######## block 1 ########
==> block_1/clock_wires.png <==
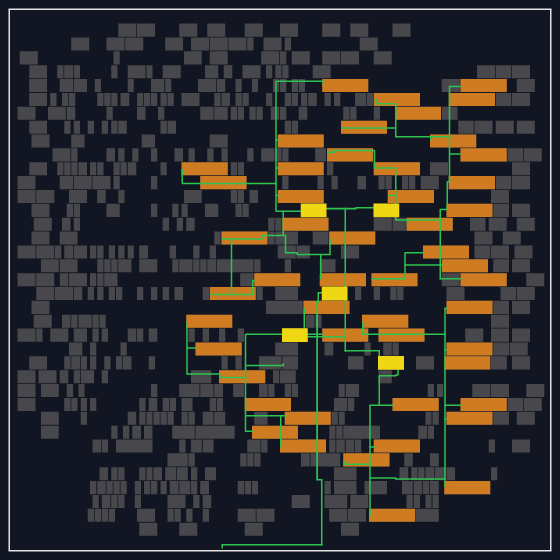
==> block_1/class_map.png <==
Bar = 20 um. Fill, decap, tap and diode cells in gray.
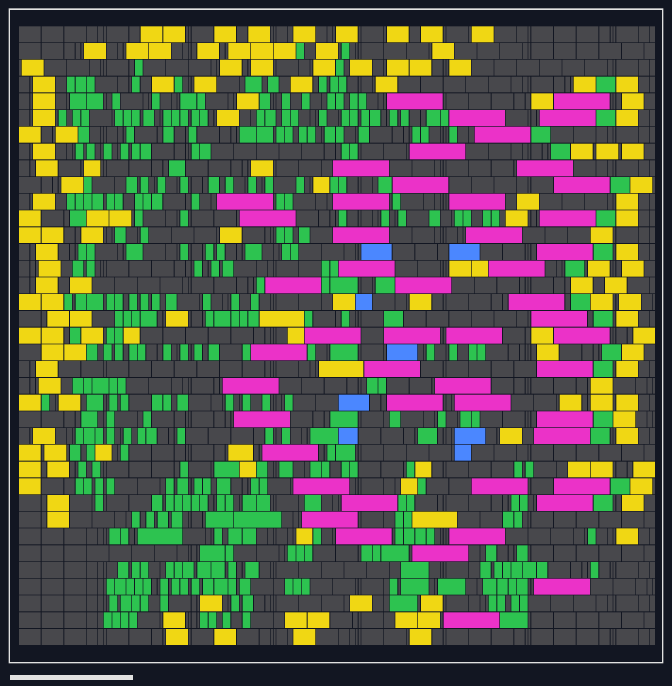
--- src/rtl/div_share_arbiter.sv ---
// div_share_arbiter
//   Shares one external 8-bit signed divider between NUM_REQ requesters.
//   A round-robin arbiter picks one request in IDLE, latches its operands,
//   pulses div_start, waits for div_ready (or a timeout), then presents a
//   one-cycle response tagged with the requester index.
//
// Ports
//   clock, reset          rising-edge clock, asynchronous active-high reset
//   req                   per-requester request level (held until its response)
//   req_dividend/divisor  packed 8-bit signed operands, requester i at [8i+7:8i]
//   gnt                   one-hot grant, held while a transaction is open
//   resp_valid            one-cycle response strobe
//   resp_id/quotient/remainder/err/dz
//                         response fields, held until the next response
//   div_start             one-cycle divider start pulse
//   div_dividend/divisor  latched operands presented to the divider
//   div_quotient/remainder/ready
//                         divider result and its one-cycle completion pulse
//   dbg_state             current FSM state for observation
//
// Handshake: req is a level that the requester holds until it sees
// resp_valid with its own resp_id; resp_valid is a strobe with no back
// pressure. div_start and div_ready are single-cycle pulses; div_ready is
// only honoured in WAIT, so a stale pulse in any other state is dropped.
module div_share_arbiter #(
    parameter int NUM_REQ        = 4,
    parameter int TIMEOUT_CYCLES = 8
) (
    input  logic                   clock,
    input  logic                   reset,
    input  logic [NUM_REQ-1:0]     req,
    input  logic [8*NUM_REQ-1:0]   req_dividend,
    input  logic [8*NUM_REQ-1:0]   req_divisor,
    output logic [NUM_REQ-1:0]     gnt,
    output logic                   resp_valid,
    output logic [1:0]             resp_id,
    output logic [7:0]             resp_quotient,
    output logic [7:0]             resp_remainder,
    output logic                   resp_err,
    output logic                   resp_dz,
    output logic                   div_start,
    output logic [7:0]             div_dividend,
    output logic [7:0]             div_divisor,
    input  logic [7:0]             div_quotient,
    input  logic [7:0]             div_remainder,
    input  logic                   div_ready,
    output logic [1:0]             dbg_state
);

    localparam int CNT_W = $clog2(TIMEOUT_CYCLES + 1);

    typedef enum logic [1:0] {
        IDLE  = 2'd0,
        ISSUE = 2'd1,
        WAIT  = 2'd2,
        RESP  = 2'd3
    } state_t;

    state_t             state;
    state_t             state_next;
    logic [1:0]         ptr;
    logic [1:0]         id_q;
    logic [CNT_W-1:0]   cnt;
    logic [1:0]         winner;
    logic [1:0]         cand;
    logic               found;
    logic               timeout_hit;

    assign dbg_state   = state;
    assign timeout_hit = (cnt == CNT_W'(TIMEOUT_CYCLES - 1));

    // Round-robin search: first asserted req at or above ptr, wrapping mod 4.
    always_comb begin
        found  = 1'b0;
        winner = ptr;
        cand   = '0;
        for (int i = 0; i < NUM_REQ; i++) begin
            cand = ptr + 2'(i);
            if (!found && req[cand]) begin
                found  = 1'b1;
                winner = cand;
            end
        end
    end

    always_ff @(posedge clock or posedge reset) begin
        if (reset) begin
            state <= IDLE;
        end else begin
            state <= state_next;
        end
    end

    always_comb begin
        state_next = state;
        div_start  = 1'b0;
        resp_valid = 1'b0;
        case (state)
            IDLE:  if (found) state_next = ISSUE;
            ISSUE: begin
                div_start  = 1'b1;
                state_next = WAIT;
            end
            WAIT:  if (div_ready || timeout_hit) state_next = RESP;
            RESP: begin
                resp_valid = 1'b1;
                state_next = IDLE;
            end
            default: state_next = IDLE;
        endcase
    end

    always_ff @(posedge clock or posedge reset) begin
        if (reset) begin
            ptr            <= '0;
            id_q           <= '0;
            cnt            <= '0;
            gnt            <= '0;
            div_dividend   <= '0;
            div_divisor    <= '0;
            resp_id        <= '0;
            resp_quotient  <= '0;
            resp_remainder <= '0;
            resp_err       <= 1'b0;
            resp_dz        <= 1'b0;
        end else begin
            case (state)
                IDLE: begin
                    cnt <= '0;
                    if (found) begin
                        id_q         <= winner;
                        ptr          <= winner + 2'd1;
                        gnt          <= NUM_REQ'(1) << winner;
                        div_dividend <= req_dividend[{winner, 3'b000} +: 8];
                        div_divisor  <= req_divisor[{winner, 3'b000} +: 8];
                    end
                end
                ISSUE: cnt <= '0;
                WAIT: begin
                    cnt <= cnt + 1'b1;
                    // div_ready is tested first so it wins a tie with the timeout.
                    if (div_ready) begin
                        resp_quotient  <= div_quotient;
                        resp_remainder <= div_remainder;
                        resp_err       <= 1'b0;
                        resp_id        <= id_q;
                        resp_dz        <= (div_divisor == 8'h00);
                    end else if (timeout_hit) begin
                        resp_quotient  <= '0;
                        resp_remainder <= '0;
                        resp_err       <= 1'b1;
                        resp_id        <= id_q;
                        resp_dz        <= (div_divisor == 8'h00);
                    end
                end
                RESP: begin
                    gnt          <= '0;
                    div_dividend <= '0;
                    div_divisor  <= '0;
                end
                default: ;
            endcase
        end
    end

endmodule

--- config.mk ---
export PLATFORM = sky130hd
export DESIGN_NAME = div_share_arbiter
export DESIGN_NICKNAME = d
export VERILOG_FILES = /design/src/rtl/div_share_arbiter.sv
export SDC_FILE = /design/constraint.sdc
export NUM_CORES = 1
export LEC_CHECK = 0
export ABC_AREA = 1
export CAP_MARGIN = 30
export CORE_UTILIZATION = 30
export CTS_CLUSTER_DIAMETER = 60
export DETAILED_ROUTE_END_ITERATION = 8
export GPL_ROUTABILITY_DRIVEN = 0
export PLACE_DENSITY_LB_ADDON = 0.05
export SLEW_MARGIN = 20
export SYNTH_ARGS = -nofsm -noshare
export SYNTH_HDL_FRONTEND = slang
export SYNTH_SLANG_ARGS = --single-unit
--- constraint.sdc ---
create_clock -name clock -period 2.6 [get_ports clock]
set_clock_uncertainty 0.05 [all_clocks]
set_input_delay 0.39 -clock clock [delete_from_list [all_inputs] [get_ports clock]]
set_output_delay 0.39 -clock clock [all_outputs]
set_load 0.01 [all_outputs]
==> flow_summary.toml <==
# flow metrics
[cells_and_area]
nets = 676
buffer_area_share_pct = 30.2
syn_to_final_growth_pct = 48.1
fin_cells = 716
diodes = 0
comb_cells = 325
final-comb-area_mm2 = 0.00164
clock_area_share_pct = 1.93
largest_cell_class = "multi-input combinational cells"

[clock_tree]
cts_tree = "done"
cts_buffers = 5

[timing]
rsz0062_at_grt = "no"
post-route-min-period_ns = 2.26
hold_ws_ns = 0.419
final.setup.worst_slack_ns = 0.335
fin_crit_sh_pct = 87.1

[pwr]
seqPwrFrac_pct = 22.5
p_comb_share_pct = 69.8
internal_power_mw = 3.11

[synth]
ys_cells = 450
yosysSeqAreaShare_pct = 38.6
fp_nets = 547
ys_chip_area_mm2 = 0.00324
synth_top_area_share_pct = 38.6
fa_ha_area_share_pct = 3.86
ys_types = 28
mux_share_pct = 0
synth-async-reset-ratio_pct = 100

[setup_path]
path_depth = 15
cp-endpoint = "div_dividend[1]"
critPathLaunch = "ptr[1]"
arrival_ns = 2.41
path_class = "flop to flop"
crit_chain = "inv_4, nand2_1, nand2_1, nand2_1, nand2_2, nand4_2, nand2_2, nand2_4, buf_4, nand2_1, nand2_1, inv_2, nand2_1, nand3_1, nand2_1"
critPathMaxStageDelay_ns = 0.53
rr_startpoint = "ptr[1]"
path_common_cell = "nand2_1"
start_kind = "flop"

[die]
fp-utilization_pct = 31.1
dieArea_mm2 = 0.0112
pin_count = 131

[placement]
dp_hpwl_mm = 6.84
place.port_buffers = 130
placed_cells = 708

[global_route]
antenna_found_initial = 0
grt_usage_pct = 16.7
grt_pass1_wl_mm = 15.3

[drt]
ant_nets = 0
first_pass_iters = 4

[run_status]
status = "finished clean"
## Picture notes: block_1/clock_wires.png
Yellow is clock-net drivers, count 5. Orange is flip-flops, count 50. Green is clock wires, length 610 um.
There are 6 routed clock nets.
Clk network pwr share: 7.7%
Late-Pin Clk Latency: 0.30 ns
clock network power: 0.464 mW

## Picture notes: block_1/class_map.png
Green is remaining logic cells, cells 378, share of their area 40%. Blue is clock drivers and dummy loads, cells 8, share of their area 2.0%. Yellow is remaining buffers and delay cells, cells 144, share of their area 31%. Magenta is registers, cells 50, share of their area 27%.
Rows: 37
core area: 0.0104 mm2
post-route cell area: 0.00480 mm2
Post-Route Utilization: 46.1%

## power groups by stage
stage,Combinational (mW),Sequential [mW],Clock [mW]
finish,4.20,1.35,0.464
global route,4.77,1.40,0.511
CTS,4.24,1.36,0.483
detailed placement,4.22,1.37,0
global placement,4.19,1.36,0
floorplan,2.72,1.44,0
## layer usage
metal	up-vias	wire [um]	track usage, %
li1	1682	-	-
met1	1397	4520	24.4
met5	-	0	0
met2	111	3960	26.4
met3	6	503	2.08
met4	0	76	3.27
## repair_timing
action,in CTS,in global routing
endpoints found under the setup margin,0,1
resized,0,1
hold buffers,0,0

######## block 2 ########
==> block_2/m2.png <==
Bar = 100 um.
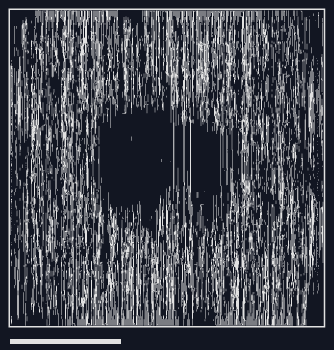
==> block_2/clock_wires.png <==
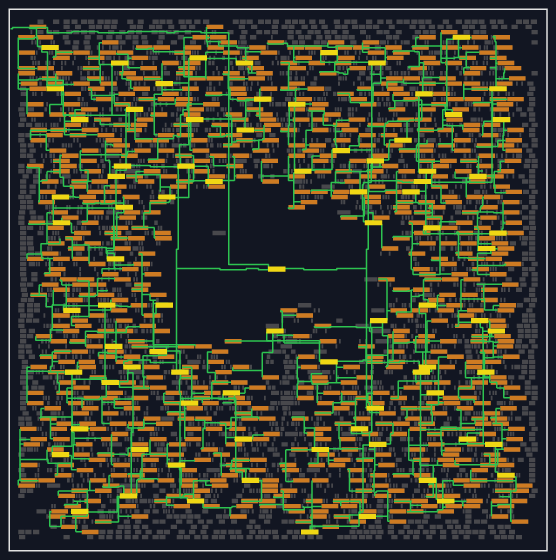
`src/rtl/toeplitz_pkg.sv`:
```
// Shared types, default sizes and helpers for the Toeplitz seed path.
package toeplitz_pkg;

  localparam int unsigned DEF_BS = 64;
  localparam int unsigned DEF_N  = 256;
  localparam int unsigned DEF_L  = 128;
  localparam int unsigned DEF_GW = 8;

  typedef enum logic [1:0] {
    S_ROW    = 2'd0,
    S_COL    = 2'd1,
    S_COMMIT = 2'd2
  } state_t;

  // Bit reversal of a default-width row; the hashing core uses the same helper.
  function automatic logic [DEF_N-1:0] bitrev(input logic [DEF_N-1:0] v);
    logic [DEF_N-1:0] r;
    for (int i = 0; i < int'(DEF_N); i++) r[i] = v[int'(DEF_N)-1-i];
    return r;
  endfunction

endpackage

```
`src/rtl/toeplitz_seed_loader_shadow.sv`:
```
// Shadow row/column registers written by word index, copied to the active set on commit.
module seed_shadow_regs #(
  parameter int unsigned BS = 64,
  parameter int unsigned N  = 256,
  parameter int unsigned L  = 128,
  parameter int unsigned CW = 3
) (
  input  logic          clk,
  input  logic          reset_n,
  input  logic          wr_en,
  input  logic [CW-1:0] wr_idx,
  input  logic [BS-1:0] wr_data,
  input  logic          commit,
  output logic [N-1:0]  row0,
  output logic [N-1:0]  rrow0,
  output logic [L-1:0]  col0
);

  localparam int unsigned NWR = N / BS;
  localparam int unsigned NWC = L / BS;

  logic [N-1:0] shadow_row;
  logic [N-1:0] rev_row;
  logic [L-1:0] shadow_col;

  // Word index 0..NWR-1 lands in the row, NWR..NWR+NWC-1 in the column, word 0 at the LSBs.
  always_ff @(posedge clk or negedge reset_n) begin
    if (!reset_n) begin
      shadow_row <= '0;
      shadow_col <= '0;
    end else if (wr_en) begin
      for (int k = 0; k < int'(NWR); k++) begin
        if (wr_idx == CW'(k)) shadow_row[k*BS +: BS] <= wr_data;
      end
      for (int j = 0; j < int'(NWC); j++) begin
        if (wr_idx == CW'(int'(NWR) + j)) shadow_col[j*BS +: BS] <= wr_data;
      end
    end
  end

  // Reversed row is prepared from the shadow so the active copy is a plain register load.
  for (genvar i = 0; i < int'(N); i++) begin : g_rev
    assign rev_row[i] = shadow_row[int'(N)-1-i];
  end

  // Active registers change only on commit, all fields together.
  always_ff @(posedge clk or negedge reset_n) begin
    if (!reset_n) begin
      row0  <= '0;
      rrow0 <= '0;
      col0  <= '0;
    end else if (commit) begin
      row0  <= shadow_row;
      rrow0 <= rev_row;
      col0  <= shadow_col;
    end
  end

endmodule

```
`src/rtl/toeplitz_seed_loader.sv`:
```
// Streams a Toeplitz seed (row then column) and atomically commits well-framed seeds.
module toeplitz_seed_loader
  import toeplitz_pkg::*;
#(
  parameter int unsigned BS = DEF_BS,
  parameter int unsigned N  = DEF_N,
  parameter int unsigned L  = DEF_L,
  parameter int unsigned GW = DEF_GW
) (
  input  logic          clk,
  input  logic          reset_n,
  input  logic [BS-1:0] s_data,
  input  logic          s_valid,
  input  logic          s_last,
  output logic          s_ready,
  input  logic          abort,
  output logic [N-1:0]  row0,
  output logic [N-1:0]  rrow0,
  output logic [L-1:0]  col0,
  output logic          seed_valid,
  output logic [GW-1:0] seed_gen,
  output logic          err,
  input  logic          err_clr
);

  localparam int unsigned NWR = N / BS;
  localparam int unsigned NWC = L / BS;
  localparam int unsigned NW  = NWR + NWC;
  localparam int unsigned CW  = (NW > 1) ? $clog2(NW) : 1;

  if ((N % BS) != 0 || (L % BS) != 0) begin : g_bad_size
    $error("toeplitz_seed_loader: N and L must be multiples of BS");
  end

  state_t        state_q, state_d;
  logic [CW-1:0] cnt_q, cnt_d;
  logic          wr_en;
  logic          commit;
  logic          err_set;
  logic          last_word;

  assign last_word = (cnt_q == CW'(NW - 1));

  // Next state, word counter and framing check; abort outranks framing, framing outranks accept.
  always_comb begin
    state_d = state_q;
    cnt_d   = cnt_q;
    wr_en   = 1'b0;
    commit  = 1'b0;
    err_set = 1'b0;
    unique case (state_q)
      S_ROW, S_COL: begin
        if (abort) begin
          cnt_d   = '0;
          state_d = S_ROW;
        end else if (s_valid && s_ready) begin
          if (s_last != last_word) begin
            err_set = 1'b1;
            cnt_d   = '0;
            state_d = S_ROW;
          end else begin
            wr_en = 1'b1;
            if (last_word) begin
              cnt_d   = '0;
              state_d = S_COMMIT;
            end else begin
              cnt_d = cnt_q + CW'(1);
              if (cnt_q == CW'(NWR - 1)) state_d = S_COL;
            end
          end
        end
      end
      S_COMMIT: begin
        commit  = 1'b1;
        cnt_d   = '0;
        state_d = S_ROW;
      end
      default: begin
        cnt_d   = '0;
        state_d = S_ROW;
      end
    endcase
  end

  // State, ready, sticky error and commit bookkeeping.
  always_ff @(posedge clk or negedge reset_n) begin
    if (!reset_n) begin
      state_q    <= S_ROW;
      cnt_q      <= '0;
      s_ready    <= 1'b0;
      err        <= 1'b0;
      seed_valid <= 1'b0;
      seed_gen   <= '0;
    end else begin
      state_q <= state_d;
      cnt_q   <= cnt_d;
      s_ready <= (state_d != S_COMMIT);
      if (err_set) err <= 1'b1;
      else if (err_clr) err <= 1'b0;
      if (commit) begin
        seed_valid <= 1'b1;
        seed_gen   <= seed_gen + GW'(1);
      end
    end
  end

  seed_shadow_regs #(
    .BS (BS),
    .N  (N),
    .L  (L),
    .CW (CW)
  ) u_shadow (
    .clk     (clk),
    .reset_n (reset_n),
    .wr_en   (wr_en),
    .wr_idx  (cnt_q),
    .wr_data (s_data),
    .commit  (commit),
    .row0    (row0),
    .rrow0   (rrow0),
    .col0    (col0)
  );

endmodule

```
`config.mk`:
```
export PLATFORM = sky130hd
export DESIGN_NAME = toeplitz_seed_loader
export DESIGN_NICKNAME = d
export VERILOG_FILES = /design/src/rtl/toeplitz_pkg.sv /design/src/rtl/toeplitz_seed_loader_shadow.sv /design/src/rtl/toeplitz_seed_loader.sv
export SDC_FILE = /design/constraint.sdc
export NUM_CORES = 1
export LEC_CHECK = 0
export ABC_AREA = 1
export CORE_AREA = 4 4 279 281
export DETAILED_ROUTE_END_ITERATION = 12
export DIE_AREA = 0 0 283 285
export PLACE_DENSITY_LB_ADDON = 0.15
export SYNTH_ARGS = -nofsm -noshare
export SYNTH_HDL_FRONTEND = slang
export SYNTH_SLANG_ARGS = --single-unit
```
`constraint.sdc`:
```
create_clock -name clk -period 3.3 [get_ports clk]
set_input_delay 0.99 -clock clk [delete_from_list [all_inputs] [get_ports clk]]
set_output_delay 0.99 -clock clk [all_outputs]
set_load 0.05 [all_outputs]
```
==> flow_summary.toml <==
# flow metrics
[cells_and_area]
nFillCells = 6967
final-comb-area_mm2 = 0.00910
most-common-layout-cells = "1,755 x nand2_1, 784 x dfrtp_1, 719 x clkdlybuf4s50_1, 194 x nand4_1, 136 x o21ai_1"
seq_area_mm2 = 0.0196
top_register = "u_shadow.shadow_row"
largest_cell_class = "flip-flops and latches"
signal_buffers = 779
nets = 3983
buffer_area_share_pct = 19.5
diodes = 2
biggestRegsByFlops = "u_shadow.shadow_row (256), u_shadow.rrow0 (255)"

[setup_path]
worstPathMaxFanout = 3
worst-path-buf-inv = 1
cp-end-kind = "output pin"
critPathMaxStageDelay_ns = 0.87

[die]
fp.dieH_um = 285
pin_count = 721

[pwr]
p_leak_nw = 20.8
power_leader = "registers"
p_total_mw = 20.6
p_sw_mw = 4.77
switching_share_pct = 23.2

[global_route]
grt_usage_pct = 23.6
grt_max_degree = 113
grtUsageMet3_pct = 3.96

[drt]
met1Wirelength_mm = 41.5
first_pass_iters = 5
avgRoutedWirePerCell_um = 19.5
highest_layer = "met4"

[run_status]
status = "finished clean"

[clock_tree]
clockRootBuffer = "clkbuf_16"
clockBufferDepth = 3
cts_tree = "done"

[run]
maxCapViolCount = 0

[synth]
syn_inst = 3511
yosysSeqAreaShare_pct = 61.6

[timing]
setup_viol = 0
About block_2/m2.png:
3,069 nets have wire on it. The layer carries 47.1 mm of wire. The layer holds 49% of the routed length. The wires run mostly vertical. The longest straight run is 120 um.
via count: 24,513
total wire length: 96.6 mm
GRT met2 Usage: 39.0%

About block_2/clock_wires.png:
Yellow is clock-net drivers, count 83. Orange is flip-flops, count 784. Green is clock wires, length 9,690 um.
Position of the flops: spread over the die. There are 84 routed clock nets.
clock network power: 9.19 mW
Clk network pwr share: 44.6%
Setup Skew: 0.0197 ns
Late-Pin Clk Latency: 0.62 ns

## synthesized netlist by cell type, types with 2 or more instances
cell type	number	share of area, %
nand2_1	1758	21
dfrtp_1	784	62
buf_4	259	6.1
nand4_1	194	3.8
buf_2	136	2.1
o21ai_1	136	2.1
inv_1	80	0.94
clkbuf_1	60	0.71
o21ai_0	58	0.91
nor2_1	8	0.094
buf_6	5	0.18
buf_1	4	0.047
xor2_1	4	0.11
nand3_1	3	0.047
nand3_2	3	0.094
nor3_1	3	0.047
o22ai_1	3	0.059
a21oi_1	2	0.031
ha_1	2	0.079
nand2_2	2	0.039
nand3b_1	2	0.047
nor2_2	2	0.039

######## block 3 ########
==> block_3/placed.png <==
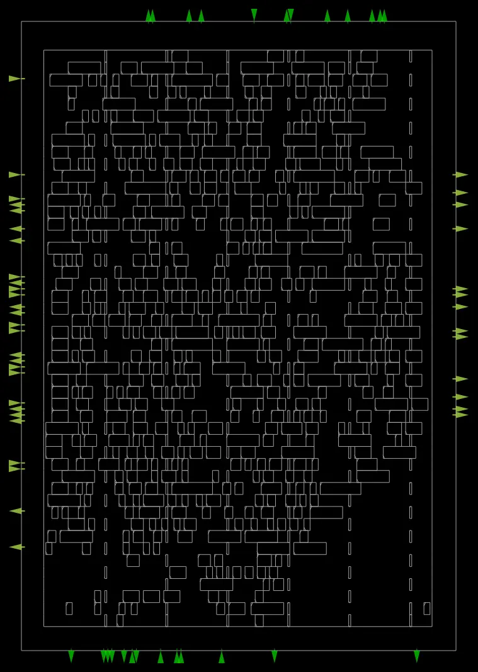
==> block_3/class_map.png <==
Bar = 20 um. Fill, decap, tap and diode cells in gray.
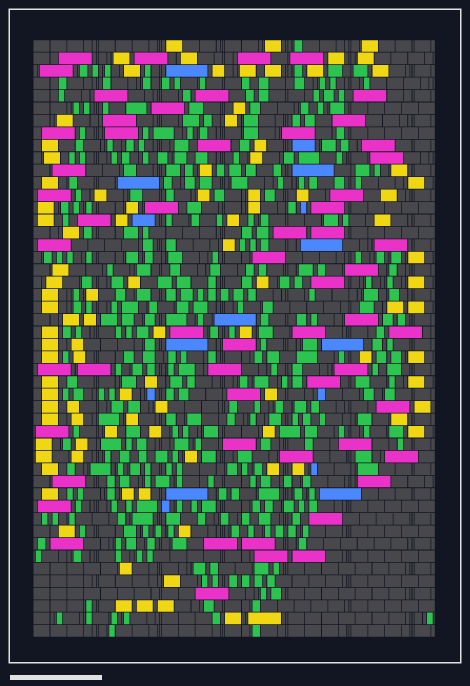
==> block_3/floorplan.png <==
Pins as bars on the die edge. Tap cells in gray.
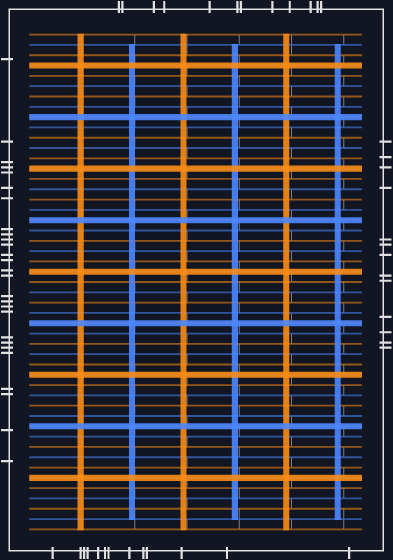
$ cat src/rtl/rtdf_pkg.sv
// Shared types and constants for the RTDF frame parser.
// Holds the FSM state encoding, header geometry, minimum frame length and default EtherType.
// No logic; imported by every RTL file of the parser.
package rtdf_pkg;

    typedef enum logic [2:0] {
        ST_IDLE    = 3'd0,
        ST_HDR     = 3'd1,
        ST_TYPE    = 3'd2,
        ST_SEQ     = 3'd3,
        ST_PAYLOAD = 3'd4,
        ST_DRAIN   = 3'd5
    } rtdf_state_e;

    typedef logic [15:0] rtdf_word_t;

    // Words between the length word and the sequence word: 3 dst MAC + 3 src MAC + EtherType.
    localparam int RTDF_HDR_WORDS = 7;

    // Smallest legal frame in bytes: length, 7 header words, sequence and one payload word.
    localparam int RTDF_MIN_LEN = 20;

    localparam rtdf_word_t RTDF_DEFAULT_ETHERTYPE = 16'h88B5;

endpackage

$ cat src/rtl/rtdf_out_reg.sv
// Single-entry output register for payload words, with the accept decision feeding the pop logic.
// Latency: 1 clk from load (in_vld) to out_valid; sustains 1 word/clk while out_ready=1.
// Backpressure: out_valid=1 with out_ready=0 holds out_data and deasserts can_accept.
// Ports: clk/reset_n, in_vld/in_dat (load strobe + word), out_ready (downstream accept),
//        can_accept (register can take a word this cycle), out_valid/out_data.
module rtdf_out_reg
    import rtdf_pkg::*;
(
    input  logic       clk,
    input  logic       reset_n,
    input  logic       in_vld,
    input  rtdf_word_t in_dat,
    input  logic       out_ready,
    output logic       can_accept,
    output logic       out_valid,
    output rtdf_word_t out_data
);

    logic       valid_q, valid_d;
    rtdf_word_t data_q, data_d;

    // out_ready is only meaningful while a word is held, so an empty register always accepts.
    assign can_accept = !valid_q || out_ready;

    always_comb begin
        valid_d = valid_q;
        data_d  = data_q;
        if (in_vld) begin
            valid_d = 1'b1;
            data_d  = in_dat;
        end else if (out_ready) begin
            valid_d = 1'b0;
        end
    end

    always_ff @(posedge clk) begin
        if (!reset_n) begin
            valid_q <= 1'b0;
            data_q  <= '0;
        end else begin
            valid_q <= valid_d;
            data_q  <= data_d;
        end
    end

    assign out_valid = valid_q;
    assign out_data  = data_q;

endmodule

$ cat src/rtl/rtdf_frame_parser.sv
// Parses RTDF sample frames from a show-ahead RX FIFO and forwards payload words of matching EtherType.
// Latency: 1 clk from payload pop to out_valid; full 1 word/clk throughput.
// Backpressure: payload pops stop while the output register is full and out_ready=0; FIFO empty stalls all states.
// Ports: clk/reset_n, rx_fifo_rd_data/rx_fifo_empty/rx_fifo_rd_req (FIFO read side),
//        out_data/out_valid/out_ready (sample output), packet_count/good_packet_count/seq_error_count (9b wrap).
// Optional feature: define RTDF_SEQ_CHECK_EN to enable sequence-continuity checking (seq_error_count).
module rtdf_frame_parser
    import rtdf_pkg::*;
#(
    parameter logic [15:0] ETHERTYPE = RTDF_DEFAULT_ETHERTYPE,
    parameter logic [10:0] MAX_WORDS = 11'd730
) (
    input  logic        clk,
    input  logic        reset_n,
    input  logic [15:0] rx_fifo_rd_data,
    input  logic        rx_fifo_empty,
    output logic        rx_fifo_rd_req,
    output logic [15:0] out_data,
    output logic        out_valid,
    input  logic        out_ready,
    output logic [8:0]  packet_count,
    output logic [8:0]  good_packet_count,
    output logic [8:0]  seq_error_count
);

    rtdf_state_e state_q, state_d;
    logic [15:0] rem_q, rem_d;          // words of the current frame still to pop after word0
    logic [2:0]  hdr_cnt_q, hdr_cnt_d;  // MAC words popped so far in HDR
    logic [8:0]  pkt_cnt_q, pkt_cnt_d;
    logic [8:0]  good_cnt_q, good_cnt_d;

    logic pop;
    logic pay_pop;
    logic out_can_accept;
    logic len_ok;
    logic last_word;

    // L counts bytes including the length word; 18 bytes are length + 7 header words + sequence.
    assign len_ok = !rx_fifo_rd_data[0]
                 && (rx_fifo_rd_data >= 16'(RTDF_MIN_LEN))
                 && (((rx_fifo_rd_data - 16'd18) >> 1) <= {5'd0, MAX_WORDS});

    assign last_word = (rem_q == 16'd1);

    // State register
    always_ff @(posedge clk) begin
        if (!reset_n) begin
            state_q <= ST_IDLE;
        end else begin
            state_q <= state_d;
        end
    end

    // Next-state logic: every transition is qualified by a pop, so an empty FIFO freezes the FSM.
    always_comb begin
        state_d = state_q;
        if (pop) begin
            unique case (state_q)
                ST_IDLE:    state_d = len_ok ? ST_HDR : ST_IDLE;
                ST_HDR:     if (hdr_cnt_q == 3'(RTDF_HDR_WORDS - 2)) state_d = ST_TYPE;
                ST_TYPE:    state_d = (rx_fifo_rd_data == ETHERTYPE) ? ST_SEQ : ST_DRAIN;
                ST_SEQ:     state_d = ST_PAYLOAD;
                ST_PAYLOAD: if (last_word) state_d = ST_IDLE;
                ST_DRAIN:   if (last_word) state_d = ST_IDLE;
                default:    state_d = ST_IDLE;
            endcase
        end
    end

    // Output logic: pop requests, gated by reset so nothing leaves the FIFO while reset_n=0.
    always_comb begin
        rx_fifo_rd_req = 1'b0;
        pay_pop        = 1'b0;
        if (reset_n && !rx_fifo_empty) begin
            if (state_q == ST_PAYLOAD) begin
                rx_fifo_rd_req = out_can_accept;
                pay_pop        = out_can_accept;
            end else begin
                rx_fifo_rd_req = 1'b1;
            end
        end
    end

    assign pop = rx_fifo_rd_req;

    // Frame bookkeeping counters
    always_comb begin
        rem_d      = rem_q;
        hdr_cnt_d  = hdr_cnt_q;
        pkt_cnt_d  = pkt_cnt_q;
        good_cnt_d = good_cnt_q;
        if (pop) begin
            if (state_q == ST_IDLE) begin
                pkt_cnt_d = pkt_cnt_q + 9'd1;
                rem_d     = (rx_fifo_rd_data - 16'd1) >> 1;  // ceil((L-2)/2)
                hdr_cnt_d = '0;
            end else begin
                rem_d = rem_q - 16'd1;
                if (state_q == ST_HDR) begin
                    hdr_cnt_d = hdr_cnt_q + 3'd1;
                end
                if (state_q == ST_PAYLOAD && last_word) begin
                    good_cnt_d = good_cnt_q + 9'd1;
                end
            end
        end
    end

    always_ff @(posedge clk) begin
        if (!reset_n) begin
            rem_q      <= '0;
            hdr_cnt_q  <= '0;
            pkt_cnt_q  <= '0;
            good_cnt_q <= '0;
        end else begin
            rem_q      <= rem_d;
            hdr_cnt_q  <= hdr_cnt_d;
            pkt_cnt_q  <= pkt_cnt_d;
            good_cnt_q <= good_cnt_d;
        end
    end

`ifdef RTDF_SEQ_CHECK_EN
    // The latched sequence number doubles as "previous" for the next frame's continuity check.
    logic [15:0] seq_q, seq_d;
    logic        seq_seen_q, seq_seen_d;  // suppresses the check on the first frame after reset
    logic [8:0]  seq_err_q, seq_err_d;

    always_comb begin
        seq_d      = seq_q;
        seq_seen_d = seq_seen_q;
        seq_err_d  = seq_err_q;
        if (pop && state_q == ST_SEQ) begin
            seq_d      = rx_fifo_rd_data;
            seq_seen_d = 1'b1;
            if (seq_seen_q && (rx_fifo_rd_data != 16'(seq_q + 16'd1))) begin
                seq_err_d = seq_err_q + 9'd1;
            end
        end
    end

    always_ff @(posedge clk) begin
        if (!reset_n) begin
            seq_q      <= '0;
            seq_seen_q <= 1'b0;
            seq_err_q  <= '0;
        end else begin
            seq_q      <= seq_d;
            seq_seen_q <= seq_seen_d;
            seq_err_q  <= seq_err_d;
        end
    end

    assign seq_error_count = seq_err_q;
`else
    // The sequence word is popped and discarded; nothing consumes it without the checker.
    assign seq_error_count = '0;
`endif

    rtdf_out_reg u_out_reg (
        .clk        (clk),
        .reset_n    (reset_n),
        .in_vld     (pay_pop),
        .in_dat     (rx_fifo_rd_data),
        .out_ready  (out_ready),
        .can_accept (out_can_accept),
        .out_valid  (out_valid),
        .out_data   (out_data)
    );

    assign packet_count      = pkt_cnt_q;
    assign good_packet_count = good_cnt_q;

endmodule

$ cat config.mk
export PLATFORM = sky130hd
export DESIGN_NAME = rtdf_frame_parser
export DESIGN_NICKNAME = d
export VERILOG_FILES = /design/src/rtl/rtdf_pkg.sv /design/src/rtl/rtdf_out_reg.sv /design/src/rtl/rtdf_frame_parser.sv
export SDC_FILE = /design/constraint.sdc
export NUM_CORES = 1
export LEC_CHECK = 0
export CELL_PAD_IN_SITES_DETAIL_PLACEMENT = 1
export CELL_PAD_IN_SITES_GLOBAL_PLACEMENT = 2
export CORE_ASPECT_RATIO = 1.5
export CORE_MARGIN = 5
export CORE_UTILIZATION = 29
export DETAILED_ROUTE_END_ITERATION = 8
export GPL_ROUTABILITY_DRIVEN = 0
export MAX_ROUTING_LAYER = met4
export PLACE_DENSITY = 0.78
export SYNTH_ARGS = -nofsm -noshare
export SYNTH_HDL_FRONTEND = slang
export SYNTH_SLANG_ARGS = --single-unit
$ cat constraint.sdc
create_clock -name clk -period 3 [get_ports clk]
set_input_delay 0.75 -clock clk [delete_from_list [all_inputs] [get_ports clk]]
set_output_delay 0.75 -clock clk [all_outputs]
set_load 0.05 [all_outputs]
==> flow_summary.toml <==
# flow metrics
[run_status]
status = "finished clean"

[cells_and_area]
clock_area_share_pct = 5.99
syn_to_final_growth_pct = 35.4
largest_cell_class = "multi-input combinational cells"

[clock_tree]
cts.sinks = 57

[setup_path]
critPathMaxStageDelay_ns = 0.58
worstPathMaxFanout = 3
critPathLaunch = "reset_n"
path_class = "input port to output pin"

[pwr]
p_leak_nw = 1.70

[synth]
ys_sh_aoi_pct = 19.5
syn_avg_cell_area_um2 = 7.46

[timing]
fin_setup_tns_ns = 0
final_hold_viol_count = 0

[drt]
drtIter0Drc = 98
Notes on block_3/placed.png above:
core area: 0.0115 mm2
Cell Count, Final, Fillers Out: 693
Fillers: 1,415
tap cells: 150

Notes on block_3/class_map.png above:
Magenta is registers, cells 57, share of their area 26%. Blue is clock drivers and dummy loads, cells 16, share of their area 6.2%. Green is remaining logic cells, cells 372, share of their area 48%. Yellow is remaining buffers and delay cells, cells 98, share of their area 20%.
Rows: 48
Post-Route Utilization: 40.1%
post-route cell area: 0.00460 mm2

Notes on block_3/floorplan.png above:
Blue is VDD. Orange is VSS.
6 straps on met4. 65 signal pins sit on the boundary. The core has 48 rows. 9 straps on met5.
Die Wd: 98.3 um
maximum VDD drop: 0.000278 V

-- per-stage QoR --
| step | utilization, % | setup WS, ns | area (um2) |
|---|---|---|---|
| 2_1_floorplan | - | 0.240 | 3420 |
| 3_3_place_gp | 37.7 | 0.0744 | 4320 |
| 3_5_place_dp | 37.7 | 0.0485 | 4320 |
| 4_1_cts | 40.1 | 0.171 | 4600 |
| 5_1_grt | 40.1 | 0.193 | 4600 |
| 6_report | 40.1 | 0.205 | 4600 |
-- where the power goes --
part	total, mW	internal (mW)	switching, mW
combinational	0.307	0.123	0.184
clock	0.958	0.599	0.359
sequential	0.795	0.775	0.0206
total	2.06	1.50	0.563

######## block 4 ########
==> block_4/class_map.png <==
Bar = 50 um. Fill, decap, tap and diode cells in gray.
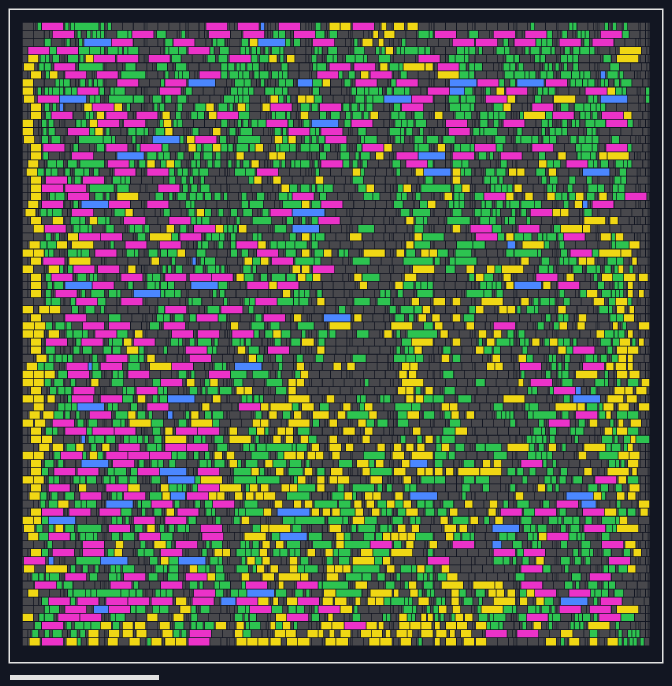
[config.mk]
export PLATFORM = sky130hd
export DESIGN_NAME = csr_unit_flat
export DESIGN_NICKNAME = d
export VERILOG_FILES = /design/src/rtl/csr_unit_pkg.sv /design/src/rtl/csr_unit_if.sv /design/src/rtl/csr_unit_counter64.sv /design/src/rtl/csr_unit.sv /design/src/flat_wrapper.sv
export SDC_FILE = /design/constraint.sdc
export NUM_CORES = 1
export LEC_CHECK = 0
export CAP_MARGIN = 10
export CORE_MARGIN = 4
export CORE_UTILIZATION = 39
export DETAILED_ROUTE_END_ITERATION = 8
export PLACE_DENSITY = 0.59
export SLEW_MARGIN = 20
export SYNTH_ARGS = -nofsm -noshare
export SYNTH_HDL_FRONTEND = slang
export SYNTH_SLANG_ARGS = --single-unit
[constraint.sdc]
create_clock -name clk -period 3.3 [get_ports clk]
set_input_delay 0.66 -clock clk [delete_from_list [all_inputs] [get_ports clk]]
set_output_delay 0.66 -clock clk [all_outputs]
set_load 0.01 [all_outputs]
[src/rtl/csr_unit_pkg.sv]
`default_nettype none
// +----------------------------------------------------------------------------+
// | csr_unit_pkg : shared encodings, CSR addresses, bit indices, cause codes    |
// | Rev 1.0                                                                     |
// +----------------------------------------------------------------------------+
package csr_unit_pkg;

    typedef enum logic [1:0] {
        CSR_OP_NONE  = 2'd0,
        CSR_OP_WRITE = 2'd1,
        CSR_OP_SET   = 2'd2,
        CSR_OP_CLEAR = 2'd3
    } csr_op_t;

    localparam logic [11:0] c_addr_mstatus   = 12'h300;
    localparam logic [11:0] c_addr_misa      = 12'h301;
    localparam logic [11:0] c_addr_mie       = 12'h304;
    localparam logic [11:0] c_addr_mtvec     = 12'h305;
    localparam logic [11:0] c_addr_mscratch  = 12'h340;
    localparam logic [11:0] c_addr_mepc      = 12'h341;
    localparam logic [11:0] c_addr_mcause    = 12'h342;
    localparam logic [11:0] c_addr_mtval     = 12'h343;
    localparam logic [11:0] c_addr_mip       = 12'h344;
    localparam logic [11:0] c_addr_mcycle    = 12'hB00;
    localparam logic [11:0] c_addr_minstret  = 12'hB02;
    localparam logic [11:0] c_addr_mcycleh   = 12'hB80;
    localparam logic [11:0] c_addr_minstreth = 12'hB82;
    localparam logic [11:0] c_addr_cycle     = 12'hC00;
    localparam logic [11:0] c_addr_instret   = 12'hC02;
    localparam logic [11:0] c_addr_cycleh    = 12'hC80;
    localparam logic [11:0] c_addr_instreth  = 12'hC82;
    localparam logic [11:0] c_addr_mvendorid = 12'hF11;
    localparam logic [11:0] c_addr_marchid   = 12'hF12;
    localparam logic [11:0] c_addr_mimpid    = 12'hF13;
    localparam logic [11:0] c_addr_mhartid   = 12'hF14;

    localparam int c_mstatus_mie  = 3;
    localparam int c_mstatus_mpie = 7;
    localparam int c_mip_msi      = 3;
    localparam int c_mip_mti      = 7;
    localparam int c_mip_mei      = 11;

    localparam logic [31:0] c_mie_writable_mask = 32'h0000_0888;
    localparam logic [31:0] c_misa_value        = 32'h4000_0100;

    localparam logic [31:0] c_cause_illegal_instr = 32'd2;
    localparam logic [31:0] c_cause_breakpoint    = 32'd3;
    localparam logic [31:0] c_cause_ecall_m       = 32'd11;

    localparam logic [30:0] c_irq_code_msi = 31'd3;
    localparam logic [30:0] c_irq_code_mti = 31'd7;
    localparam logic [30:0] c_irq_code_mei = 31'd11;

    // External beats software beats timer; no pending source yields zero.
    function automatic logic [31:0] irq_cause_of(input logic [31:0] pend);
        logic [31:0] cause;
        cause = 32'd0;
        if (pend[c_mip_mei]) begin
            cause = {1'b1, c_irq_code_mei};
        end else if (pend[c_mip_msi]) begin
            cause = {1'b1, c_irq_code_msi};
        end else if (pend[c_mip_mti]) begin
            cause = {1'b1, c_irq_code_mti};
        end
        return cause;
    endfunction

endpackage
`default_nettype wire

[src/rtl/csr_unit_if.sv]
`default_nettype none
// +----------------------------------------------------------------------------+
// | csr_unit_if : pipeline <-> CSR unit signal bundle                           |
// | Rev 1.0                                                                     |
// +----------------------------------------------------------------------------+
interface csr_unit_if;

    logic [1:0]  csr_op;
    logic        csr_source;
    logic [11:0] csr_addr;
    logic [4:0]  rs1_idx;
    logic [31:0] rs1_data;
    logic        exc_request;
    logic [31:0] exc_cause;
    logic        exc_ret;
    logic [31:0] pc;
    logic        instr_retired;
    logic        irq_timer;
    logic        irq_external;
    logic        irq_software;

    logic [31:0] csr_rdata;
    logic        illegal_csr;
    logic [31:0] mtvec_out;
    logic [31:0] mepc_out;
    logic        irq_req;
    logic [31:0] irq_cause;

    modport master (
        output csr_op, csr_source, csr_addr, rs1_idx, rs1_data,
        output exc_request, exc_cause, exc_ret, pc, instr_retired,
        output irq_timer, irq_external, irq_software,
        input  csr_rdata, illegal_csr, mtvec_out, mepc_out, irq_req, irq_cause
    );

    modport slave (
        input  csr_op, csr_source, csr_addr, rs1_idx, rs1_data,
        input  exc_request, exc_cause, exc_ret, pc, instr_retired,
        input  irq_timer, irq_external, irq_software,
        output csr_rdata, illegal_csr, mtvec_out, mepc_out, irq_req, irq_cause
    );

endinterface
`default_nettype wire

[src/rtl/csr_unit_counter64.sv]
`default_nettype none
// +----------------------------------------------------------------------------+
// | csr_counter64 : 64-bit counter with increment enable and lo/hi write ports  |
// | Rev 1.0                                                                     |
// +----------------------------------------------------------------------------+
module csr_counter64 (
    input  logic        clk,
    input  logic        rst,
    input  logic        i_inc,
    input  logic        i_wr_lo,
    input  logic        i_wr_hi,
    input  logic [31:0] i_wdata,
    output logic [63:0] o_count
);

    logic [63:0] r_count;
    logic [63:0] w_count_nxt;

    // A write to one half freezes the other half and suppresses the increment.
    always_comb begin
        w_count_nxt = r_count;
        if (i_wr_lo) begin
            w_count_nxt[31:0] = i_wdata;
        end else if (i_wr_hi) begin
            w_count_nxt[63:32] = i_wdata;
        end else if (i_inc) begin
            w_count_nxt = r_count + 64'd1;
        end
    end

    always_ff @(posedge clk) begin
        if (rst) begin
            r_count <= 64'd0;
        end else begin
            r_count <= w_count_nxt;
        end
    end

    assign o_count = r_count;

endmodule
`default_nettype wire

[src/rtl/csr_unit.sv]
`default_nettype none
// +----------------------------------------------------------------------------+
// | csr_unit : machine-mode CSR file and trap sequencer for the RV32I hart      |
// | Rev 1.0                                                                     |
// +----------------------------------------------------------------------------+
module csr_unit
    import csr_unit_pkg::*;
#(
    parameter logic [31:0] MTVEC_RESET = 32'h0000_0100,
    parameter logic [31:0] HART_ID     = 32'd0
) (
    input  logic      clk,
    input  logic      rst,
    csr_unit_if.slave bus
);

    localparam logic [31:0] c_mtvec_reset = {MTVEC_RESET[31:2], 2'b00};

    logic        r_mstatus_mie;
    logic        r_mstatus_mpie;
    logic [31:0] r_mie;
    logic [31:0] r_mtvec;
    logic [31:0] r_mscratch;
    logic [31:0] r_mepc;
    logic [31:0] r_mcause;
    logic [31:0] r_mtval;

    logic        w_mstatus_mie_nxt;
    logic        w_mstatus_mpie_nxt;
    logic [31:0] w_mie_nxt;
    logic [31:0] w_mtvec_nxt;
    logic [31:0] w_mscratch_nxt;
    logic [31:0] w_mepc_nxt;
    logic [31:0] w_mcause_nxt;
    logic [31:0] w_mtval_nxt;

    csr_op_t     w_op;
    logic [31:0] w_mstatus;
    logic [31:0] w_mip;
    logic [31:0] w_irq_pend;
    logic [63:0] w_mcycle;
    logic [63:0] w_minstret;
    logic [31:0] w_rval;
    logic        w_impl;
    logic [31:0] w_operand;
    logic [31:0] w_wval;
    logic        w_we;
    logic        w_illegal;
    logic        w_wr_commit;
    logic        w_unused;

    assign w_op     = csr_op_t'(bus.csr_op);
    assign w_unused = ^bus.pc[1:0];

    always_comb begin
        w_mstatus                 = 32'd0;
        w_mstatus[c_mstatus_mie]  = r_mstatus_mie;
        w_mstatus[c_mstatus_mpie] = r_mstatus_mpie;
        w_mstatus[12:11]          = 2'b11;
    end

    always_comb begin
        w_mip            = 32'd0;
        w_mip[c_mip_msi] = bus.irq_software;
        w_mip[c_mip_mti] = bus.irq_timer;
        w_mip[c_mip_mei] = bus.irq_external;
    end

    always_comb begin
        w_impl = 1'b1;
        w_rval = 32'd0;
        case (bus.csr_addr)
            c_addr_mstatus:   w_rval = w_mstatus;
            c_addr_misa:      w_rval = c_misa_value;
            c_addr_mie:       w_rval = r_mie;
            c_addr_mtvec:     w_rval = r_mtvec;
            c_addr_mscratch:  w_rval = r_mscratch;
            c_addr_mepc:      w_rval = r_mepc;
            c_addr_mcause:    w_rval = r_mcause;
            c_addr_mtval:     w_rval = r_mtval;
            c_addr_mip:       w_rval = w_mip;
            c_addr_mcycle,
            c_addr_cycle:     w_rval = w_mcycle[31:0];
            c_addr_mcycleh,
            c_addr_cycleh:    w_rval = w_mcycle[63:32];
            c_addr_minstret,
            c_addr_instret:   w_rval = w_minstret[31:0];
            c_addr_minstreth,
            c_addr_instreth:  w_rval = w_minstret[63:32];
            c_addr_mvendorid,
            c_addr_marchid,
            c_addr_mimpid:    w_rval = 32'd0;
            c_addr_mhartid:   w_rval = HART_ID;
            default:          w_impl = 1'b0;
        endcase
    end

    assign w_operand = bus.csr_source ? {27'd0, bus.rs1_idx} : bus.rs1_data;

    always_comb begin
        w_wval = w_operand;
        case (w_op)
            CSR_OP_SET:   w_wval = w_rval | w_operand;
            CSR_OP_CLEAR: w_wval = w_rval & ~w_operand;
            default:      w_wval = w_operand;
        endcase
    end

    // Set/clear with rs1 field zero never writes, so read-only CSRs stay readable that way.
    assign w_we = (w_op == CSR_OP_WRITE) ||
                  (((w_op == CSR_OP_SET) || (w_op == CSR_OP_CLEAR)) && (bus.rs1_idx != 5'd0));

    assign w_illegal = (w_op != CSR_OP_NONE) &&
                       (!w_impl || (w_we && (bus.csr_addr[11:10] == 2'b11)));

    assign w_wr_commit = w_we && !w_illegal && !bus.exc_request && !bus.exc_ret;

    always_comb begin
        w_mstatus_mie_nxt  = r_mstatus_mie;
        w_mstatus_mpie_nxt = r_mstatus_mpie;
        w_mie_nxt          = r_mie;
        w_mtvec_nxt        = r_mtvec;
        w_mscratch_nxt     = r_mscratch;
        w_mepc_nxt         = r_mepc;
        w_mcause_nxt       = r_mcause;
        w_mtval_nxt        = r_mtval;
        if (bus.exc_request) begin
            w_mepc_nxt         = {bus.pc[31:2], 2'b00};
            w_mcause_nxt       = bus.exc_cause;
            w_mtval_nxt        = 32'd0;
            w_mstatus_mpie_nxt = r_mstatus_mie;
            w_mstatus_mie_nxt  = 1'b0;
        end else if (bus.exc_ret) begin
            w_mstatus_mie_nxt  = r_mstatus_mpie;
            w_mstatus_mpie_nxt = 1'b1;
        end else if (w_wr_commit) begin
            case (bus.csr_addr)
                c_addr_mstatus: begin
                    w_mstatus_mie_nxt  = w_wval[c_mstatus_mie];
                    w_mstatus_mpie_nxt = w_wval[c_mstatus_mpie];
                end
                c_addr_mie:      w_mie_nxt      = w_wval & c_mie_writable_mask;
                c_addr_mtvec:    w_mtvec_nxt    = {w_wval[31:2], 2'b00};
                c_addr_mscratch: w_mscratch_nxt = w_wval;
                c_addr_mepc:     w_mepc_nxt     = {w_wval[31:2], 2'b00};
                c_addr_mcause:   w_mcause_nxt   = w_wval;
                c_addr_mtval:    w_mtval_nxt    = w_wval;
                default: ;
            endcase
        end
    end

    always_ff @(posedge clk) begin
        if (rst) begin
            r_mstatus_mie  <= 1'b0;
            r_mstatus_mpie <= 1'b0;
            r_mie          <= 32'd0;
            r_mtvec        <= c_mtvec_reset;
            r_mscratch     <= 32'd0;
            r_mepc         <= 32'd0;
            r_mcause       <= 32'd0;
            r_mtval        <= 32'd0;
        end else begin
            r_mstatus_mie  <= w_mstatus_mie_nxt;
            r_mstatus_mpie <= w_mstatus_mpie_nxt;
            r_mie          <= w_mie_nxt;
            r_mtvec        <= w_mtvec_nxt;
            r_mscratch     <= w_mscratch_nxt;
            r_mepc         <= w_mepc_nxt;
            r_mcause       <= w_mcause_nxt;
            r_mtval        <= w_mtval_nxt;
        end
    end

    csr_counter64 u_mcycle (
        .clk     (clk),
        .rst     (rst),
        .i_inc   (1'b1),
        .i_wr_lo (w_wr_commit && (bus.csr_addr == c_addr_mcycle)),
        .i_wr_hi (w_wr_commit && (bus.csr_addr == c_addr_mcycleh)),
        .i_wdata (w_wval),
        .o_count (w_mcycle)
    );

    csr_counter64 u_minstret (
        .clk     (clk),
        .rst     (rst),
        .i_inc   (bus.instr_retired),
        .i_wr_lo (w_wr_commit && (bus.csr_addr == c_addr_minstret)),
        .i_wr_hi (w_wr_commit && (bus.csr_addr == c_addr_minstreth)),
        .i_wdata (w_wval),
        .o_count (w_minstret)
    );

    assign w_irq_pend = r_mie & w_mip;

    assign bus.csr_rdata   = w_illegal ? 32'd0 : w_rval;
    assign bus.illegal_csr = w_illegal;
    assign bus.mtvec_out   = {r_mtvec[31:2], 2'b00};
    assign bus.mepc_out    = r_mepc;
    assign bus.irq_req     = r_mstatus_mie && (w_irq_pend != 32'd0);
    assign bus.irq_cause   = irq_cause_of(w_irq_pend);

endmodule
`default_nettype wire

[src/flat_wrapper.sv]
// flat-port wrapper written by rule: the top's interface ports become plain ports
module csr_unit_flat import csr_unit_pkg::*;
#(
    parameter logic [31:0] MTVEC_RESET = 32'h0000_0100,
    parameter logic [31:0] HART_ID     = 32'd0
)
  (clk, rst, bus_csr_op, bus_csr_source, bus_csr_addr, bus_rs1_idx, bus_rs1_data, bus_exc_request, bus_exc_cause, bus_exc_ret, bus_pc, bus_instr_retired, bus_irq_timer, bus_irq_external, bus_irq_software, bus_csr_rdata, bus_illegal_csr, bus_mtvec_out, bus_mepc_out, bus_irq_req, bus_irq_cause);
  csr_unit_if bus_i ();
  input  logic clk;
  input  logic rst;
  input wire logic [$bits(bus_i.csr_op)-1:0] bus_csr_op;
  input wire logic [$bits(bus_i.csr_source)-1:0] bus_csr_source;
  input wire logic [$bits(bus_i.csr_addr)-1:0] bus_csr_addr;
  input wire logic [$bits(bus_i.rs1_idx)-1:0] bus_rs1_idx;
  input wire logic [$bits(bus_i.rs1_data)-1:0] bus_rs1_data;
  input wire logic [$bits(bus_i.exc_request)-1:0] bus_exc_request;
  input wire logic [$bits(bus_i.exc_cause)-1:0] bus_exc_cause;
  input wire logic [$bits(bus_i.exc_ret)-1:0] bus_exc_ret;
  input wire logic [$bits(bus_i.pc)-1:0] bus_pc;
  input wire logic [$bits(bus_i.instr_retired)-1:0] bus_instr_retired;
  input wire logic [$bits(bus_i.irq_timer)-1:0] bus_irq_timer;
  input wire logic [$bits(bus_i.irq_external)-1:0] bus_irq_external;
  input wire logic [$bits(bus_i.irq_software)-1:0] bus_irq_software;
  output wire logic [$bits(bus_i.csr_rdata)-1:0] bus_csr_rdata;
  output wire logic [$bits(bus_i.illegal_csr)-1:0] bus_illegal_csr;
  output wire logic [$bits(bus_i.mtvec_out)-1:0] bus_mtvec_out;
  output wire logic [$bits(bus_i.mepc_out)-1:0] bus_mepc_out;
  output wire logic [$bits(bus_i.irq_req)-1:0] bus_irq_req;
  output wire logic [$bits(bus_i.irq_cause)-1:0] bus_irq_cause;
  assign bus_i.csr_op = bus_csr_op;
  assign bus_i.csr_source = bus_csr_source;
  assign bus_i.csr_addr = bus_csr_addr;
  assign bus_i.rs1_idx = bus_rs1_idx;
  assign bus_i.rs1_data = bus_rs1_data;
  assign bus_i.exc_request = bus_exc_request;
  assign bus_i.exc_cause = bus_exc_cause;
  assign bus_i.exc_ret = bus_exc_ret;
  assign bus_i.pc = bus_pc;
  assign bus_i.instr_retired = bus_instr_retired;
  assign bus_i.irq_timer = bus_irq_timer;
  assign bus_i.irq_external = bus_irq_external;
  assign bus_i.irq_software = bus_irq_software;
  assign bus_csr_rdata = bus_i.csr_rdata;
  assign bus_illegal_csr = bus_i.illegal_csr;
  assign bus_mtvec_out = bus_i.mtvec_out;
  assign bus_mepc_out = bus_i.mepc_out;
  assign bus_irq_req = bus_i.irq_req;
  assign bus_irq_cause = bus_i.irq_cause;
  csr_unit #(.MTVEC_RESET(MTVEC_RESET), .HART_ID(HART_ID)) u_core (.clk(clk), .rst(rst), .bus(bus_i));
endmodule
==> flow_summary.toml <==
# flow metrics
[drt]
drc = 0
ant_nets = 0
first_pass_iters = 6
vias = 21123
wl_mm = 99.1

[setup_path]
r2r_cells = 7
cp-end-kind = "output pin"
path_depth = 13

[timing]
final.setup.worst_slack_ns = -0.0186
fin_crit_sh_pct = 101
slew_headroom_pct = 43.4
worst_pin_slew_ns = 0.841
setup_viol = 2
fin_setup_tns_ns = -0.0245

[clock_tree]
cts_tree = "done"
post_cts_buffers = 37
clockBufferDepth = 3
cts.sinks = 289

[pwr]
p_comb_share_pct = 13.8
seqPwrFrac_pct = 40.7
power_leader = "the clock network"
clkPwrFrac_pct = 45.5

[hold_path]
worstHoldStart = "u_core.r_mscratch[19]"

[cells_and_area]
nets = 2818
largest_cell_class = "multi-input combinational cells"
syn_to_final_growth_pct = 46.5
most-common-layout-cells = "386 x buf_4, 289 x dfxtp_1, 184 x nor2_1, 173 x clkdlybuf4s50_1, 148 x nand2_1"

[die]
pin_count = 254
nWellTaps = 592
fp.dieH_um = 219
dieArea_mm2 = 0.0480

[synth]
ys_cells = 2156
common_cells = "289 x dfxtp_1, 200 x nor2_1, 149 x nand2_1"
ys.flop_type = "dfxtp_1"
syn_avg_cell_area_um2 = 8.05
edf_count = 0

[global_route]
globalRouteOverflowTotal = 0
grt_pass1_vias = 19691

[run_status]
violations = "setup timing"
status = "complete, but fails checks"
## Picture notes: block_4/class_map.png
Blue is clock drivers and dummy loads, cells 59, share of their area 4.7%. Green is remaining logic cells, cells 1,669, share of their area 46%. Yellow is remaining buffers and delay cells, cells 696, share of their area 26%. Magenta is registers, cells 289, share of their area 23%.
Rows: 77
post-route cell area: 0.0254 mm2
Post-Route Utilization: 57.6%
Seq/total area: 22.8%

stage by stage:
stage	hold slack (ns)	cell area (um2)	std cells
2_1_floorplan	0.436	17500	2186
3_3_place_gp	0.470	23200	3193
3_5_place_dp	0.488	23200	3193
4_1_cts	0.500	25100	3286
5_1_grt	0.514	25400	3305
6_report	0.499	25400	3305
routing by layer:
layer | GRT usage (%) | up-vias | routed length, um
met3 | 8.04 | 260 | 9720
met4 | 19.1 | 2 | 6100
met2 | 62.3 | 1314 | 43800
met5 | 0 | - | 12
li1 | - | 9212 | -
met1 | 52.5 | 10335 | 39400

######## block 5 ########
===== config.mk =====
export PLATFORM = sky130hd
export DESIGN_NAME = alu_booth_mul_seq
export DESIGN_NICKNAME = d
export VERILOG_FILES = /design/src/rtl/alu_booth_mul_seq_pkg.sv /design/src/rtl/alu.sv /design/src/rtl/alu_booth_mul_seq.sv
export SDC_FILE = /design/constraint.sdc
export NUM_CORES = 1
export LEC_CHECK = 0
export ABC_AREA = 1
export ABC_CLOCK_PERIOD_IN_PS = 6100
export CAP_MARGIN = 20
export CORE_ASPECT_RATIO = 0.7
export CORE_MARGIN = 2
export CORE_UTILIZATION = 35
export DETAILED_ROUTE_END_ITERATION = 12
export GPL_ROUTABILITY_DRIVEN = 0
export GPL_TIMING_DRIVEN = 0
export PLACE_DENSITY = 0.59
export SLEW_MARGIN = 20
export SYNTH_ARGS = -nofsm -noshare
export SYNTH_HDL_FRONTEND = slang
export SYNTH_SLANG_ARGS = --single-unit

===== constraint.sdc =====
create_clock -name clk_i -period 6.1 [get_ports clk_i]
set_clock_uncertainty 0.05 [all_clocks]
set_input_delay 1.525 -clock clk_i [delete_from_list [all_inputs] [get_ports clk_i]]
set_output_delay 1.525 -clock clk_i [all_outputs]
set_load 0.02 [all_outputs]

===== src/rtl/alu_booth_mul_seq_pkg.sv =====
// Shared ALU control codes and multiplier FSM encoding.
// Latency: n/a (constants only).
// Backpressure: n/a.
package alu_booth_mul_seq_pkg;

  // ALU_control codes understood by the datapath ALU
  localparam logic [3:0] ALU_CTL_AND = 4'b0000;
  localparam logic [3:0] ALU_CTL_OR  = 4'b0001;
  localparam logic [3:0] ALU_CTL_ADD = 4'b0010;
  localparam logic [3:0] ALU_CTL_SUB = 4'b0110;
  localparam logic [3:0] ALU_CTL_SLT = 4'b0111;

  // Multiplier sequencer states
  localparam logic [1:0] MUL_IDLE = 2'd0;
  localparam logic [1:0] MUL_RUN  = 2'd1;
  localparam logic [1:0] MUL_DONE = 2'd2;

endpackage


===== src/rtl/alu.sv =====
// 32-bit datapath ALU: and/or/add/sub/slt with carry, signed overflow and zero flags.
// Latency: combinational.
// Backpressure: none; result follows inputs every cycle.
module alu
  import alu_booth_mul_seq_pkg::*;
(
  input  logic        rst_n,
  input  logic [31:0] a,
  input  logic [31:0] b,
  input  logic [3:0]  ALU_control,
  output logic [31:0] result,
  output logic        overflow,
  output logic        cout,
  output logic        zero
);

  logic [32:0] sum33;

  // Operation select; outputs are forced quiet while reset is asserted
  always_comb begin
    sum33    = '0;
    result   = '0;
    overflow = 1'b0;
    cout     = 1'b0;
    case (ALU_control)
      ALU_CTL_AND: result = a & b;
      ALU_CTL_OR:  result = a | b;
      ALU_CTL_ADD: begin
        sum33    = {1'b0, a} + {1'b0, b};
        result   = sum33[31:0];
        cout     = sum33[32];
        overflow = (a[31] == b[31]) && (sum33[31] != a[31]);
      end
      ALU_CTL_SUB: begin
        sum33    = {1'b0, a} + {1'b0, ~b} + 33'd1;
        result   = sum33[31:0];
        cout     = sum33[32];
        overflow = (a[31] != b[31]) && (sum33[31] != a[31]);
      end
      ALU_CTL_SLT: result = {31'd0, ($signed(a) < $signed(b))};
      default:     result = '0;
    endcase
    if (!rst_n) begin
      result   = '0;
      overflow = 1'b0;
      cout     = 1'b0;
    end
  end

  assign zero = (result == 32'd0);

endmodule


===== src/rtl/alu_booth_mul_seq.sv =====
// Signed 32x32->64 radix-2 Booth multiplier sequencing one shared-style ALU.
// Latency: done_o 33 cycles after accepted start (1 cycle when an operand is zero).
// Backpressure: start_i ignored while busy_o; abort_i cancels any operation next edge.
module alu_booth_mul_seq
  import alu_booth_mul_seq_pkg::*;
#(
  parameter int DATA_W    = 32,
  parameter bit ZERO_SKIP = 1'b1
) (
  input  logic                clk_i,
  input  logic                rst_n,
  input  logic                start_i,
  input  logic                abort_i,
  input  logic [DATA_W-1:0]   mcand_i,
  input  logic [DATA_W-1:0]   mplier_i,
  output logic                busy_o,
  output logic                done_o,
  output logic [2*DATA_W-1:0] product_o,
  output logic                prod_zero_o
);

  localparam logic [4:0] CNT_LAST = 5'(DATA_W - 1);

  logic [1:0]        state_q, state_nxt;
  logic [DATA_W-1:0] a_q, a_nxt;
  logic [DATA_W-1:0] q_q, q_nxt;
  logic              qm1_q, qm1_nxt;
  logic [DATA_W-1:0] m_q, m_nxt;
  logic [4:0]        cnt_q, cnt_nxt;
  logic              pz_q;
  logic              upd;

  logic [3:0]        alu_ctl;
  logic [DATA_W-1:0] alu_res;
  logic              alu_ovf;
  logic              alu_cout;
  logic              alu_zero;
  logic              use_alu;
  logic [DATA_W-1:0] sum;
  logic              sgn;
  logic              unused_alu;

  alu u_alu (
    .rst_n       (rst_n),
    .a           (a_q),
    .b           (m_q),
    .ALU_control (alu_ctl),
    .result      (alu_res),
    .overflow    (alu_ovf),
    .cout        (alu_cout),
    .zero        (alu_zero)
  );

  assign unused_alu = alu_cout ^ alu_zero;

  // Booth recode of {Q[0], q_m1}: 01 add, 10 sub, otherwise keep A. The shifted-in
  // sign comes from sum ^ overflow so M = -2^31 still gives the true sign.
  always_comb begin
    use_alu = (q_q[0] != qm1_q);
    alu_ctl = (q_q[0] && !qm1_q) ? ALU_CTL_SUB : ALU_CTL_ADD;
    sum     = use_alu ? alu_res : a_q;
    sgn     = use_alu ? (alu_res[DATA_W-1] ^ alu_ovf) : a_q[DATA_W-1];
  end

  // Next-state and datapath update; abort overrides every state
  always_comb begin
    state_nxt = state_q;
    a_nxt     = a_q;
    q_nxt     = q_q;
    qm1_nxt   = qm1_q;
    m_nxt     = m_q;
    cnt_nxt   = cnt_q;
    upd       = 1'b0;
    if (abort_i) begin
      state_nxt = MUL_IDLE;
    end else begin
      case (state_q)
        MUL_IDLE: begin
          if (start_i) begin
            m_nxt   = mcand_i;
            a_nxt   = '0;
            q_nxt   = mplier_i;
            qm1_nxt = 1'b0;
            cnt_nxt = '0;
            upd     = 1'b1;
            if (ZERO_SKIP && ((mcand_i == '0) || (mplier_i == '0))) begin
              q_nxt     = '0;
              state_nxt = MUL_DONE;
            end else begin
              state_nxt = MUL_RUN;
            end
          end
        end
        MUL_RUN: begin
          a_nxt   = {sgn, sum[DATA_W-1:1]};
          q_nxt   = {sum[0], q_q[DATA_W-1:1]};
          qm1_nxt = q_q[0];
          cnt_nxt = cnt_q + 5'd1;
          upd     = 1'b1;
          if (cnt_q == CNT_LAST) state_nxt = MUL_DONE;
        end
        MUL_DONE: state_nxt = MUL_IDLE;
        default:  state_nxt = MUL_IDLE;
      endcase
    end
  end

  // State and datapath registers; zero flag tracks {A,Q} only when they are written
  always_ff @(posedge clk_i or negedge rst_n) begin
    if (!rst_n) begin
      state_q <= MUL_IDLE;
      a_q     <= '0;
      q_q     <= '0;
      qm1_q   <= 1'b0;
      m_q     <= '0;
      cnt_q   <= '0;
      pz_q    <= 1'b0;
    end else begin
      state_q <= state_nxt;
      a_q     <= a_nxt;
      q_q     <= q_nxt;
      qm1_q   <= qm1_nxt;
      m_q     <= m_nxt;
      cnt_q   <= cnt_nxt;
      if (upd) pz_q <= ({a_nxt, q_nxt} == '0);
    end
  end

  assign busy_o      = (state_q != MUL_IDLE);
  assign done_o      = (state_q == MUL_DONE);
  assign product_o   = {a_q, q_q};
  assign prod_zero_o = pz_q;

endmodule


==> block_5/floorplan.png <==
Pins as bars on the die edge. Tap cells in gray.
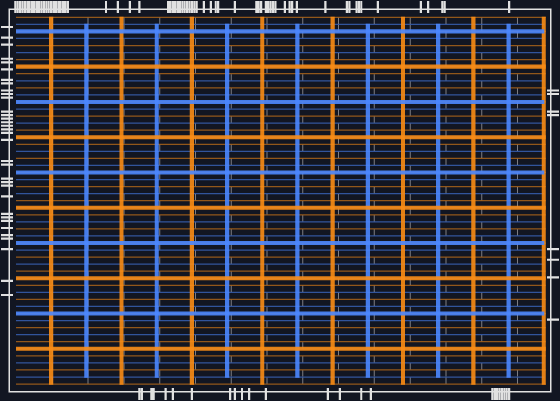
Blue is VDD. Orange is VSS.
135 signal pins sit on the boundary. 378 tap cells. 15 straps on met4. 10 straps on met5. 53 met1 rails follow the rows.
Die Wd: 208 um
core area: 0.0288 mm2
maximum VDD drop: 0.000207 V

==> flow_summary.toml <==
# flow metrics
[synth]
syn_inst = 1725
common_cells = "594 x nand2_1, 282 x inv_1, 165 x nor2_1"
synth-async-reset-ratio_pct = 100
synthTopCellsByArea = "dfrtp_1 26%, nand2_1 22%, inv_1 10%"
synth_top_area_share_pct = 25.7
syn_area_mm2 = 0.0102
syn_avg_cell_area_um2 = 5.93

[timing]
drv_slew = 0
final_hold_viol_count = 0
setup_viol = 0

[die]
nWellTaps = 378

[run_status]
status = "finished clean"

[setup_path]
worst-path-buf-inv = 4
worstPathMaxFanout = 10
path_class = "input port to flop"
crit_chain = "clkdlybuf4s50_1, nor2_1, inv_2, clkbuf_1, nor3_2, clkbuf_1, nand2_1, nand2_1"
cp-endpoint = "m_q[31]"
critPathMaxStageDelay_ns = 0.72
rr_startpoint = "a_q[0]"

[pwr]
pwr_density_cell_mw_per_mm2 = 597
p_comb_share_pct = 72.9
p_comb_mw = 5.39
p_sw_mw = 4.41
p_leak_nw = 6.54
power_leader = "combinational cells"

[clock_tree]
hold_buffers = 0
clkSlewWorstSetupHoldPaths_ns = 0.09
clockRootBuffer = "clkbuf_16"

[drt]
drtIter0Drc = 1247
highest_layer = "met4"
wl_mm = 39.9
vias = 11671

[placement]
dpl-instance-area_mm2 = 0.0121
dp_slack_ns = 1.47

[run]
warning_count = 57
maxCapViolCount = 0

[cells_and_area]
diodes = 0
comb_cells = 1254
buffer_area_share_pct = 13.2
nNonClkInverters = 307
utilization_pct = 42.9
stdcell_area_mm2 = 0.0124
clock_area_share_pct = 2.51

[global_route]
gr-usage-met1_pct = 40.2

[hold_path]
hold_end = "cnt_q[2]"
-- kinds of logic (layout without fill, tap and decap cells) --
family | Yosys count | after routing | synth area share, %
flip-flops | 105 | 105 | 25.7
AND/OR/NAND/NOR | 965 | 965 | 39.3
multiplexers | 1 | 1 | 0.0979
XOR/XNOR | 2 | 2 | 0.171
buffers and inverters | 366 | 517 | 13.9
adder cells (fa/ha/maj) | 67 | 67 | 8.35
AND-OR/OR-AND | 219 | 219 | 12.5

######## block 6 ########
==> block_6/class_map.png <==
Bar = 50 um. Fill, decap, tap and diode cells in gray.
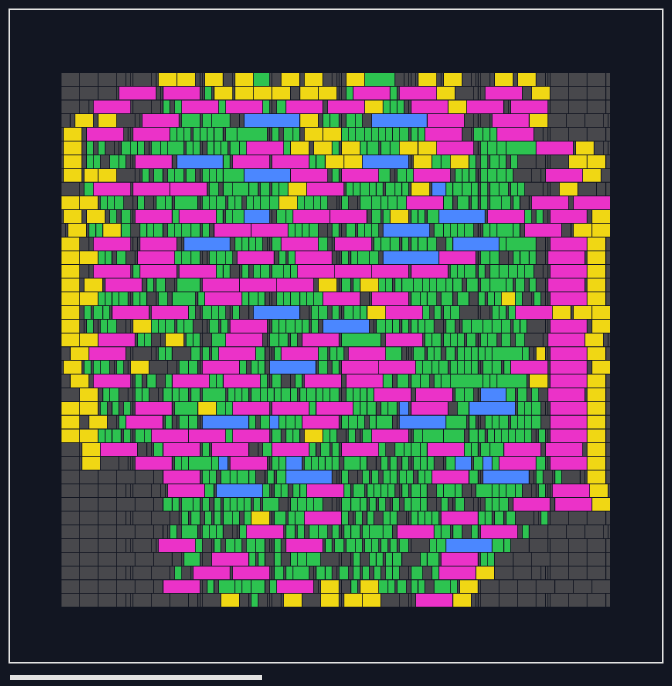
`src/rtl/meteo_display_mux.sv`:
```
// Multi-channel 7-segment display engine: per-channel BCD snapshots, manual/auto channel select,
// registered segment outputs. Optional leading-zero blanking under METEO_LZ_BLANK_EN.

module meteo_seg7 (
    input  logic [3:0] nib_i,
    input  logic       blank_i,
    input  logic       dash_i,
    output logic [6:0] seg_o
);
    always_comb begin
        seg_o = 7'b0111111;
        if (dash_i) begin
            seg_o = 7'b0111111;
        end else if (blank_i) begin
            seg_o = 7'b1111111;
        end else begin
            case (nib_i)
                4'd0:    seg_o = 7'b1000000;
                4'd1:    seg_o = 7'b1111001;
                4'd2:    seg_o = 7'b0100100;
                4'd3:    seg_o = 7'b0110000;
                4'd4:    seg_o = 7'b0011001;
                4'd5:    seg_o = 7'b0010010;
                4'd6:    seg_o = 7'b0000010;
                4'd7:    seg_o = 7'b1111000;
                4'd8:    seg_o = 7'b0000000;
                4'd9:    seg_o = 7'b0010000;
                default: seg_o = 7'b0111111;
            endcase
        end
    end
endmodule

module meteo_display_mux #(
    parameter int NCH   = 3,
    parameter int NDIG  = 6,
    parameter int DWELL = 100000000,
    parameter int CW    = 27
) (
    input  logic                  Clk,
    input  logic                  Rst_n,
    input  logic [NCH*NDIG*4-1:0] Bcd_i,
    input  logic [NCH-1:0]        Valid_i,
    input  logic [NCH-1:0]        Sel_i,
    input  logic                  Auto_i,
    output logic [NDIG*7-1:0]     Dec_o,
    output logic [2:0]            Chan_o,
    output logic                  Stale_o
);
    localparam int DW = NDIG * 4;
    localparam int SW = NDIG * 7;

    logic [NCH-1:0][DW-1:0] snap_q, snap_d;
    logic [NCH-1:0]         cap_q, cap_d;
    logic [2:0]             chan_q, chan_d;
    logic [CW-1:0]          cnt_q, cnt_d;
    logic [SW-1:0]          dec_q, dec_d;
    logic [2:0]             chan_o_q, chan_o_d;
    logic                   stale_q, stale_d;

    logic [DW-1:0]          cur_snap;
    logic                   cur_cap;
    logic [NDIG-1:0]        blank;

    always_comb begin
        snap_d = snap_q;
        cap_d  = cap_q;
        for (int c = 0; c < NCH; c++) begin
            if (Valid_i[c]) begin
                snap_d[c] = Bcd_i[c*DW +: DW];
                cap_d[c]  = 1'b1;
            end
        end
    end

    // Manual mode keeps the dwell counter at 0 so a later switch to auto starts a full dwell.
    always_comb begin
        chan_d = chan_q;
        cnt_d  = '0;
        if (Auto_i) begin
            if (cnt_q == CW'(DWELL - 1)) begin
                cnt_d  = '0;
                chan_d = (chan_q == 3'(NCH - 1)) ? 3'd0 : chan_q + 3'd1;
            end else begin
                cnt_d = cnt_q + CW'(1);
            end
        end else begin
            for (int c = NCH - 1; c >= 0; c--) begin
                if (Sel_i[c]) chan_d = 3'(c);
            end
        end
    end

    always_comb begin
        cur_snap = '0;
        cur_cap  = 1'b0;
        for (int c = 0; c < NCH; c++) begin
            if (chan_q == 3'(c)) begin
                cur_snap = snap_q[c];
                cur_cap  = cap_q[c];
            end
        end
    end

    always_comb begin
        stale_d  = ~cur_cap;
        chan_o_d = chan_q;
    end

`ifdef METEO_LZ_BLANK_EN
    // A digit blanks only while every digit above it is a blanked zero; digit 0 always shows.
    always_comb begin
        logic run;
        blank = '0;
        run   = 1'b1;
        for (int d = NDIG - 1; d >= 1; d--) begin
            run      = run & (cur_snap[d*4 +: 4] == 4'd0);
            blank[d] = run & ~stale_d;
        end
    end
`else
    always_comb begin
        blank = '0;
    end
`endif

    for (genvar d = 0; d < NDIG; d++) begin : g_dig
        meteo_seg7 u_seg (
            .nib_i   (cur_snap[d*4 +: 4]),
            .blank_i (blank[d]),
            .dash_i  (stale_d),
            .seg_o   (dec_d[d*7 +: 7])
        );
    end

    always_ff @(posedge Clk) begin
        if (!Rst_n) begin
            snap_q   <= '0;
            cap_q    <= '0;
            chan_q   <= '0;
            cnt_q    <= '0;
            dec_q    <= '1;
            chan_o_q <= '0;
            stale_q  <= 1'b1;
        end else begin
            snap_q   <= snap_d;
            cap_q    <= cap_d;
            chan_q   <= chan_d;
            cnt_q    <= cnt_d;
            dec_q    <= dec_d;
            chan_o_q <= chan_o_d;
            stale_q  <= stale_d;
        end
    end

    assign Dec_o   = dec_q;
    assign Chan_o  = chan_o_q;
    assign Stale_o = stale_q;
endmodule
```
`config.mk`:
```
export PLATFORM = sky130hd
export DESIGN_NAME = meteo_display_mux
export DESIGN_NICKNAME = d
export VERILOG_FILES = /design/src/rtl/meteo_display_mux.sv
export SDC_FILE = /design/constraint.sdc
export NUM_CORES = 1
export LEC_CHECK = 0
export ABC_AREA = 1
export CAP_MARGIN = 20
export CORE_MARGIN = 10
export CORE_UTILIZATION = 56
export CTS_BUF_LIST = sky130_fd_sc_hd__clkbuf_4 sky130_fd_sc_hd__clkbuf_8 sky130_fd_sc_hd__clkbuf_16
export CTS_CLUSTER_DIAMETER = 50
export DETAILED_ROUTE_END_ITERATION = 7
export PLACE_DENSITY = 0.9
export SYNTH_ARGS = -nofsm -noshare
export SYNTH_HDL_FRONTEND = slang
export SYNTH_SLANG_ARGS = --single-unit
```
`constraint.sdc`:
```
create_clock -name Clk -period 4.7 [get_ports Clk]
set_input_delay 1.175 -clock Clk [delete_from_list [all_inputs] [get_ports Clk]]
set_output_delay 1.175 -clock Clk [all_outputs]
set_load 0.1 [all_outputs]
```
==> flow_summary.toml <==
# flow metrics
[pwr]
ir_drop_v = 0.000216
pwr_density_cell_mw_per_mm2 = 419
p_leak_nw = 3.49

[cells_and_area]
top_register = "snap_q"
largest_reg_flops = 72
clock_area_share_pct = 6.87
fin_cells = 1213
stdcell_area_mm2 = 0.00855
seq_area_mm2 = 0.00302
utilization_pct = 74.0
most-common-layout-cells = "227 x nand2_1, 178 x nor2_1, 151 x dfxtp_1, 125 x clkdlybuf4s50_1, 101 x o21ai_0"
comb_cells = 687
syn_to_final_growth_pct = 27.7
nClkBuffers = 20
largest_cell_class = "multi-input combinational cells"
nNonClkInverters = 75

[timing]
rsz0062_at_grt = "no"
worst_pin_slew_ns = 0.999

[synth]
synthMostInstantiatedCell = "nand2_1"
ys.flops = 151
syn_avg_cell_area_um2 = 7.07
common_cells = "227 x nand2_1, 178 x nor2_1, 151 x dfxtp_1"
mux_share_pct = 0
ys_chip_area_mm2 = 0.00670
synthTopLogicFamily = "simple AND/OR/NAND/NOR gates"
edf_count = 0
synthTopCellsByArea = "dfxtp_1 45%, nand2_1 13%, nor2_1 10%"
synth_top_area_share_pct = 45.1
yosys_warnings = 0

[clock_tree]
cts_tree = "done"
hold_buffers = 0
cts_resized = 0
clockRootBuffer = "clkbuf_16"
cts_max_level = 4
clkSlewWorstSetupHoldPaths_ns = 0.06
clockBufferDepth = 2
post_cts_buffers = 0

[die]
fp.dieW_um = 129
fp-utilization_pct = 57.9
rows = 39
nWellTaps = 143
dieArea_mm2 = 0.0167

[hold_path]
hp-class = "flop to flop"

[placement]
place.port_buffers = 126
dpl-instance-area_mm2 = 0.00797
gp_congestion = 0.919
placed_cells = 1184

[run_status]
status = "finished clean"

[global_route]
met2_usage_pct = 36.4
grtUsageMet3_pct = 7.30
gr-usage-met1_pct = 27.6
grt_pass1_wl_mm = 30.5

[drt]
drtIter0Drc = 866

[setup_path]
worstPathMaxFanout = 1
crit_chain = "clkdlybuf4s50_1"
arrival_ns = 1.90

[run]
maxCapViolCount = 0
## Picture notes: block_6/class_map.png
Yellow is remaining buffers and delay cells, cells 128, share of their area 15%. Blue is clock drivers and dummy loads, cells 29, share of their area 7.0%. Magenta is registers, cells 151, share of their area 36%. Green is remaining logic cells, cells 762, share of their area 42%.
Seq/total area: 35.3%
core area: 0.0116 mm2

report_power, final:
part           switching [mW]  internal (mW)
clock network           0.506          0.857
logic                   0.586          0.227
registers              0.0442           1.37
path summary, 6_finish.rpt:
path / from / end / slack [ns] / depth (start not counted)
min reg2reg: cap_q[0] / cap_q[0] / 0.47 / 2
max reg2reg: chan_o_d[1] / Dec_o[39] / 2.11 / 9
min: cap_q[0] / cap_q[0] / 0.47 / 2
max: Dec_o[21] / Dec_o[21] / 1.63 / 1
metal layers:
layer,routed length (um),vias up
li1,-,3250
met2,8760,371
met1,7750,3020
met3,2340,49
met4,545,0
met5,0,-

######## block 7 ########
==> block_7/class_map.png <==
Bar = 10 um. Fill, decap, tap and diode cells in gray.
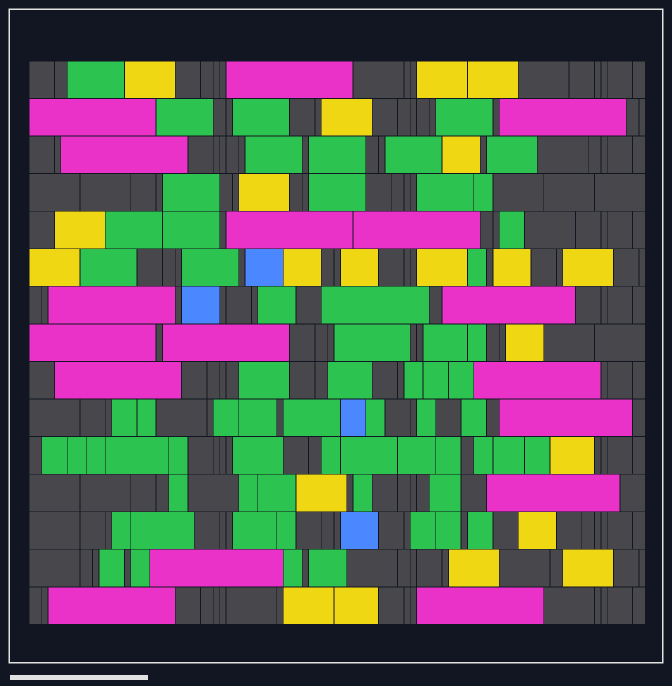
**src/rtl/uart_tx_frame.sv**
```systemverilog
// UART transmit framer/serializer: start bit, LSB-first data, optional parity, stop bit.
// Define UART_TX_PARITY_EN to include the parity bit (par_type: 0 = even, 1 = odd).
module uart_tx_frame #(
    parameter int DATA_WIDTH = 8
) (
    input  logic                  clk,
    input  logic                  rst,
    input  logic                  tx_tick,
    input  logic [DATA_WIDTH-1:0] p_data,
    input  logic                  data_valid,
    input  logic                  par_type,
    output logic                  tx_ready,
    output logic                  tx_out,
    output logic                  busy,
    output logic                  tx_done
);

    localparam int               CNT_W    = $clog2(DATA_WIDTH);
    localparam logic [CNT_W-1:0] LAST_BIT = CNT_W'(DATA_WIDTH - 1);

`ifdef UART_TX_PARITY_EN
    typedef enum logic [2:0] {IDLE, SYNC, START, DATA, PARITY, STOP} state_t;
`else
    typedef enum logic [2:0] {IDLE, SYNC, START, DATA, STOP} state_t;
`endif

    state_t                  r_state;
    logic [DATA_WIDTH-1:0]   r_shift;
    logic [CNT_W-1:0]        r_cnt;
    logic                    w_accept;

`ifdef UART_TX_PARITY_EN
    logic                    r_parity;
    logic                    w_parity;
    assign w_parity = (^p_data) ^ par_type;
`else
    logic                    w_unused_par_type;
    assign w_unused_par_type = par_type;
`endif

    // A STOP-state tick also opens the handshake so the next start bit follows without a gap.
    assign tx_ready = (r_state == IDLE) || ((r_state == STOP) && tx_tick);
    assign w_accept = data_valid && tx_ready;

    // NOTE: sequential state uses non-blocking assignments only, so every branch sees pre-edge values.
    always_ff @(posedge clk or negedge rst) begin
        if (!rst) begin
            r_state  <= IDLE;
            r_shift  <= '0;
            r_cnt    <= '0;
            tx_out   <= 1'b1;
            busy     <= 1'b0;
            tx_done  <= 1'b0;
`ifdef UART_TX_PARITY_EN
            r_parity <= 1'b0;
`endif
        end else begin
            tx_done <= 1'b0;
            case (r_state)
                IDLE: begin
                    if (w_accept) begin
                        r_shift  <= p_data;
`ifdef UART_TX_PARITY_EN
                        r_parity <= w_parity;
`endif
                        r_state  <= SYNC;
                        busy     <= 1'b1;
                        tx_out   <= 1'b1;
                    end
                end
                SYNC: begin
                    if (tx_tick) begin
                        r_state <= START;
                        tx_out  <= 1'b0;
                    end
                end
                START: begin
                    if (tx_tick) begin
                        r_state <= DATA;
                        r_cnt   <= '0;
                        tx_out  <= r_shift[0];
                    end
                end
                DATA: begin
                    if (tx_tick) begin
                        r_shift <= r_shift >> 1;
                        if (r_cnt == LAST_BIT) begin
                            r_cnt   <= '0;
`ifdef UART_TX_PARITY_EN
                            r_state <= PARITY;
                            tx_out  <= r_parity;
`else
                            r_state <= STOP;
                            tx_out  <= 1'b1;
`endif
                        end else begin
                            r_cnt  <= r_cnt + CNT_W'(1);
                            tx_out <= r_shift[1];
                        end
                    end
                end
`ifdef UART_TX_PARITY_EN
                PARITY: begin
                    if (tx_tick) begin
                        r_state <= STOP;
                        tx_out  <= 1'b1;
                    end
                end
`endif
                STOP: begin
                    if (tx_tick) begin
                        tx_done <= 1'b1;
                        if (w_accept) begin
                            r_shift  <= p_data;
`ifdef UART_TX_PARITY_EN
                            r_parity <= w_parity;
`endif
                            r_state  <= START;
                            tx_out   <= 1'b0;
                        end else begin
                            r_state <= IDLE;
                            busy    <= 1'b0;
                            tx_out  <= 1'b1;
                        end
                    end
                end
                default: begin
                    r_state <= IDLE;
                    busy    <= 1'b0;
                    tx_out  <= 1'b1;
                end
            endcase
        end
    end

endmodule

```
**config.mk**
```make
export PLATFORM = sky130hd
export DESIGN_NAME = uart_tx_frame
export DESIGN_NICKNAME = d
export VERILOG_FILES = /design/src/rtl/uart_tx_frame.sv
export SDC_FILE = /design/constraint.sdc
export NUM_CORES = 1
export LEC_CHECK = 0
export CAP_MARGIN = 10
export CORE_UTILIZATION = 45
export DETAILED_ROUTE_END_ITERATION = 10
export GPL_TIMING_DRIVEN = 0
export PLACE_DENSITY = 0.71
export REMOVE_ABC_BUFFERS = 1
export SLEW_MARGIN = 20
export SYNTH_ARGS = -nofsm -noshare
export SYNTH_HDL_FRONTEND = slang
export SYNTH_SLANG_ARGS = --single-unit
```
**constraint.sdc**
```tcl
create_clock -name clk -period 1.7 [get_ports clk]
set_input_delay 0.255 -clock clk [delete_from_list [all_inputs] [get_ports clk]]
set_output_delay 0.255 -clock clk [all_outputs]
set_load 0.005 [all_outputs]
```
==> flow_summary.toml <==
# flow metrics
[drt]
first_pass_iters = 4
met1Wirelength_um = 817
wl_met2_um = 799

[synth]
synthMostInstantiatedCell = "dfrtp_1"
yosys_warnings = 0
ys_sh_simple_pct = 17.3

[run_status]
status = "finished clean"

[setup_path]
worst-path-buf-inv = 0
path_class = "flop to flop"
slowest_stage = "dfrtp_2"

[placement]
place.port_buffers = 15
placed_cells = 122
gp_congestion = 0.762

[timing]
final_hold_viol_count = 0
post-route-min-period_ns = 1.66
setup_viol = 0

[cells_and_area]
buffer_area_share_pct = 16.5
layout-drive-gt1-share_pct = 29.0
signal_buffers = 21

[global_route]
grtUsageMet3_pct = 4.62
grt_pass1_vias = 645
met2_usage_pct = 28.6

[clock_tree]
clock_latency_ns = 0.30
clockRootBuffer = "clkbuf_4"

[hold_path]
hp-class = "input port to async pin"
About block_7/class_map.png:
Yellow is remaining buffers and delay cells, cells 21, share of their area 17%. Magenta is registers, cells 17, share of their area 38%. Blue is clock drivers and dummy loads, cells 4, share of their area 2.4%. Green is remaining logic cells, cells 65, share of their area 43%.
post-route cell area: 0.00117 mm2
Post-Route Utilization: 64.1%

[power groups by stage]
stage / sequential (mW) / combinational, mW / clock, mW
global placement: 0.737 / 0.726 / 0
detailed placement: 0.745 / 0.743 / 0
floorplan: 0.707 / 0.573 / 0
global route: 0.712 / 0.989 / 0.244
finish: 0.690 / 0.885 / 0.231
CTS: 0.687 / 0.890 / 0.231

######## block 8 ########
==> block_8/class_map.png <==
Bar = 20 um. Fill, decap, tap and diode cells in gray.
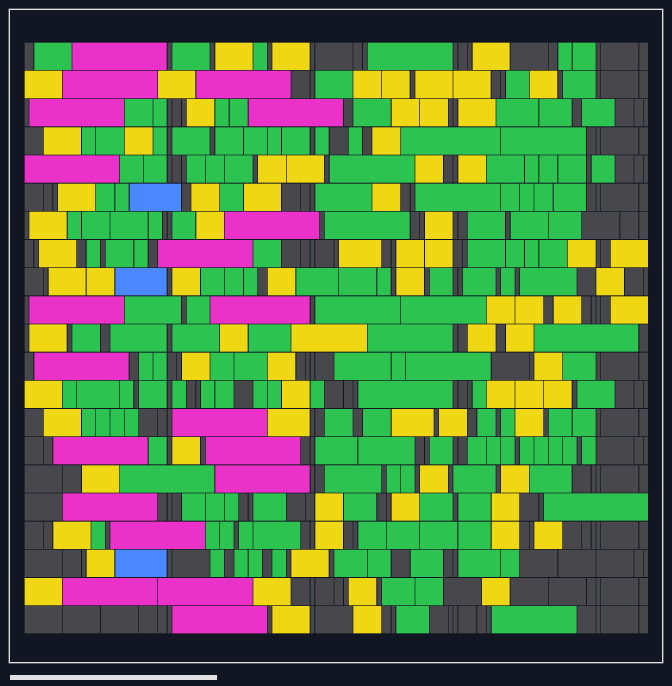
File: src/rtl/aer_pkg.sv
// Shared types and constants for the AER transmit arbiter: handshake FSM
// states, default sizing and a constant-evaluable log2 helper.
package aer_pkg;

    typedef enum logic [1:0] {
        IDLE  = 2'd0,
        SETUP = 2'd1,
        REQ   = 2'd2,
        REL   = 2'd3
    } aer_state_t;

    localparam int N_SRC_DEF       = 8;
    localparam int SYNC_STAGES_DEF = 2;

    function automatic int clog2(input int n);
        int r;
        r = 0;
        while ((1 << r) < n) begin
            r = r + 1;
        end
        return r;
    endfunction

endpackage

File: src/rtl/aer_rr_select.sv
// Combinational round-robin picker: first set pending bit at or after rr_ptr_i,
// wrapping modulo N_SRC.
module aer_rr_select
    import aer_pkg::*;
#(
    parameter int N_SRC  = N_SRC_DEF,
    parameter int ADDR_W = clog2(N_SRC)
) (
    input  logic [N_SRC-1:0]  pending_i,
    input  logic [ADDR_W-1:0] rr_ptr_i,
    output logic [ADDR_W-1:0] grant_o,
    output logic              valid_o
);

    logic [ADDR_W-1:0] cand_idx [N_SRC];
    logic [N_SRC-1:0]  hit;

    // cand_idx[k] is the source visited k steps after the pointer.
    generate
        for (genvar gi = 0; gi < N_SRC; gi++) begin : g_cand
            logic [ADDR_W:0] sum;
            assign sum          = {1'b0, rr_ptr_i} + (ADDR_W+1)'(gi);
            assign cand_idx[gi] = (sum >= (ADDR_W+1)'(N_SRC))
                                ? ADDR_W'(sum - (ADDR_W+1)'(N_SRC))
                                : sum[ADDR_W-1:0];
            assign hit[gi]      = pending_i[cand_idx[gi]];
        end
    endgenerate

    always_comb begin
        grant_o = '0;
        valid_o = 1'b0;
        for (int i = N_SRC - 1; i >= 0; i--) begin
            if (hit[i]) begin
                grant_o = cand_idx[i];
                valid_o = 1'b1;
            end
        end
    end

endmodule

File: src/rtl/aer_tx_arbiter.sv
// Shares one AER bus among N_SRC spike sources: latches events, grants them
// round-robin and runs a 4-phase req/ack handshake per grant.
module aer_tx_arbiter
    import aer_pkg::*;
#(
    parameter int N_SRC       = N_SRC_DEF,
    parameter int ADDR_W      = clog2(N_SRC),
    parameter int SYNC_STAGES = SYNC_STAGES_DEF
) (
    input  logic              clk,
    input  logic              reset,
    input  logic              enable,
    input  logic [N_SRC-1:0]  ev_in,
    input  logic              ack,
    output logic              req,
    output logic [ADDR_W-1:0] addr,
    output logic              busy,
    output logic [N_SRC-1:0]  pending,
    output logic              overflow,
    input  logic              clr_ovf
);

    aer_state_t        state_q, state_d;
    logic [SYNC_STAGES-1:0] ack_sync_q;
    logic              ack_s;
    logic [N_SRC-1:0]  pending_q, pending_d, clr;
    logic [ADDR_W-1:0] rr_ptr_q, rr_ptr_d, addr_q, addr_d, grant_idx;
    logic              grant_valid, grant, req_q, overflow_q, overflow_d, ovf_hit;

    always_ff @(posedge clk or posedge reset) begin
        if (reset) ack_sync_q <= '0;
        else       ack_sync_q <= {ack_sync_q[SYNC_STAGES-2:0], ack};
    end
    assign ack_s = ack_sync_q[SYNC_STAGES-1];

    aer_rr_select #(
        .N_SRC  (N_SRC),
        .ADDR_W (ADDR_W)
    ) u_rr_select (
        .pending_i (pending_q),
        .rr_ptr_i  (rr_ptr_q),
        .grant_o   (grant_idx),
        .valid_o   (grant_valid)
    );

    assign grant = (state_q == IDLE) && enable && grant_valid;

    generate
        for (genvar gi = 0; gi < N_SRC; gi++) begin : g_clr
            assign clr[gi] = grant && (grant_idx == ADDR_W'(gi));
        end
    endgenerate

    // A new event on the granted source survives its own clear.
    assign pending_d  = (pending_q & ~clr) | ev_in;
    assign ovf_hit    = |(ev_in & pending_q & ~clr);
    assign overflow_d = ovf_hit | (overflow_q & ~clr_ovf);

    always_comb begin
        state_d  = state_q;
        addr_d   = addr_q;
        rr_ptr_d = rr_ptr_q;
        case (state_q)
            IDLE: begin
                if (grant) begin
                    state_d  = SETUP;
                    addr_d   = grant_idx;
                    rr_ptr_d = (grant_idx == ADDR_W'(N_SRC - 1)) ? '0 : grant_idx + 1'b1;
                end
            end
            SETUP:   state_d = REQ;
            REQ:     if (ack_s)  state_d = REL;
            REL:     if (!ack_s) state_d = IDLE;
            default: state_d = IDLE;
        endcase
    end

    always_ff @(posedge clk or posedge reset) begin
        if (reset) begin
            state_q    <= IDLE;
            req_q      <= 1'b0;
            addr_q     <= '0;
            rr_ptr_q   <= '0;
            pending_q  <= '0;
            overflow_q <= 1'b0;
        end else begin
            state_q    <= state_d;
            req_q      <= (state_d == REQ);
            addr_q     <= addr_d;
            rr_ptr_q   <= rr_ptr_d;
            pending_q  <= pending_d;
            overflow_q <= overflow_d;
        end
    end

    assign req      = req_q;
    assign addr     = addr_q;
    assign busy     = (state_q != IDLE);
    assign pending  = pending_q;
    assign overflow = overflow_q;

endmodule
File: config.mk
export PLATFORM = sky130hd
export DESIGN_NAME = aer_tx_arbiter
export DESIGN_NICKNAME = d
export VERILOG_FILES = /design/src/rtl/aer_pkg.sv /design/src/rtl/aer_rr_select.sv /design/src/rtl/aer_tx_arbiter.sv
export SDC_FILE = /design/constraint.sdc
export NUM_CORES = 1
export LEC_CHECK = 0
export ABC_AREA = 0
export ABC_CLOCK_PERIOD_IN_PS = 3500
export CAP_MARGIN = 20
export CORE_MARGIN = 1
export CORE_UTILIZATION = 49
export DETAILED_ROUTE_END_ITERATION = 16
export PLACE_DENSITY = 0.76
export REMOVE_ABC_BUFFERS = 1
export SLEW_MARGIN = 10
export SYNTH_ARGS = -nofsm -noshare
export SYNTH_HDL_FRONTEND = slang
export SYNTH_SLANG_ARGS = --single-unit
File: constraint.sdc
create_clock -name clk -period 3.5 [get_ports clk]
set_input_delay 0.7 -clock clk [delete_from_list [all_inputs] [get_ports clk]]
set_output_delay 0.7 -clock clk [all_outputs]
set_load 0.01 [all_outputs]
==> flow_summary.toml <==
# flow metrics
[setup_path]
worstPathRequired_ns = 3.63
critPathLaunch = "rr_ptr_q[1]"
rr_startpoint = "rr_ptr_q[1]"

[run_status]
status = "complete, but fails checks"
violations = "setup timing"

[die]
dieArea_mm2 = 0.00396
fp.dieH_um = 63.0

[drt]
drc = 0

[pwr]
p_sw_mw = 0.843

[cells_and_area]
syn_to_final_growth_pct = 46.5
buffer_area_share_pct = 26.1
nClkBuffers = 3
clock_area_share_pct = 1.55
nNonClkInverters = 13

[placement]
placed_cells = 304
dp_slack_ns = -0.246

[synth]
yosys_warnings = 0
fa_ha_area_share_pct = 4.12

[clock_tree]
clkSlewWorstSetupHoldPaths_ns = 0.07
cts_max_level = 1
post_cts_buffers = 4
hold_buffers = 0

[run]
maxCapViolCount = 0

[global_route]
gr-usage-met1_pct = 34.0
grt_max_degree = 21

[timing]
drv_slew = 0
setup_viol = 1
final.setup.worst_slack_ns = -0.0549
About block_8/class_map.png:
Green is remaining logic cells, cells 165, share of their area 52%. Blue is clock-net drivers, cells 3, share of their area 1.6%. Magenta is registers, cells 20, share of their area 19%. Yellow is remaining buffers and delay cells, cells 81, share of their area 27%.
core area: 0.00344 mm2
Seq/total area: 18.8%
Rows: 21
post-route cell area: 0.00267 mm2
Post-Route Utilization: 77.5%

power groups by stage:
stage | clock (mW) | sequential (mW) | combinational [mW]
after global routing | 0.164 | 0.360 | 1.56
after floorplan | 0 | 0.412 | 0.640
final | 0.147 | 0.354 | 1.46
after global placement | 0 | 0.343 | 1.19
after detailed placement | 0 | 0.348 | 1.23
after CTS | 0.148 | 0.349 | 1.34
registers in the layout, summed over array words and instances, names as in the netlist:
name        count
req             1
ack_sync_q      2
overflow        1
addr            3
rr_ptr_q        3
state_q         2
pending         8

######## block 9 ########
==> block_9/m2.png <==
Bar = 20 um.
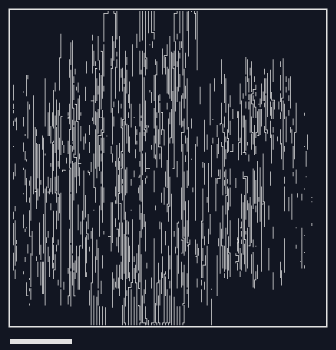
==> block_9/class_map.png <==
Bar = 20 um. Fill, decap, tap and diode cells in gray.
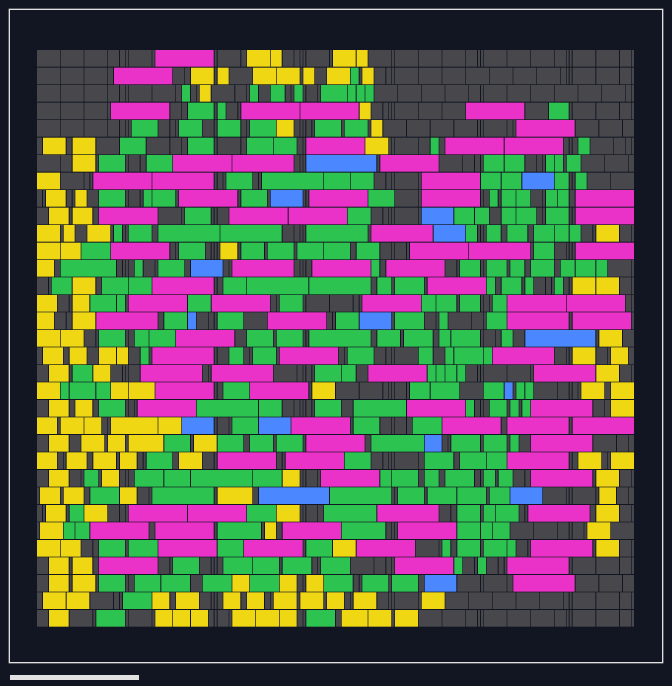
$ cat config.mk
export PLATFORM = sky130hd
export DESIGN_NAME = io_seg7_ctrl
export DESIGN_NICKNAME = d
export VERILOG_FILES = /design/src/rtl/io_seg7_ctrl.sv
export SDC_FILE = /design/constraint.sdc
export NUM_CORES = 1
export LEC_CHECK = 0
export CAP_MARGIN = 5
export CORE_MARGIN = 4
export CORE_UTILIZATION = 49
export CTS_CLUSTER_SIZE = 14
export DETAILED_ROUTE_END_ITERATION = 8
export MAX_ROUTING_LAYER = met4
export PLACE_DENSITY = 0.86
export SYNTH_ARGS = -nofsm -noshare
export SYNTH_HDL_FRONTEND = slang
export SYNTH_SLANG_ARGS = --single-unit
$ cat constraint.sdc
create_clock -name cpu_clk -period 3.9 [get_ports cpu_clk]
set_clock_uncertainty 0.15 [all_clocks]
set_input_delay 1.17 -clock cpu_clk [delete_from_list [all_inputs] [get_ports cpu_clk]]
set_output_delay 1.17 -clock cpu_clk [all_outputs]
set_load 0.02 [all_outputs]
$ cat src/rtl/io_seg7_ctrl.sv
// Memory-mapped 8-digit seven-segment controller: DATA/CTRL registers on the CPU bus,
// plus a free-running scan that time-multiplexes one digit at a time onto shared segment lines.
module io_seg7_ctrl #(
    parameter logic [31:0] BASE_ADDR = 32'hFFFF_F000,
    parameter int          SCAN_DIV  = 50000
) (
    input  logic        cpu_clk,
    input  logic        cpu_rst_n,
    input  logic [31:0] addr,
    input  logic        we,
    input  logic [31:0] wdata,
    output logic [31:0] rdata,
    output logic        io_hit,
    output logic [7:0]  dig_en,
    output logic [7:0]  seg
);

    localparam int              CNT_W    = (SCAN_DIV > 1) ? $clog2(SCAN_DIV) : 1;
    localparam logic [CNT_W-1:0] CNT_LAST = CNT_W'(SCAN_DIV - 1);

    logic [31:0]      data_q, data_d;
    logic [15:0]      ctrl_q, ctrl_d;
    logic [CNT_W-1:0] cnt_q, cnt_d;
    logic [2:0]       idx_q, idx_d;
    logic [7:0]       dig_en_q, dig_en_d;
    logic [7:0]       seg_q, seg_d;
    logic [3:0]       nibble;

    // Active-low glyphs for hex digits, bit order {G,F,E,D,C,B,A}.
    function automatic logic [6:0] hex7(input logic [3:0] v);
        logic [6:0] s;
        case (v)
            4'h0: s = 7'h40;
            4'h1: s = 7'h79;
            4'h2: s = 7'h24;
            4'h3: s = 7'h30;
            4'h4: s = 7'h19;
            4'h5: s = 7'h12;
            4'h6: s = 7'h02;
            4'h7: s = 7'h78;
            4'h8: s = 7'h00;
            4'h9: s = 7'h10;
            4'hA: s = 7'h08;
            4'hB: s = 7'h03;
            4'hC: s = 7'h46;
            4'hD: s = 7'h21;
            4'hE: s = 7'h06;
            default: s = 7'h0E;
        endcase
        return s;
    endfunction

    assign io_hit = (addr[31:3] == BASE_ADDR[31:3]);

    always_comb begin
        rdata = 32'h0;
        if (io_hit) begin
            rdata = addr[2] ? {16'h0, ctrl_q} : data_q;
        end
    end

    always_comb begin
        data_d = data_q;
        ctrl_d = ctrl_q;
        if (we && io_hit) begin
            if (addr[2]) begin
                ctrl_d = wdata[15:0];
            end else begin
                data_d = wdata;
            end
        end
    end

    // Slots are never skipped for masked digits, so every digit gets equal on-time.
    always_comb begin
        cnt_d = cnt_q + 1'b1;
        idx_d = idx_q;
        if (cnt_q == CNT_LAST) begin
            cnt_d = '0;
            idx_d = idx_q + 3'd1;
        end
    end

    always_comb begin
        nibble   = data_q[{idx_q, 2'b00} +: 4];
        dig_en_d = ctrl_q[idx_q] ? ~(8'b1 << idx_q) : 8'hFF;
        seg_d    = {~ctrl_q[{1'b1, idx_q}], hex7(nibble)};
    end

    always_ff @(posedge cpu_clk or negedge cpu_rst_n) begin
        if (!cpu_rst_n) begin
            data_q   <= 32'h0;
            ctrl_q   <= 16'h00FF;
            cnt_q    <= '0;
            idx_q    <= 3'd0;
            dig_en_q <= 8'hFF;
            seg_q    <= 8'hFF;
        end else begin
            data_q   <= data_d;
            ctrl_q   <= ctrl_d;
            cnt_q    <= cnt_d;
            idx_q    <= idx_d;
            dig_en_q <= dig_en_d;
            seg_q    <= seg_d;
        end
    end

    assign dig_en = dig_en_q;
    assign seg    = seg_q;

endmodule

==> flow_summary.toml <==
# flow metrics
[pwr]
p_leak_nw = 2.73
clkPwrFrac_pct = 43.7
pwr_density_cell_mw_per_mm2 = 291
internal_power_mw = 1.36

[placement]
placed_cells = 539

[setup_path]
cp-end-kind = "output pin"
rr_startpoint = "idx_q[0]"
start_kind = "input port"
cp-endpoint = "rdata[16]"

[drt]
wl_met3_um = 504
first_pass_iters = 4

[run]
warning_count = 37

[run_status]
status = "finished clean"

[die]
nWellTaps = 105
pin_count = 116
fp.dieW_um = 101
fp.dieH_um = 101

[cells_and_area]
most-common-layout-cells = "59 x dfrtp_1, 52 x clkdlybuf4s50_1, 51 x mux2_2, 29 x buf_4, 25 x mux2i_1"
comb_cells = 221
nFillCells = 604

[timing]
worst_pin_slew_ns = 1.02
hold_ws_ns = 0.305

[global_route]
grt_pass1_vias = 3314
antenna_found_initial = 0

[synth]
syn_avg_cell_area_um2 = 13.1

[hold_path]
worstHoldStart = "cnt_q[0]"
About block_9/m2.png:
The wires run mostly vertical. 465 nets have wire on it. The layer carries 5,110 um of wire. The layer holds 51% of the routed length.
via count: 3,117
GRT met2 Usage: 35.5%
total wire length: 10.0 mm

About block_9/class_map.png:
Green is remaining logic cells, cells 229, share of their area 39%. Magenta is registers, cells 83, share of their area 37%. Blue is clock drivers and dummy loads, cells 16, share of their area 4.3%. Yellow is remaining buffers and delay cells, cells 125, share of their area 20%.
post-route cell area: 0.00584 mm2
core area: 0.00834 mm2
Post-Route Utilization: 70.0%
Seq/total area: 36.1%

power groups by stage:
stage | sequential (mW) | combinational [mW] | clock, mW
floorplan | 0.877 | 0.0116 | 0
global placement | 0.877 | 0.0986 | 0
detailed placement | 0.877 | 0.100 | 0
CTS | 0.861 | 0.0946 | 0.754
global route | 0.861 | 0.102 | 0.784
finish | 0.861 | 0.0941 | 0.741
flip-flops by register name, indices dropped and copies added, names as in the netlist:
register and count:
cnt_q 16, idx_q 3, dig_en 8, seg 8, data_q 32, ctrl_q 16

######## block 10 ########
==> block_10/floorplan.png <==
Pins as bars on the die edge. Tap cells in gray.
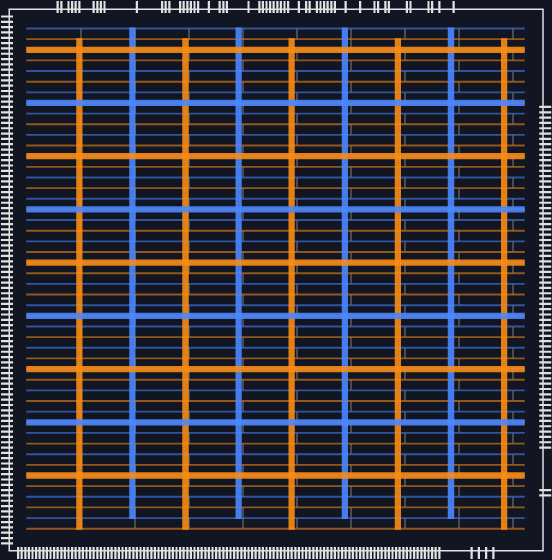
==> block_10/placed.png <==
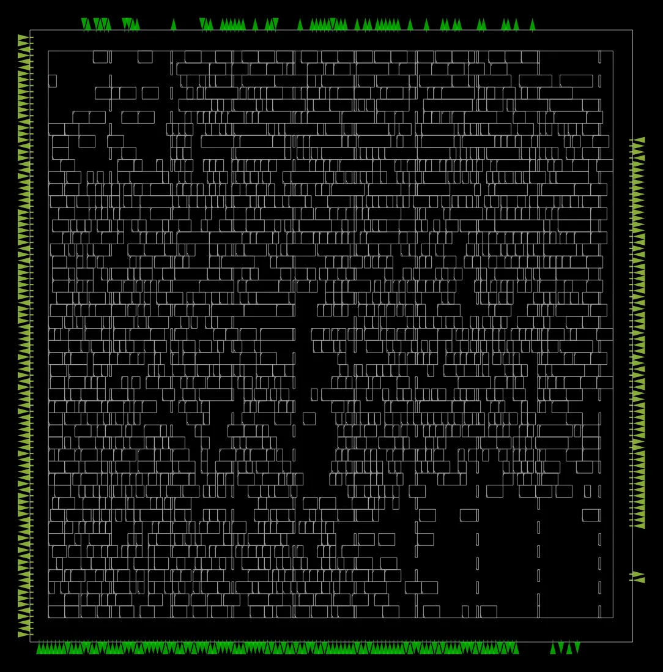
$ cat src/rtl/ysyx_22040750_lsu.sv
// Load/store unit between the memory pipeline stage and the data cache.
// Latency: a load completes (O_done) two cycles after issue on a cache hit; a store completes one cycle after the write response.
// Backpressure: holds the request while I_dc_ready is low and asserts O_stall until the RESP cycle.
// Optional feature: define YSYX_22040750_LSU_MISALIGN_CHK_EN to reject misaligned accesses without touching the cache.
module ysyx_22040750_lsu (
    input  logic        I_clk,
    input  logic        I_rst,
    input  logic        I_valid,
    input  logic        I_ren,
    input  logic        I_wen,
    input  logic [2:0]  I_funct3,
    input  logic [31:0] I_addr,
    input  logic [63:0] I_wdata,
    output logic [63:0] O_rdata,
    output logic        O_done,
    output logic        O_stall,
    output logic        O_misalign,
    output logic [31:0] O_dc_addr,
    output logic [63:0] O_dc_wdata,
    output logic [7:0]  O_dc_wmask,
    output logic        O_dc_rd_req,
    output logic        O_dc_wr_req,
    input  logic        I_dc_ready,
    input  logic [63:0] I_dc_rdata,
    input  logic        I_dc_rvalid,
    input  logic        I_dc_bvalid
);

    typedef enum logic [1:0] {
        IDLE    = 2'd0,
        WAIT_RD = 2'd1,
        WAIT_WR = 2'd2,
        RESP    = 2'd3
    } state_t;

    state_t      state;
    state_t      state_nxt;

    // Access shape captured at issue; the pipeline may move on afterwards.
    logic [2:0]  off_q;
    logic [2:0]  f3_q;
    logic        mis_q;
    logic [63:0] rdata_q;

    logic        op_vld;
    logic        misal;
    logic        issue;
    logic [63:0] shifted;
    logic [63:0] load_ext;
    logic [7:0]  size_mask;

    assign op_vld = I_valid && (I_ren || I_wen);

`ifdef YSYX_22040750_LSU_MISALIGN_CHK_EN
    // Address must be a multiple of the access size.
    always_comb begin
        misal = 1'b0;
        case (I_funct3[1:0])
            2'd0:    misal = 1'b0;
            2'd1:    misal = I_addr[0];
            2'd2:    misal = |I_addr[1:0];
            default: misal = |I_addr[2:0];
        endcase
    end
`else
    assign misal = 1'b0;
`endif

    // A request goes out only from IDLE, for an aligned op the cache can take now.
    assign issue = (state == IDLE) && op_vld && !misal && I_dc_ready;

    // State register.
    always_ff @(posedge I_clk) begin
        if (I_rst) begin
            state <= IDLE;
        end else begin
            state <= state_nxt;
        end
    end

    // Next-state logic; a load wins when both I_ren and I_wen are set.
    always_comb begin
        state_nxt = state;
        case (state)
            IDLE: begin
                if (op_vld && misal) begin
                    state_nxt = RESP;
                end else if (issue) begin
                    state_nxt = I_ren ? WAIT_RD : WAIT_WR;
                end
            end
            WAIT_RD: begin
                if (I_dc_rvalid) begin
                    state_nxt = RESP;
                end
            end
            WAIT_WR: begin
                if (I_dc_bvalid) begin
                    state_nxt = RESP;
                end
            end
            default: state_nxt = IDLE;
        endcase
    end

    // Control outputs; all forced low while reset is asserted.
    always_comb begin
        O_dc_rd_req = !I_rst && issue && I_ren;
        O_dc_wr_req = !I_rst && issue && !I_ren;
        O_done      = !I_rst && (state == RESP);
        O_stall     = !I_rst && op_vld && (state != RESP);
        O_misalign  = !I_rst && (state == RESP) && mis_q;
    end

    // Store path: move data and strobes into the addressed byte lanes.
    always_comb begin
        size_mask = 8'h01;
        case (I_funct3[1:0])
            2'd0:    size_mask = 8'h01;
            2'd1:    size_mask = 8'h03;
            2'd2:    size_mask = 8'h0F;
            default: size_mask = 8'hFF;
        endcase
    end

    assign O_dc_addr  = I_addr;
    assign O_dc_wdata = I_wdata << {I_addr[2:0], 3'b000};
    assign O_dc_wmask = size_mask << I_addr[2:0];

    // Load path: bring the addressed bytes to bit 0 and extend from the access size.
    assign shifted = I_dc_rdata >> {off_q, 3'b000};

    always_comb begin
        load_ext = shifted;
        case (f3_q[1:0])
            2'd0:    load_ext = {{56{shifted[7]  && !f3_q[2]}}, shifted[7:0]};
            2'd1:    load_ext = {{48{shifted[15] && !f3_q[2]}}, shifted[15:0]};
            2'd2:    load_ext = {{32{shifted[31] && !f3_q[2]}}, shifted[31:0]};
            default: load_ext = shifted;
        endcase
    end

    // Capture byte offset and funct3 at issue.
    always_ff @(posedge I_clk) begin
        if (I_rst) begin
            off_q <= 3'd0;
            f3_q  <= 3'd0;
        end else if (issue) begin
            off_q <= I_addr[2:0];
            f3_q  <= I_funct3;
        end
    end

    // Misalign flag lives for the RESP cycle of a rejected op.
    always_ff @(posedge I_clk) begin
        if (I_rst) begin
            mis_q <= 1'b0;
        end else if ((state == IDLE) && op_vld && misal) begin
            mis_q <= 1'b1;
        end else if (state == RESP) begin
            mis_q <= 1'b0;
        end
    end

    // Load result register; stores leave it untouched, rejected ops clear it.
    always_ff @(posedge I_clk) begin
        if (I_rst) begin
            rdata_q <= 64'd0;
        end else if ((state == IDLE) && op_vld && misal) begin
            rdata_q <= 64'd0;
        end else if ((state == WAIT_RD) && I_dc_rvalid) begin
            rdata_q <= load_ext;
        end
    end

    assign O_rdata = rdata_q;

endmodule

$ cat config.mk
export PLATFORM = sky130hd
export DESIGN_NAME = ysyx_22040750_lsu
export DESIGN_NICKNAME = d
export VERILOG_FILES = /design/src/rtl/ysyx_22040750_lsu.sv
export SDC_FILE = /design/constraint.sdc
export NUM_CORES = 1
export LEC_CHECK = 0
export ABC_AREA = 1
export CAP_MARGIN = 30
export CORE_AREA = 4 4 132 134
export CTS_BUF_LIST = sky130_fd_sc_hd__clkbuf_2 sky130_fd_sc_hd__clkbuf_4 sky130_fd_sc_hd__clkbuf_8
export CTS_CLUSTER_DIAMETER = 40
export DETAILED_ROUTE_END_ITERATION = 6
export DIE_AREA = 0 0 136 138
export PLACE_DENSITY = 0.83
export SLEW_MARGIN = 20
export SYNTH_ARGS = -nofsm -noshare
export SYNTH_HDL_FRONTEND = slang
export SYNTH_SLANG_ARGS = --single-unit
$ cat constraint.sdc
create_clock -name I_clk -period 2.9 [get_ports I_clk]
set_clock_uncertainty 0.2 [all_clocks]
set_input_delay 0.58 -clock I_clk [delete_from_list [all_inputs] [get_ports I_clk]]
set_output_delay 0.58 -clock I_clk [all_outputs]
set_load 0.02 [all_outputs]
==> flow_summary.toml <==
# flow metrics
[run_status]
status = "finished clean"

[setup_path]
cp-end-kind = "output pin"
crit_family = "buffers and inverters"
worstPathMaxFanout = 2
arrival_ns = 2.06
slowest_stage = "clkdlybuf4s50_1"

[cells_and_area]
most-common-layout-cells = "368 x nand2_1, 207 x clkdlybuf4s50_1, 159 x nor2_1, 147 x o21ai_0, 132 x nand3_1"
diodes = 2
stdcell_area_mm2 = 0.00992
syn_to_final_growth_pct = 46.7
nNonClkInverters = 73

[drt]
drc = 0
met1Wirelength_mm = 11.2
highest_layer = "met4"

[synth]
synth-async-reset-ratio_pct = 0
synthMostInstantiatedCell = "nand2_1"
edf_count = 0
ys_sh_xor_pct = 0
synth_top_area_share_pct = 21.3
yosysSeqAreaShare_pct = 21.3

[global_route]
grtUsageMet3_pct = 8.90
antenna_found_initial = 2
grt_max_degree = 63

[clock_tree]
cts_resized = 74
post_cts_buffers = 0

[die]
pin_count = 344

[placement]
placed_cells = 1657

[timing]
fmax_ghz = 0.352
## Picture notes: block_10/floorplan.png
Orange is VSS. Blue is VDD.
9 straps on met4. The core has 47 rows. 344 signal pins sit on the boundary.
Die Wd: 136 um
core area: 0.0163 mm2

## Picture notes: block_10/placed.png
Fillers: 1,593
flip-flops: 72

## power breakdown
group | switching (mW) | internal, mW
Combinational | 1.63 | 1.08
Clock | 0.420 | 0.587
Sequential | 0.134 | 1.19
## final timing paths
check        cells past startpoint         from  slack [ns]             end
min reg2reg                      2   O_rdata[6]        0.32      O_rdata[6]
max reg2reg                      9     off_q[0]        0.50     O_rdata[45]
min                              2   O_rdata[6]        0.32      O_rdata[6]
max                              7  I_wdata[14]        0.06  O_dc_wdata[38]
## sequential cells by signal, indices dropped and copies added (netlist names)
register and flops:
O_rdata 64, f3_q 3, off_q 3, state 2

######## block 11 ########
$ cat src/rtl/fft_pkg.sv
// Shared constants for the FFT butterfly stage: Q1.14 twiddles for W_16^m and a
// saturation helper. Rounding behaviour elsewhere is selected by FFT_STAGE_PIPE_ROUND_EN.
package fft_pkg;

    localparam int TW_FRAC = 14;

    // W_16^m = cos(2*pi*m/16) - j*sin(2*pi*m/16); sin stored positive, sign applied in the multiply
    localparam logic signed [15:0] TW_COS [0:7] = '{
        16'sd16384, 16'sd15137, 16'sd11585, 16'sd6270,
        16'sd0, -16'sd6270, -16'sd11585, -16'sd15137
    };
    localparam logic signed [15:0] TW_SIN [0:7] = '{
        16'sd0, 16'sd6270, 16'sd11585, 16'sd15137,
        16'sd16384, 16'sd15137, 16'sd11585, 16'sd6270
    };

    function automatic logic signed [31:0] sat_w(input logic signed [31:0] x, input int w);
        logic signed [31:0] hi;
        logic signed [31:0] lo;
        hi = (32'sd1 <<< (w - 1)) - 32'sd1;
        lo = -(32'sd1 <<< (w - 1));
        if (x > hi) return hi;
        if (x < lo) return lo;
        return x;
    endfunction

endpackage

$ cat src/rtl/fft_cmul_pipe.sv
// Registered complex multiply of b by a fixed twiddle W_16^TW_IDX, result W+1 bits.
// FFT_STAGE_PIPE_ROUND_EN selects round-half-up instead of truncation.
module fft_cmul_pipe
    import fft_pkg::*;
#(
    parameter int W      = 8,
    parameter int TW_IDX = 0
) (
    input  logic                clk,
    input  logic                rst,
    input  logic                en,
    input  logic signed [W-1:0] b_re,
    input  logic signed [W-1:0] b_im,
    output logic signed [W:0]   t_re,
    output logic signed [W:0]   t_im
);

    localparam int PW = W + 17;
    localparam logic signed [PW-1:0] C = PW'(TW_COS[TW_IDX]);
    localparam logic signed [PW-1:0] S = PW'(TW_SIN[TW_IDX]);

    logic signed [PW-1:0] p_re, p_im, r_re, r_im;
    logic unused_bits;

    // (br + j*bi) * (c - j*s)
    assign p_re = PW'(b_re) * C + PW'(b_im) * S;
    assign p_im = PW'(b_im) * C - PW'(b_re) * S;

`ifdef FFT_STAGE_PIPE_ROUND_EN
    localparam logic signed [PW-1:0] BIAS = PW'(1) <<< (TW_FRAC - 1);
    assign r_re = p_re + BIAS;
    assign r_im = p_im + BIAS;
`else
    assign r_re = p_re;
    assign r_im = p_im;
`endif

    assign unused_bits = ^{r_re[PW-1:TW_FRAC+W+1], r_re[TW_FRAC-1:0],
                           r_im[PW-1:TW_FRAC+W+1], r_im[TW_FRAC-1:0]};

    always_ff @(posedge clk) begin
        if (rst) begin
            t_re <= '0;
            t_im <= '0;
        end else if (en) begin
            t_re <= r_re[TW_FRAC +: W+1];
            t_im <= r_im[TW_FRAC +: W+1];
        end
    end

endmodule

$ cat src/rtl/fft_stage_pipe.sv
// Two-stage radix-2 DIT butterfly over a parallel 2**LOG_PTS frame with valid/ready
// backpressure, optional 1/2 scaling and sticky saturation. Rounding: FFT_STAGE_PIPE_ROUND_EN.
module fft_stage_pipe
    import fft_pkg::*;
#(
    parameter int W       = 8,
    parameter int LOG_PTS = 3
) (
    input  logic                      clk,
    input  logic                      rst,
    input  logic                      in_valid,
    output logic                      in_ready,
    input  logic [W*(2**LOG_PTS)-1:0] in_r,
    input  logic [W*(2**LOG_PTS)-1:0] in_i,
    input  logic                      scale,
    output logic                      out_valid,
    input  logic                      out_ready,
    output logic [W*(2**LOG_PTS)-1:0] out_r,
    output logic [W*(2**LOG_PTS)-1:0] out_i,
    input  logic                      clear_sat,
    output logic                      sat_sticky
);

    localparam int P       = 2**LOG_PTS;
    localparam int H       = P / 2;
    localparam int TW_STEP = 16 / P;
    localparam int XW      = W + 2;

    logic [2:1]          vld_pipe;
    logic                ld2, acc, st2_load, sc1, sat_any;
    logic [H-1:0][W-1:0] a_re, a_im;
    logic [H-1:0][W:0]   tw_re, tw_im;
    logic [P-1:0][W-1:0] res_re, res_im, nxt_re, nxt_im;

    assign ld2       = !vld_pipe[2] || out_ready;
    assign in_ready  = !vld_pipe[1] || ld2;
    assign acc       = in_valid && in_ready;
    assign st2_load  = ld2 && vld_pipe[1];
    assign out_valid = vld_pipe[2];
    assign out_r     = res_re;
    assign out_i     = res_im;

    for (genvar k = 0; k < H; k++) begin : g_pair
        fft_cmul_pipe #(.W(W), .TW_IDX(k * TW_STEP)) u_cmul (
            .clk  (clk),
            .rst  (rst),
            .en   (acc),
            .b_re (in_r[(k+H)*W +: W]),
            .b_im (in_i[(k+H)*W +: W]),
            .t_re (tw_re[k]),
            .t_im (tw_im[k])
        );
    end

    function automatic logic signed [XW-1:0] halve(input logic signed [XW-1:0] x);
`ifdef FFT_STAGE_PIPE_ROUND_EN
        return (x + XW'(1)) >>> 1;
`else
        return x >>> 1;
`endif
    endfunction

    // Returns {saturated, value} for a +/- t, optionally halved.
    function automatic logic [W:0] post(input logic [W-1:0] a, input logic [W:0] t,
                                        input logic neg, input logic sc);
        logic signed [XW-1:0] x;
        logic signed [31:0]   z;
        x = neg ? XW'($signed(a)) - XW'($signed(t)) : XW'($signed(a)) + XW'($signed(t));
        if (sc) x = halve(x);
        z = sat_w(32'(x), W);
        return {z != 32'(x), z[W-1:0]};
    endfunction

    always_comb begin
        logic [W:0] q;
        q       = '0;
        nxt_re  = '0;
        nxt_im  = '0;
        sat_any = 1'b0;
        for (int k = 0; k < H; k++) begin
            q = post(a_re[k], tw_re[k], 1'b0, sc1); nxt_re[k]   = q[W-1:0]; sat_any = sat_any | q[W];
            q = post(a_im[k], tw_im[k], 1'b0, sc1); nxt_im[k]   = q[W-1:0]; sat_any = sat_any | q[W];
            q = post(a_re[k], tw_re[k], 1'b1, sc1); nxt_re[k+H] = q[W-1:0]; sat_any = sat_any | q[W];
            q = post(a_im[k], tw_im[k], 1'b1, sc1); nxt_im[k+H] = q[W-1:0]; sat_any = sat_any | q[W];
        end
    end

    always_ff @(posedge clk) begin
        if (rst) begin
            vld_pipe   <= '0;
            a_re       <= '0;
            a_im       <= '0;
            sc1        <= 1'b0;
            res_re     <= '0;
            res_im     <= '0;
            sat_sticky <= 1'b0;
        end else begin
            if (in_ready) vld_pipe[1] <= in_valid;
            if (ld2)      vld_pipe[2] <= vld_pipe[1];
            if (acc) begin
                for (int k = 0; k < H; k++) begin
                    a_re[k] <= in_r[k*W +: W];
                    a_im[k] <= in_i[k*W +: W];
                end
                sc1 <= scale;
            end
            if (st2_load) begin
                res_re <= nxt_re;
                res_im <= nxt_im;
            end
            // a fresh saturation event beats a simultaneous clear
            if (st2_load && sat_any) sat_sticky <= 1'b1;
            else if (clear_sat)      sat_sticky <= 1'b0;
        end
    end

endmodule

$ cat config.mk
export PLATFORM = sky130hd
export DESIGN_NAME = fft_stage_pipe
export DESIGN_NICKNAME = d
export VERILOG_FILES = /design/src/rtl/fft_pkg.sv /design/src/rtl/fft_cmul_pipe.sv /design/src/rtl/fft_stage_pipe.sv
export SDC_FILE = /design/constraint.sdc
export NUM_CORES = 2
export LEC_CHECK = 0
export ABC_CLOCK_PERIOD_IN_PS = 5900
export CORE_MARGIN = 2
export CORE_UTILIZATION = 60
export CTS_CLUSTER_DIAMETER = 200
export DETAILED_ROUTE_END_ITERATION = 6
export DONT_BUFFER_PORTS = 1
export PLACE_DENSITY = 0.79
export SETUP_SLACK_MARGIN = 0.3
export SYNTH_ARGS = -nofsm -noshare
export SYNTH_HDL_FRONTEND = slang
export SYNTH_SLANG_ARGS = --single-unit
$ cat constraint.sdc
create_clock -name clk -period 5.9 [get_ports clk]
set_clock_uncertainty 0.05 [all_clocks]
set_input_delay 0.885 -clock clk [delete_from_list [all_inputs] [get_ports clk]]
set_output_delay 0.885 -clock clk [all_outputs]
set_load 0.02 [all_outputs]
==> flow_summary.toml <==
# flow metrics
[setup_path]
crit_family = "adder cells"
path_class = "input port to flop"
critPathMaxStageDelay_ns = 0.56
arrival_ns = 5.85
worstPathRequired_ns = 6.33
slowest_stage = "fa_1"
r2r_slack_ns = 1.28
path_depth = 18
timing.rr.end = "sat_sticky"
r2r_cells = 16

[synth]
ys_sh_aoi_pct = 17.7
mux_share_pct = 0.893
edf_count = 0
synthMostInstantiatedCell = "inv_1"
largest_area_cell = "ha_1"

[drt]
ant_nets = 0
met1Wirelength_mm = 37.0
highest_layer = "met5"
drc = 0

[pwr]
seqPwrFrac_pct = 13.8
p_comb_share_pct = 72.9
power_leader = "combinational cells"

[global_route]
grt_pass1_wl_mm = 133
grt_max_degree = 264

[timing]
setup_viol = 0
hold_ws_ns = 0.369
fin_setup_tns_ns = 0
slew_headroom_pct = 43.3

[placement]
place.port_buffers = 0
placed_cells = 4402
dpl-instance-area_mm2 = 0.0318

[clock_tree]
cts_buffers = 34
cts_tree = "done"
cts_resized = 0
cts.sinks = 265

[run_status]
status = "finished clean"

[die]
dieArea_mm2 = 0.0541
## state kept, by name (all words and copies together) (netlist names)
| register | count |
|---|---|
| vld_pipe | 2 |
| out_r | 64 |
| sc1 | 1 |
| a_im | 32 |
| g_pair.u_cmul.t_re | 34 |
| sat_sticky | 1 |
| out_i | 64 |
| a_re | 32 |
| g_pair.u_cmul.t_im | 35 |
## final cells by class
cell class,count,area (um2)
repair buffers,36,295
multi-input cells,2906,23400
clock inverters,16,265
fillers,4515,18400
diodes,1,2.50
clock buffers,46,976
well taps,680,851
inverters,515,1930
flip-flops and latches,265,5310
==> block_11/floorplan.png <==
Pins as bars on the die edge. Tap cells in gray.
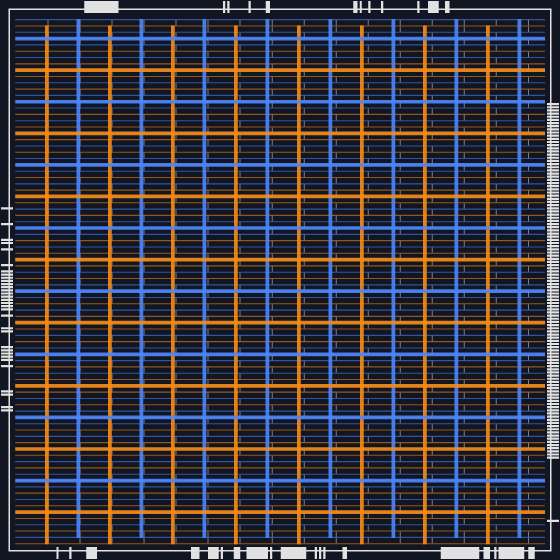
Blue is VDD. Orange is VSS.
84 met1 rails follow the rows. 680 tap cells. 265 signal pins sit on the boundary. 16 straps on met5.
maximum VDD drop: 0.000995 V
Die Ht: 233 um
core area: 0.0515 mm2
Die Wd: 233 um

==> block_11/clock_wires.png <==
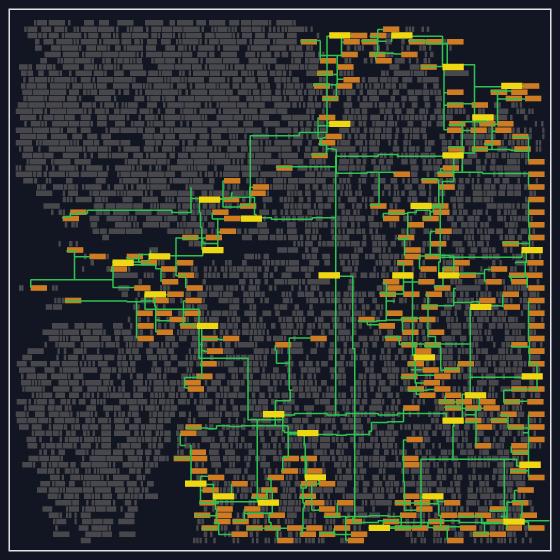
Orange is flip-flops, count 265. Green is clock wires, length 3,960 um. Yellow is clock-net drivers, count 34.
There are 35 routed clock nets. Position of the flops: spread over the die.
Clk network pwr share: 13.3%
clock network power: 2.29 mW

==> block_11/placed.png <==
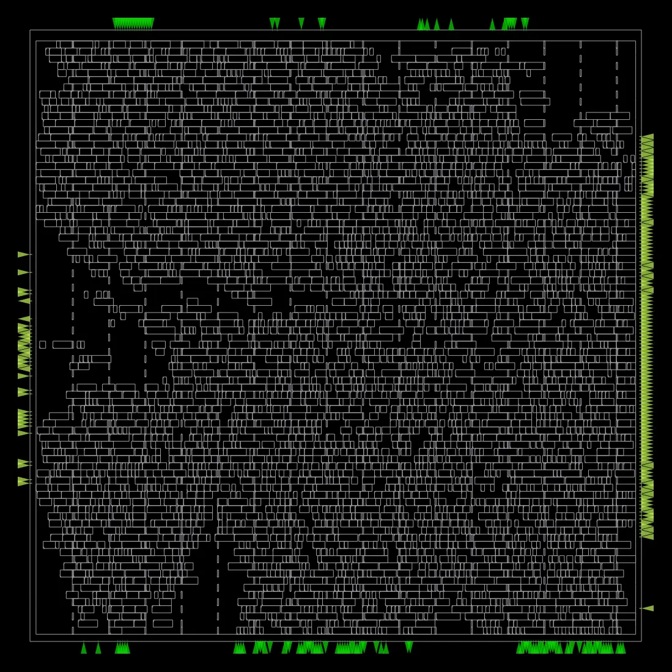
flip-flops: 265
Seq/total area: 16.1%
Cell Count, Final, Fillers Out: 4,465
Post-Route Utilization: 64.2%
Fillers: 4,515



==> screenshots <==
The metal 2 layer.
shot_01.png
Bar = 50 um.
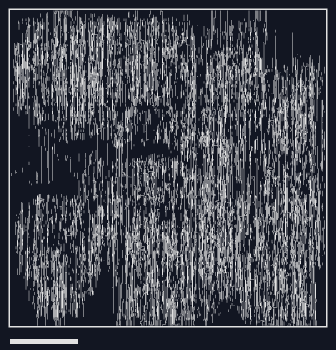
shot_02.png
Bar = 20 um.
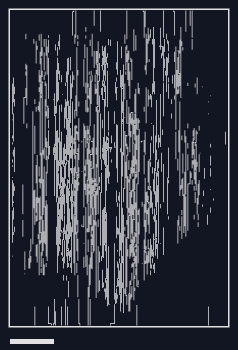
shot_03.png
Bar = 50 um.
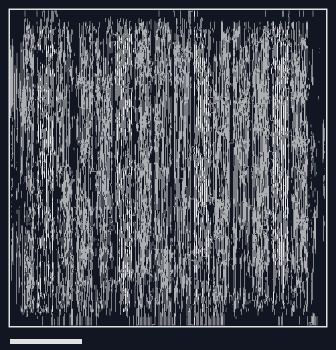
shot_04.png
Bar = 20 um.
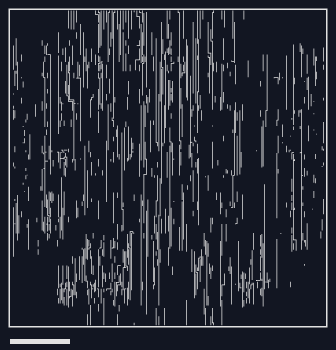
shot_05.png
Bar = 10 um.
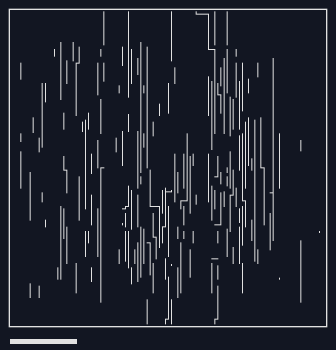
shot_06.png
Bar = 50 um.
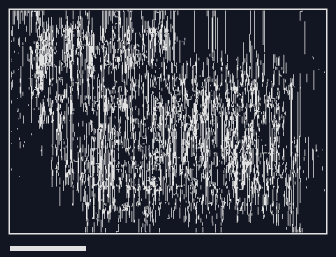
- smallest die: shot_05.png
shot_04.png: block 1
shot_03.png: block 4
shot_01.png: block 11
shot_06.png: block 5
shot_02.png: block 3
shot_05.png: block 7

Key to shot_04.png:
463 nets have wire on it. The layer carries 3,960 um of wire.


==> notes/layouts.md <==
Pictures saved along the way, in no particular order.

Cell outlines without signal wires.
Plate I
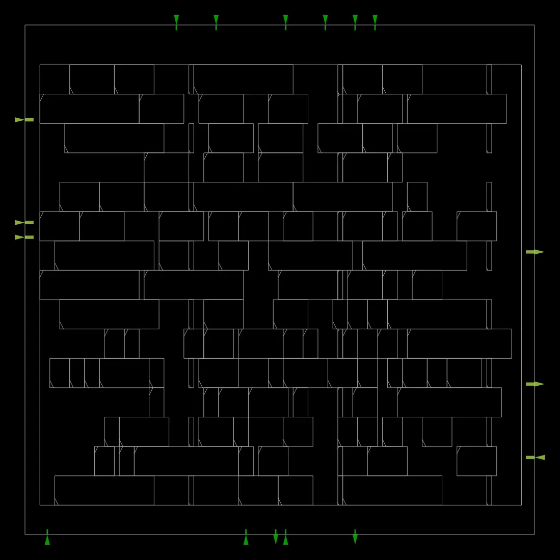
Plate II
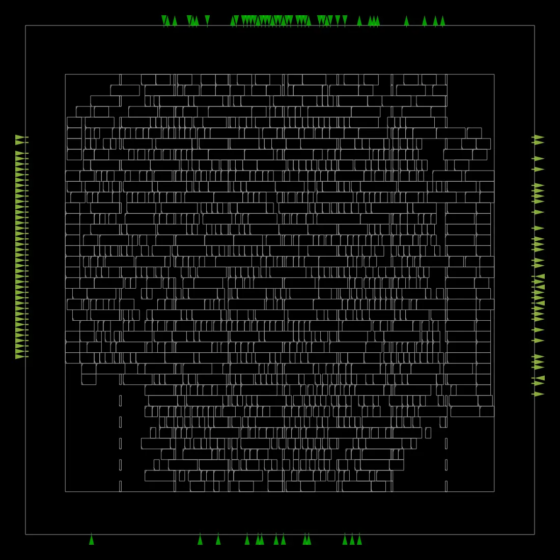
Plate III
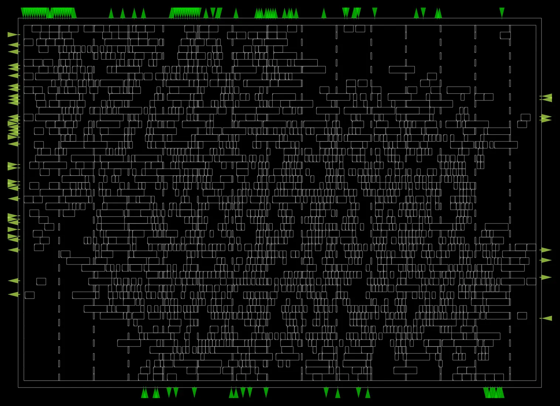
Plate IV
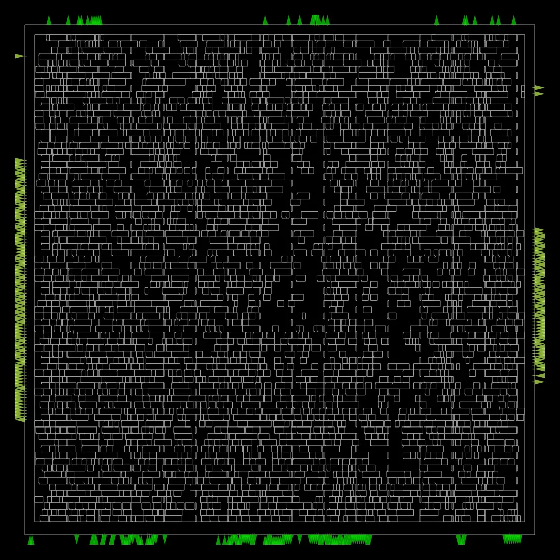
Plate V
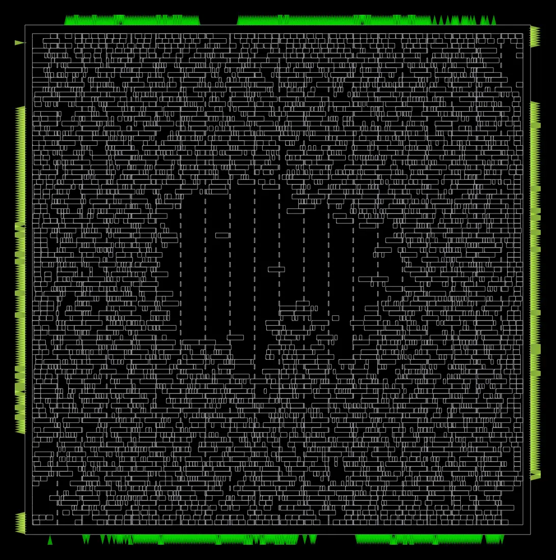
Plate VI
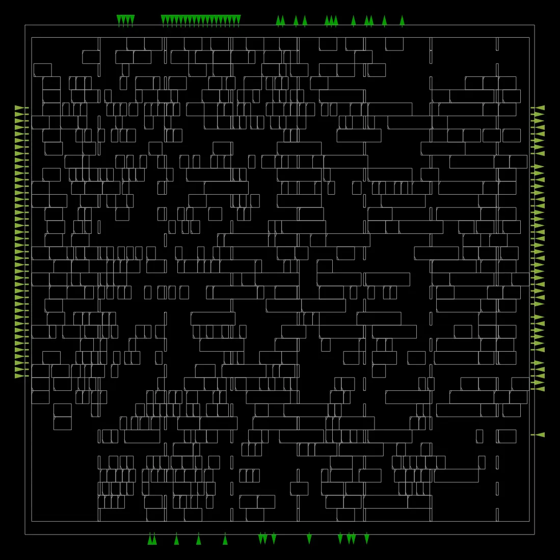
Plate II is block 6.
Plate I is block 7.
Plate VI is block 1.
Plate V is block 2.
Plate IV is block 4.
Plate III is block 5.

No activity file was given, so power comes from the tool's default toggle rates.
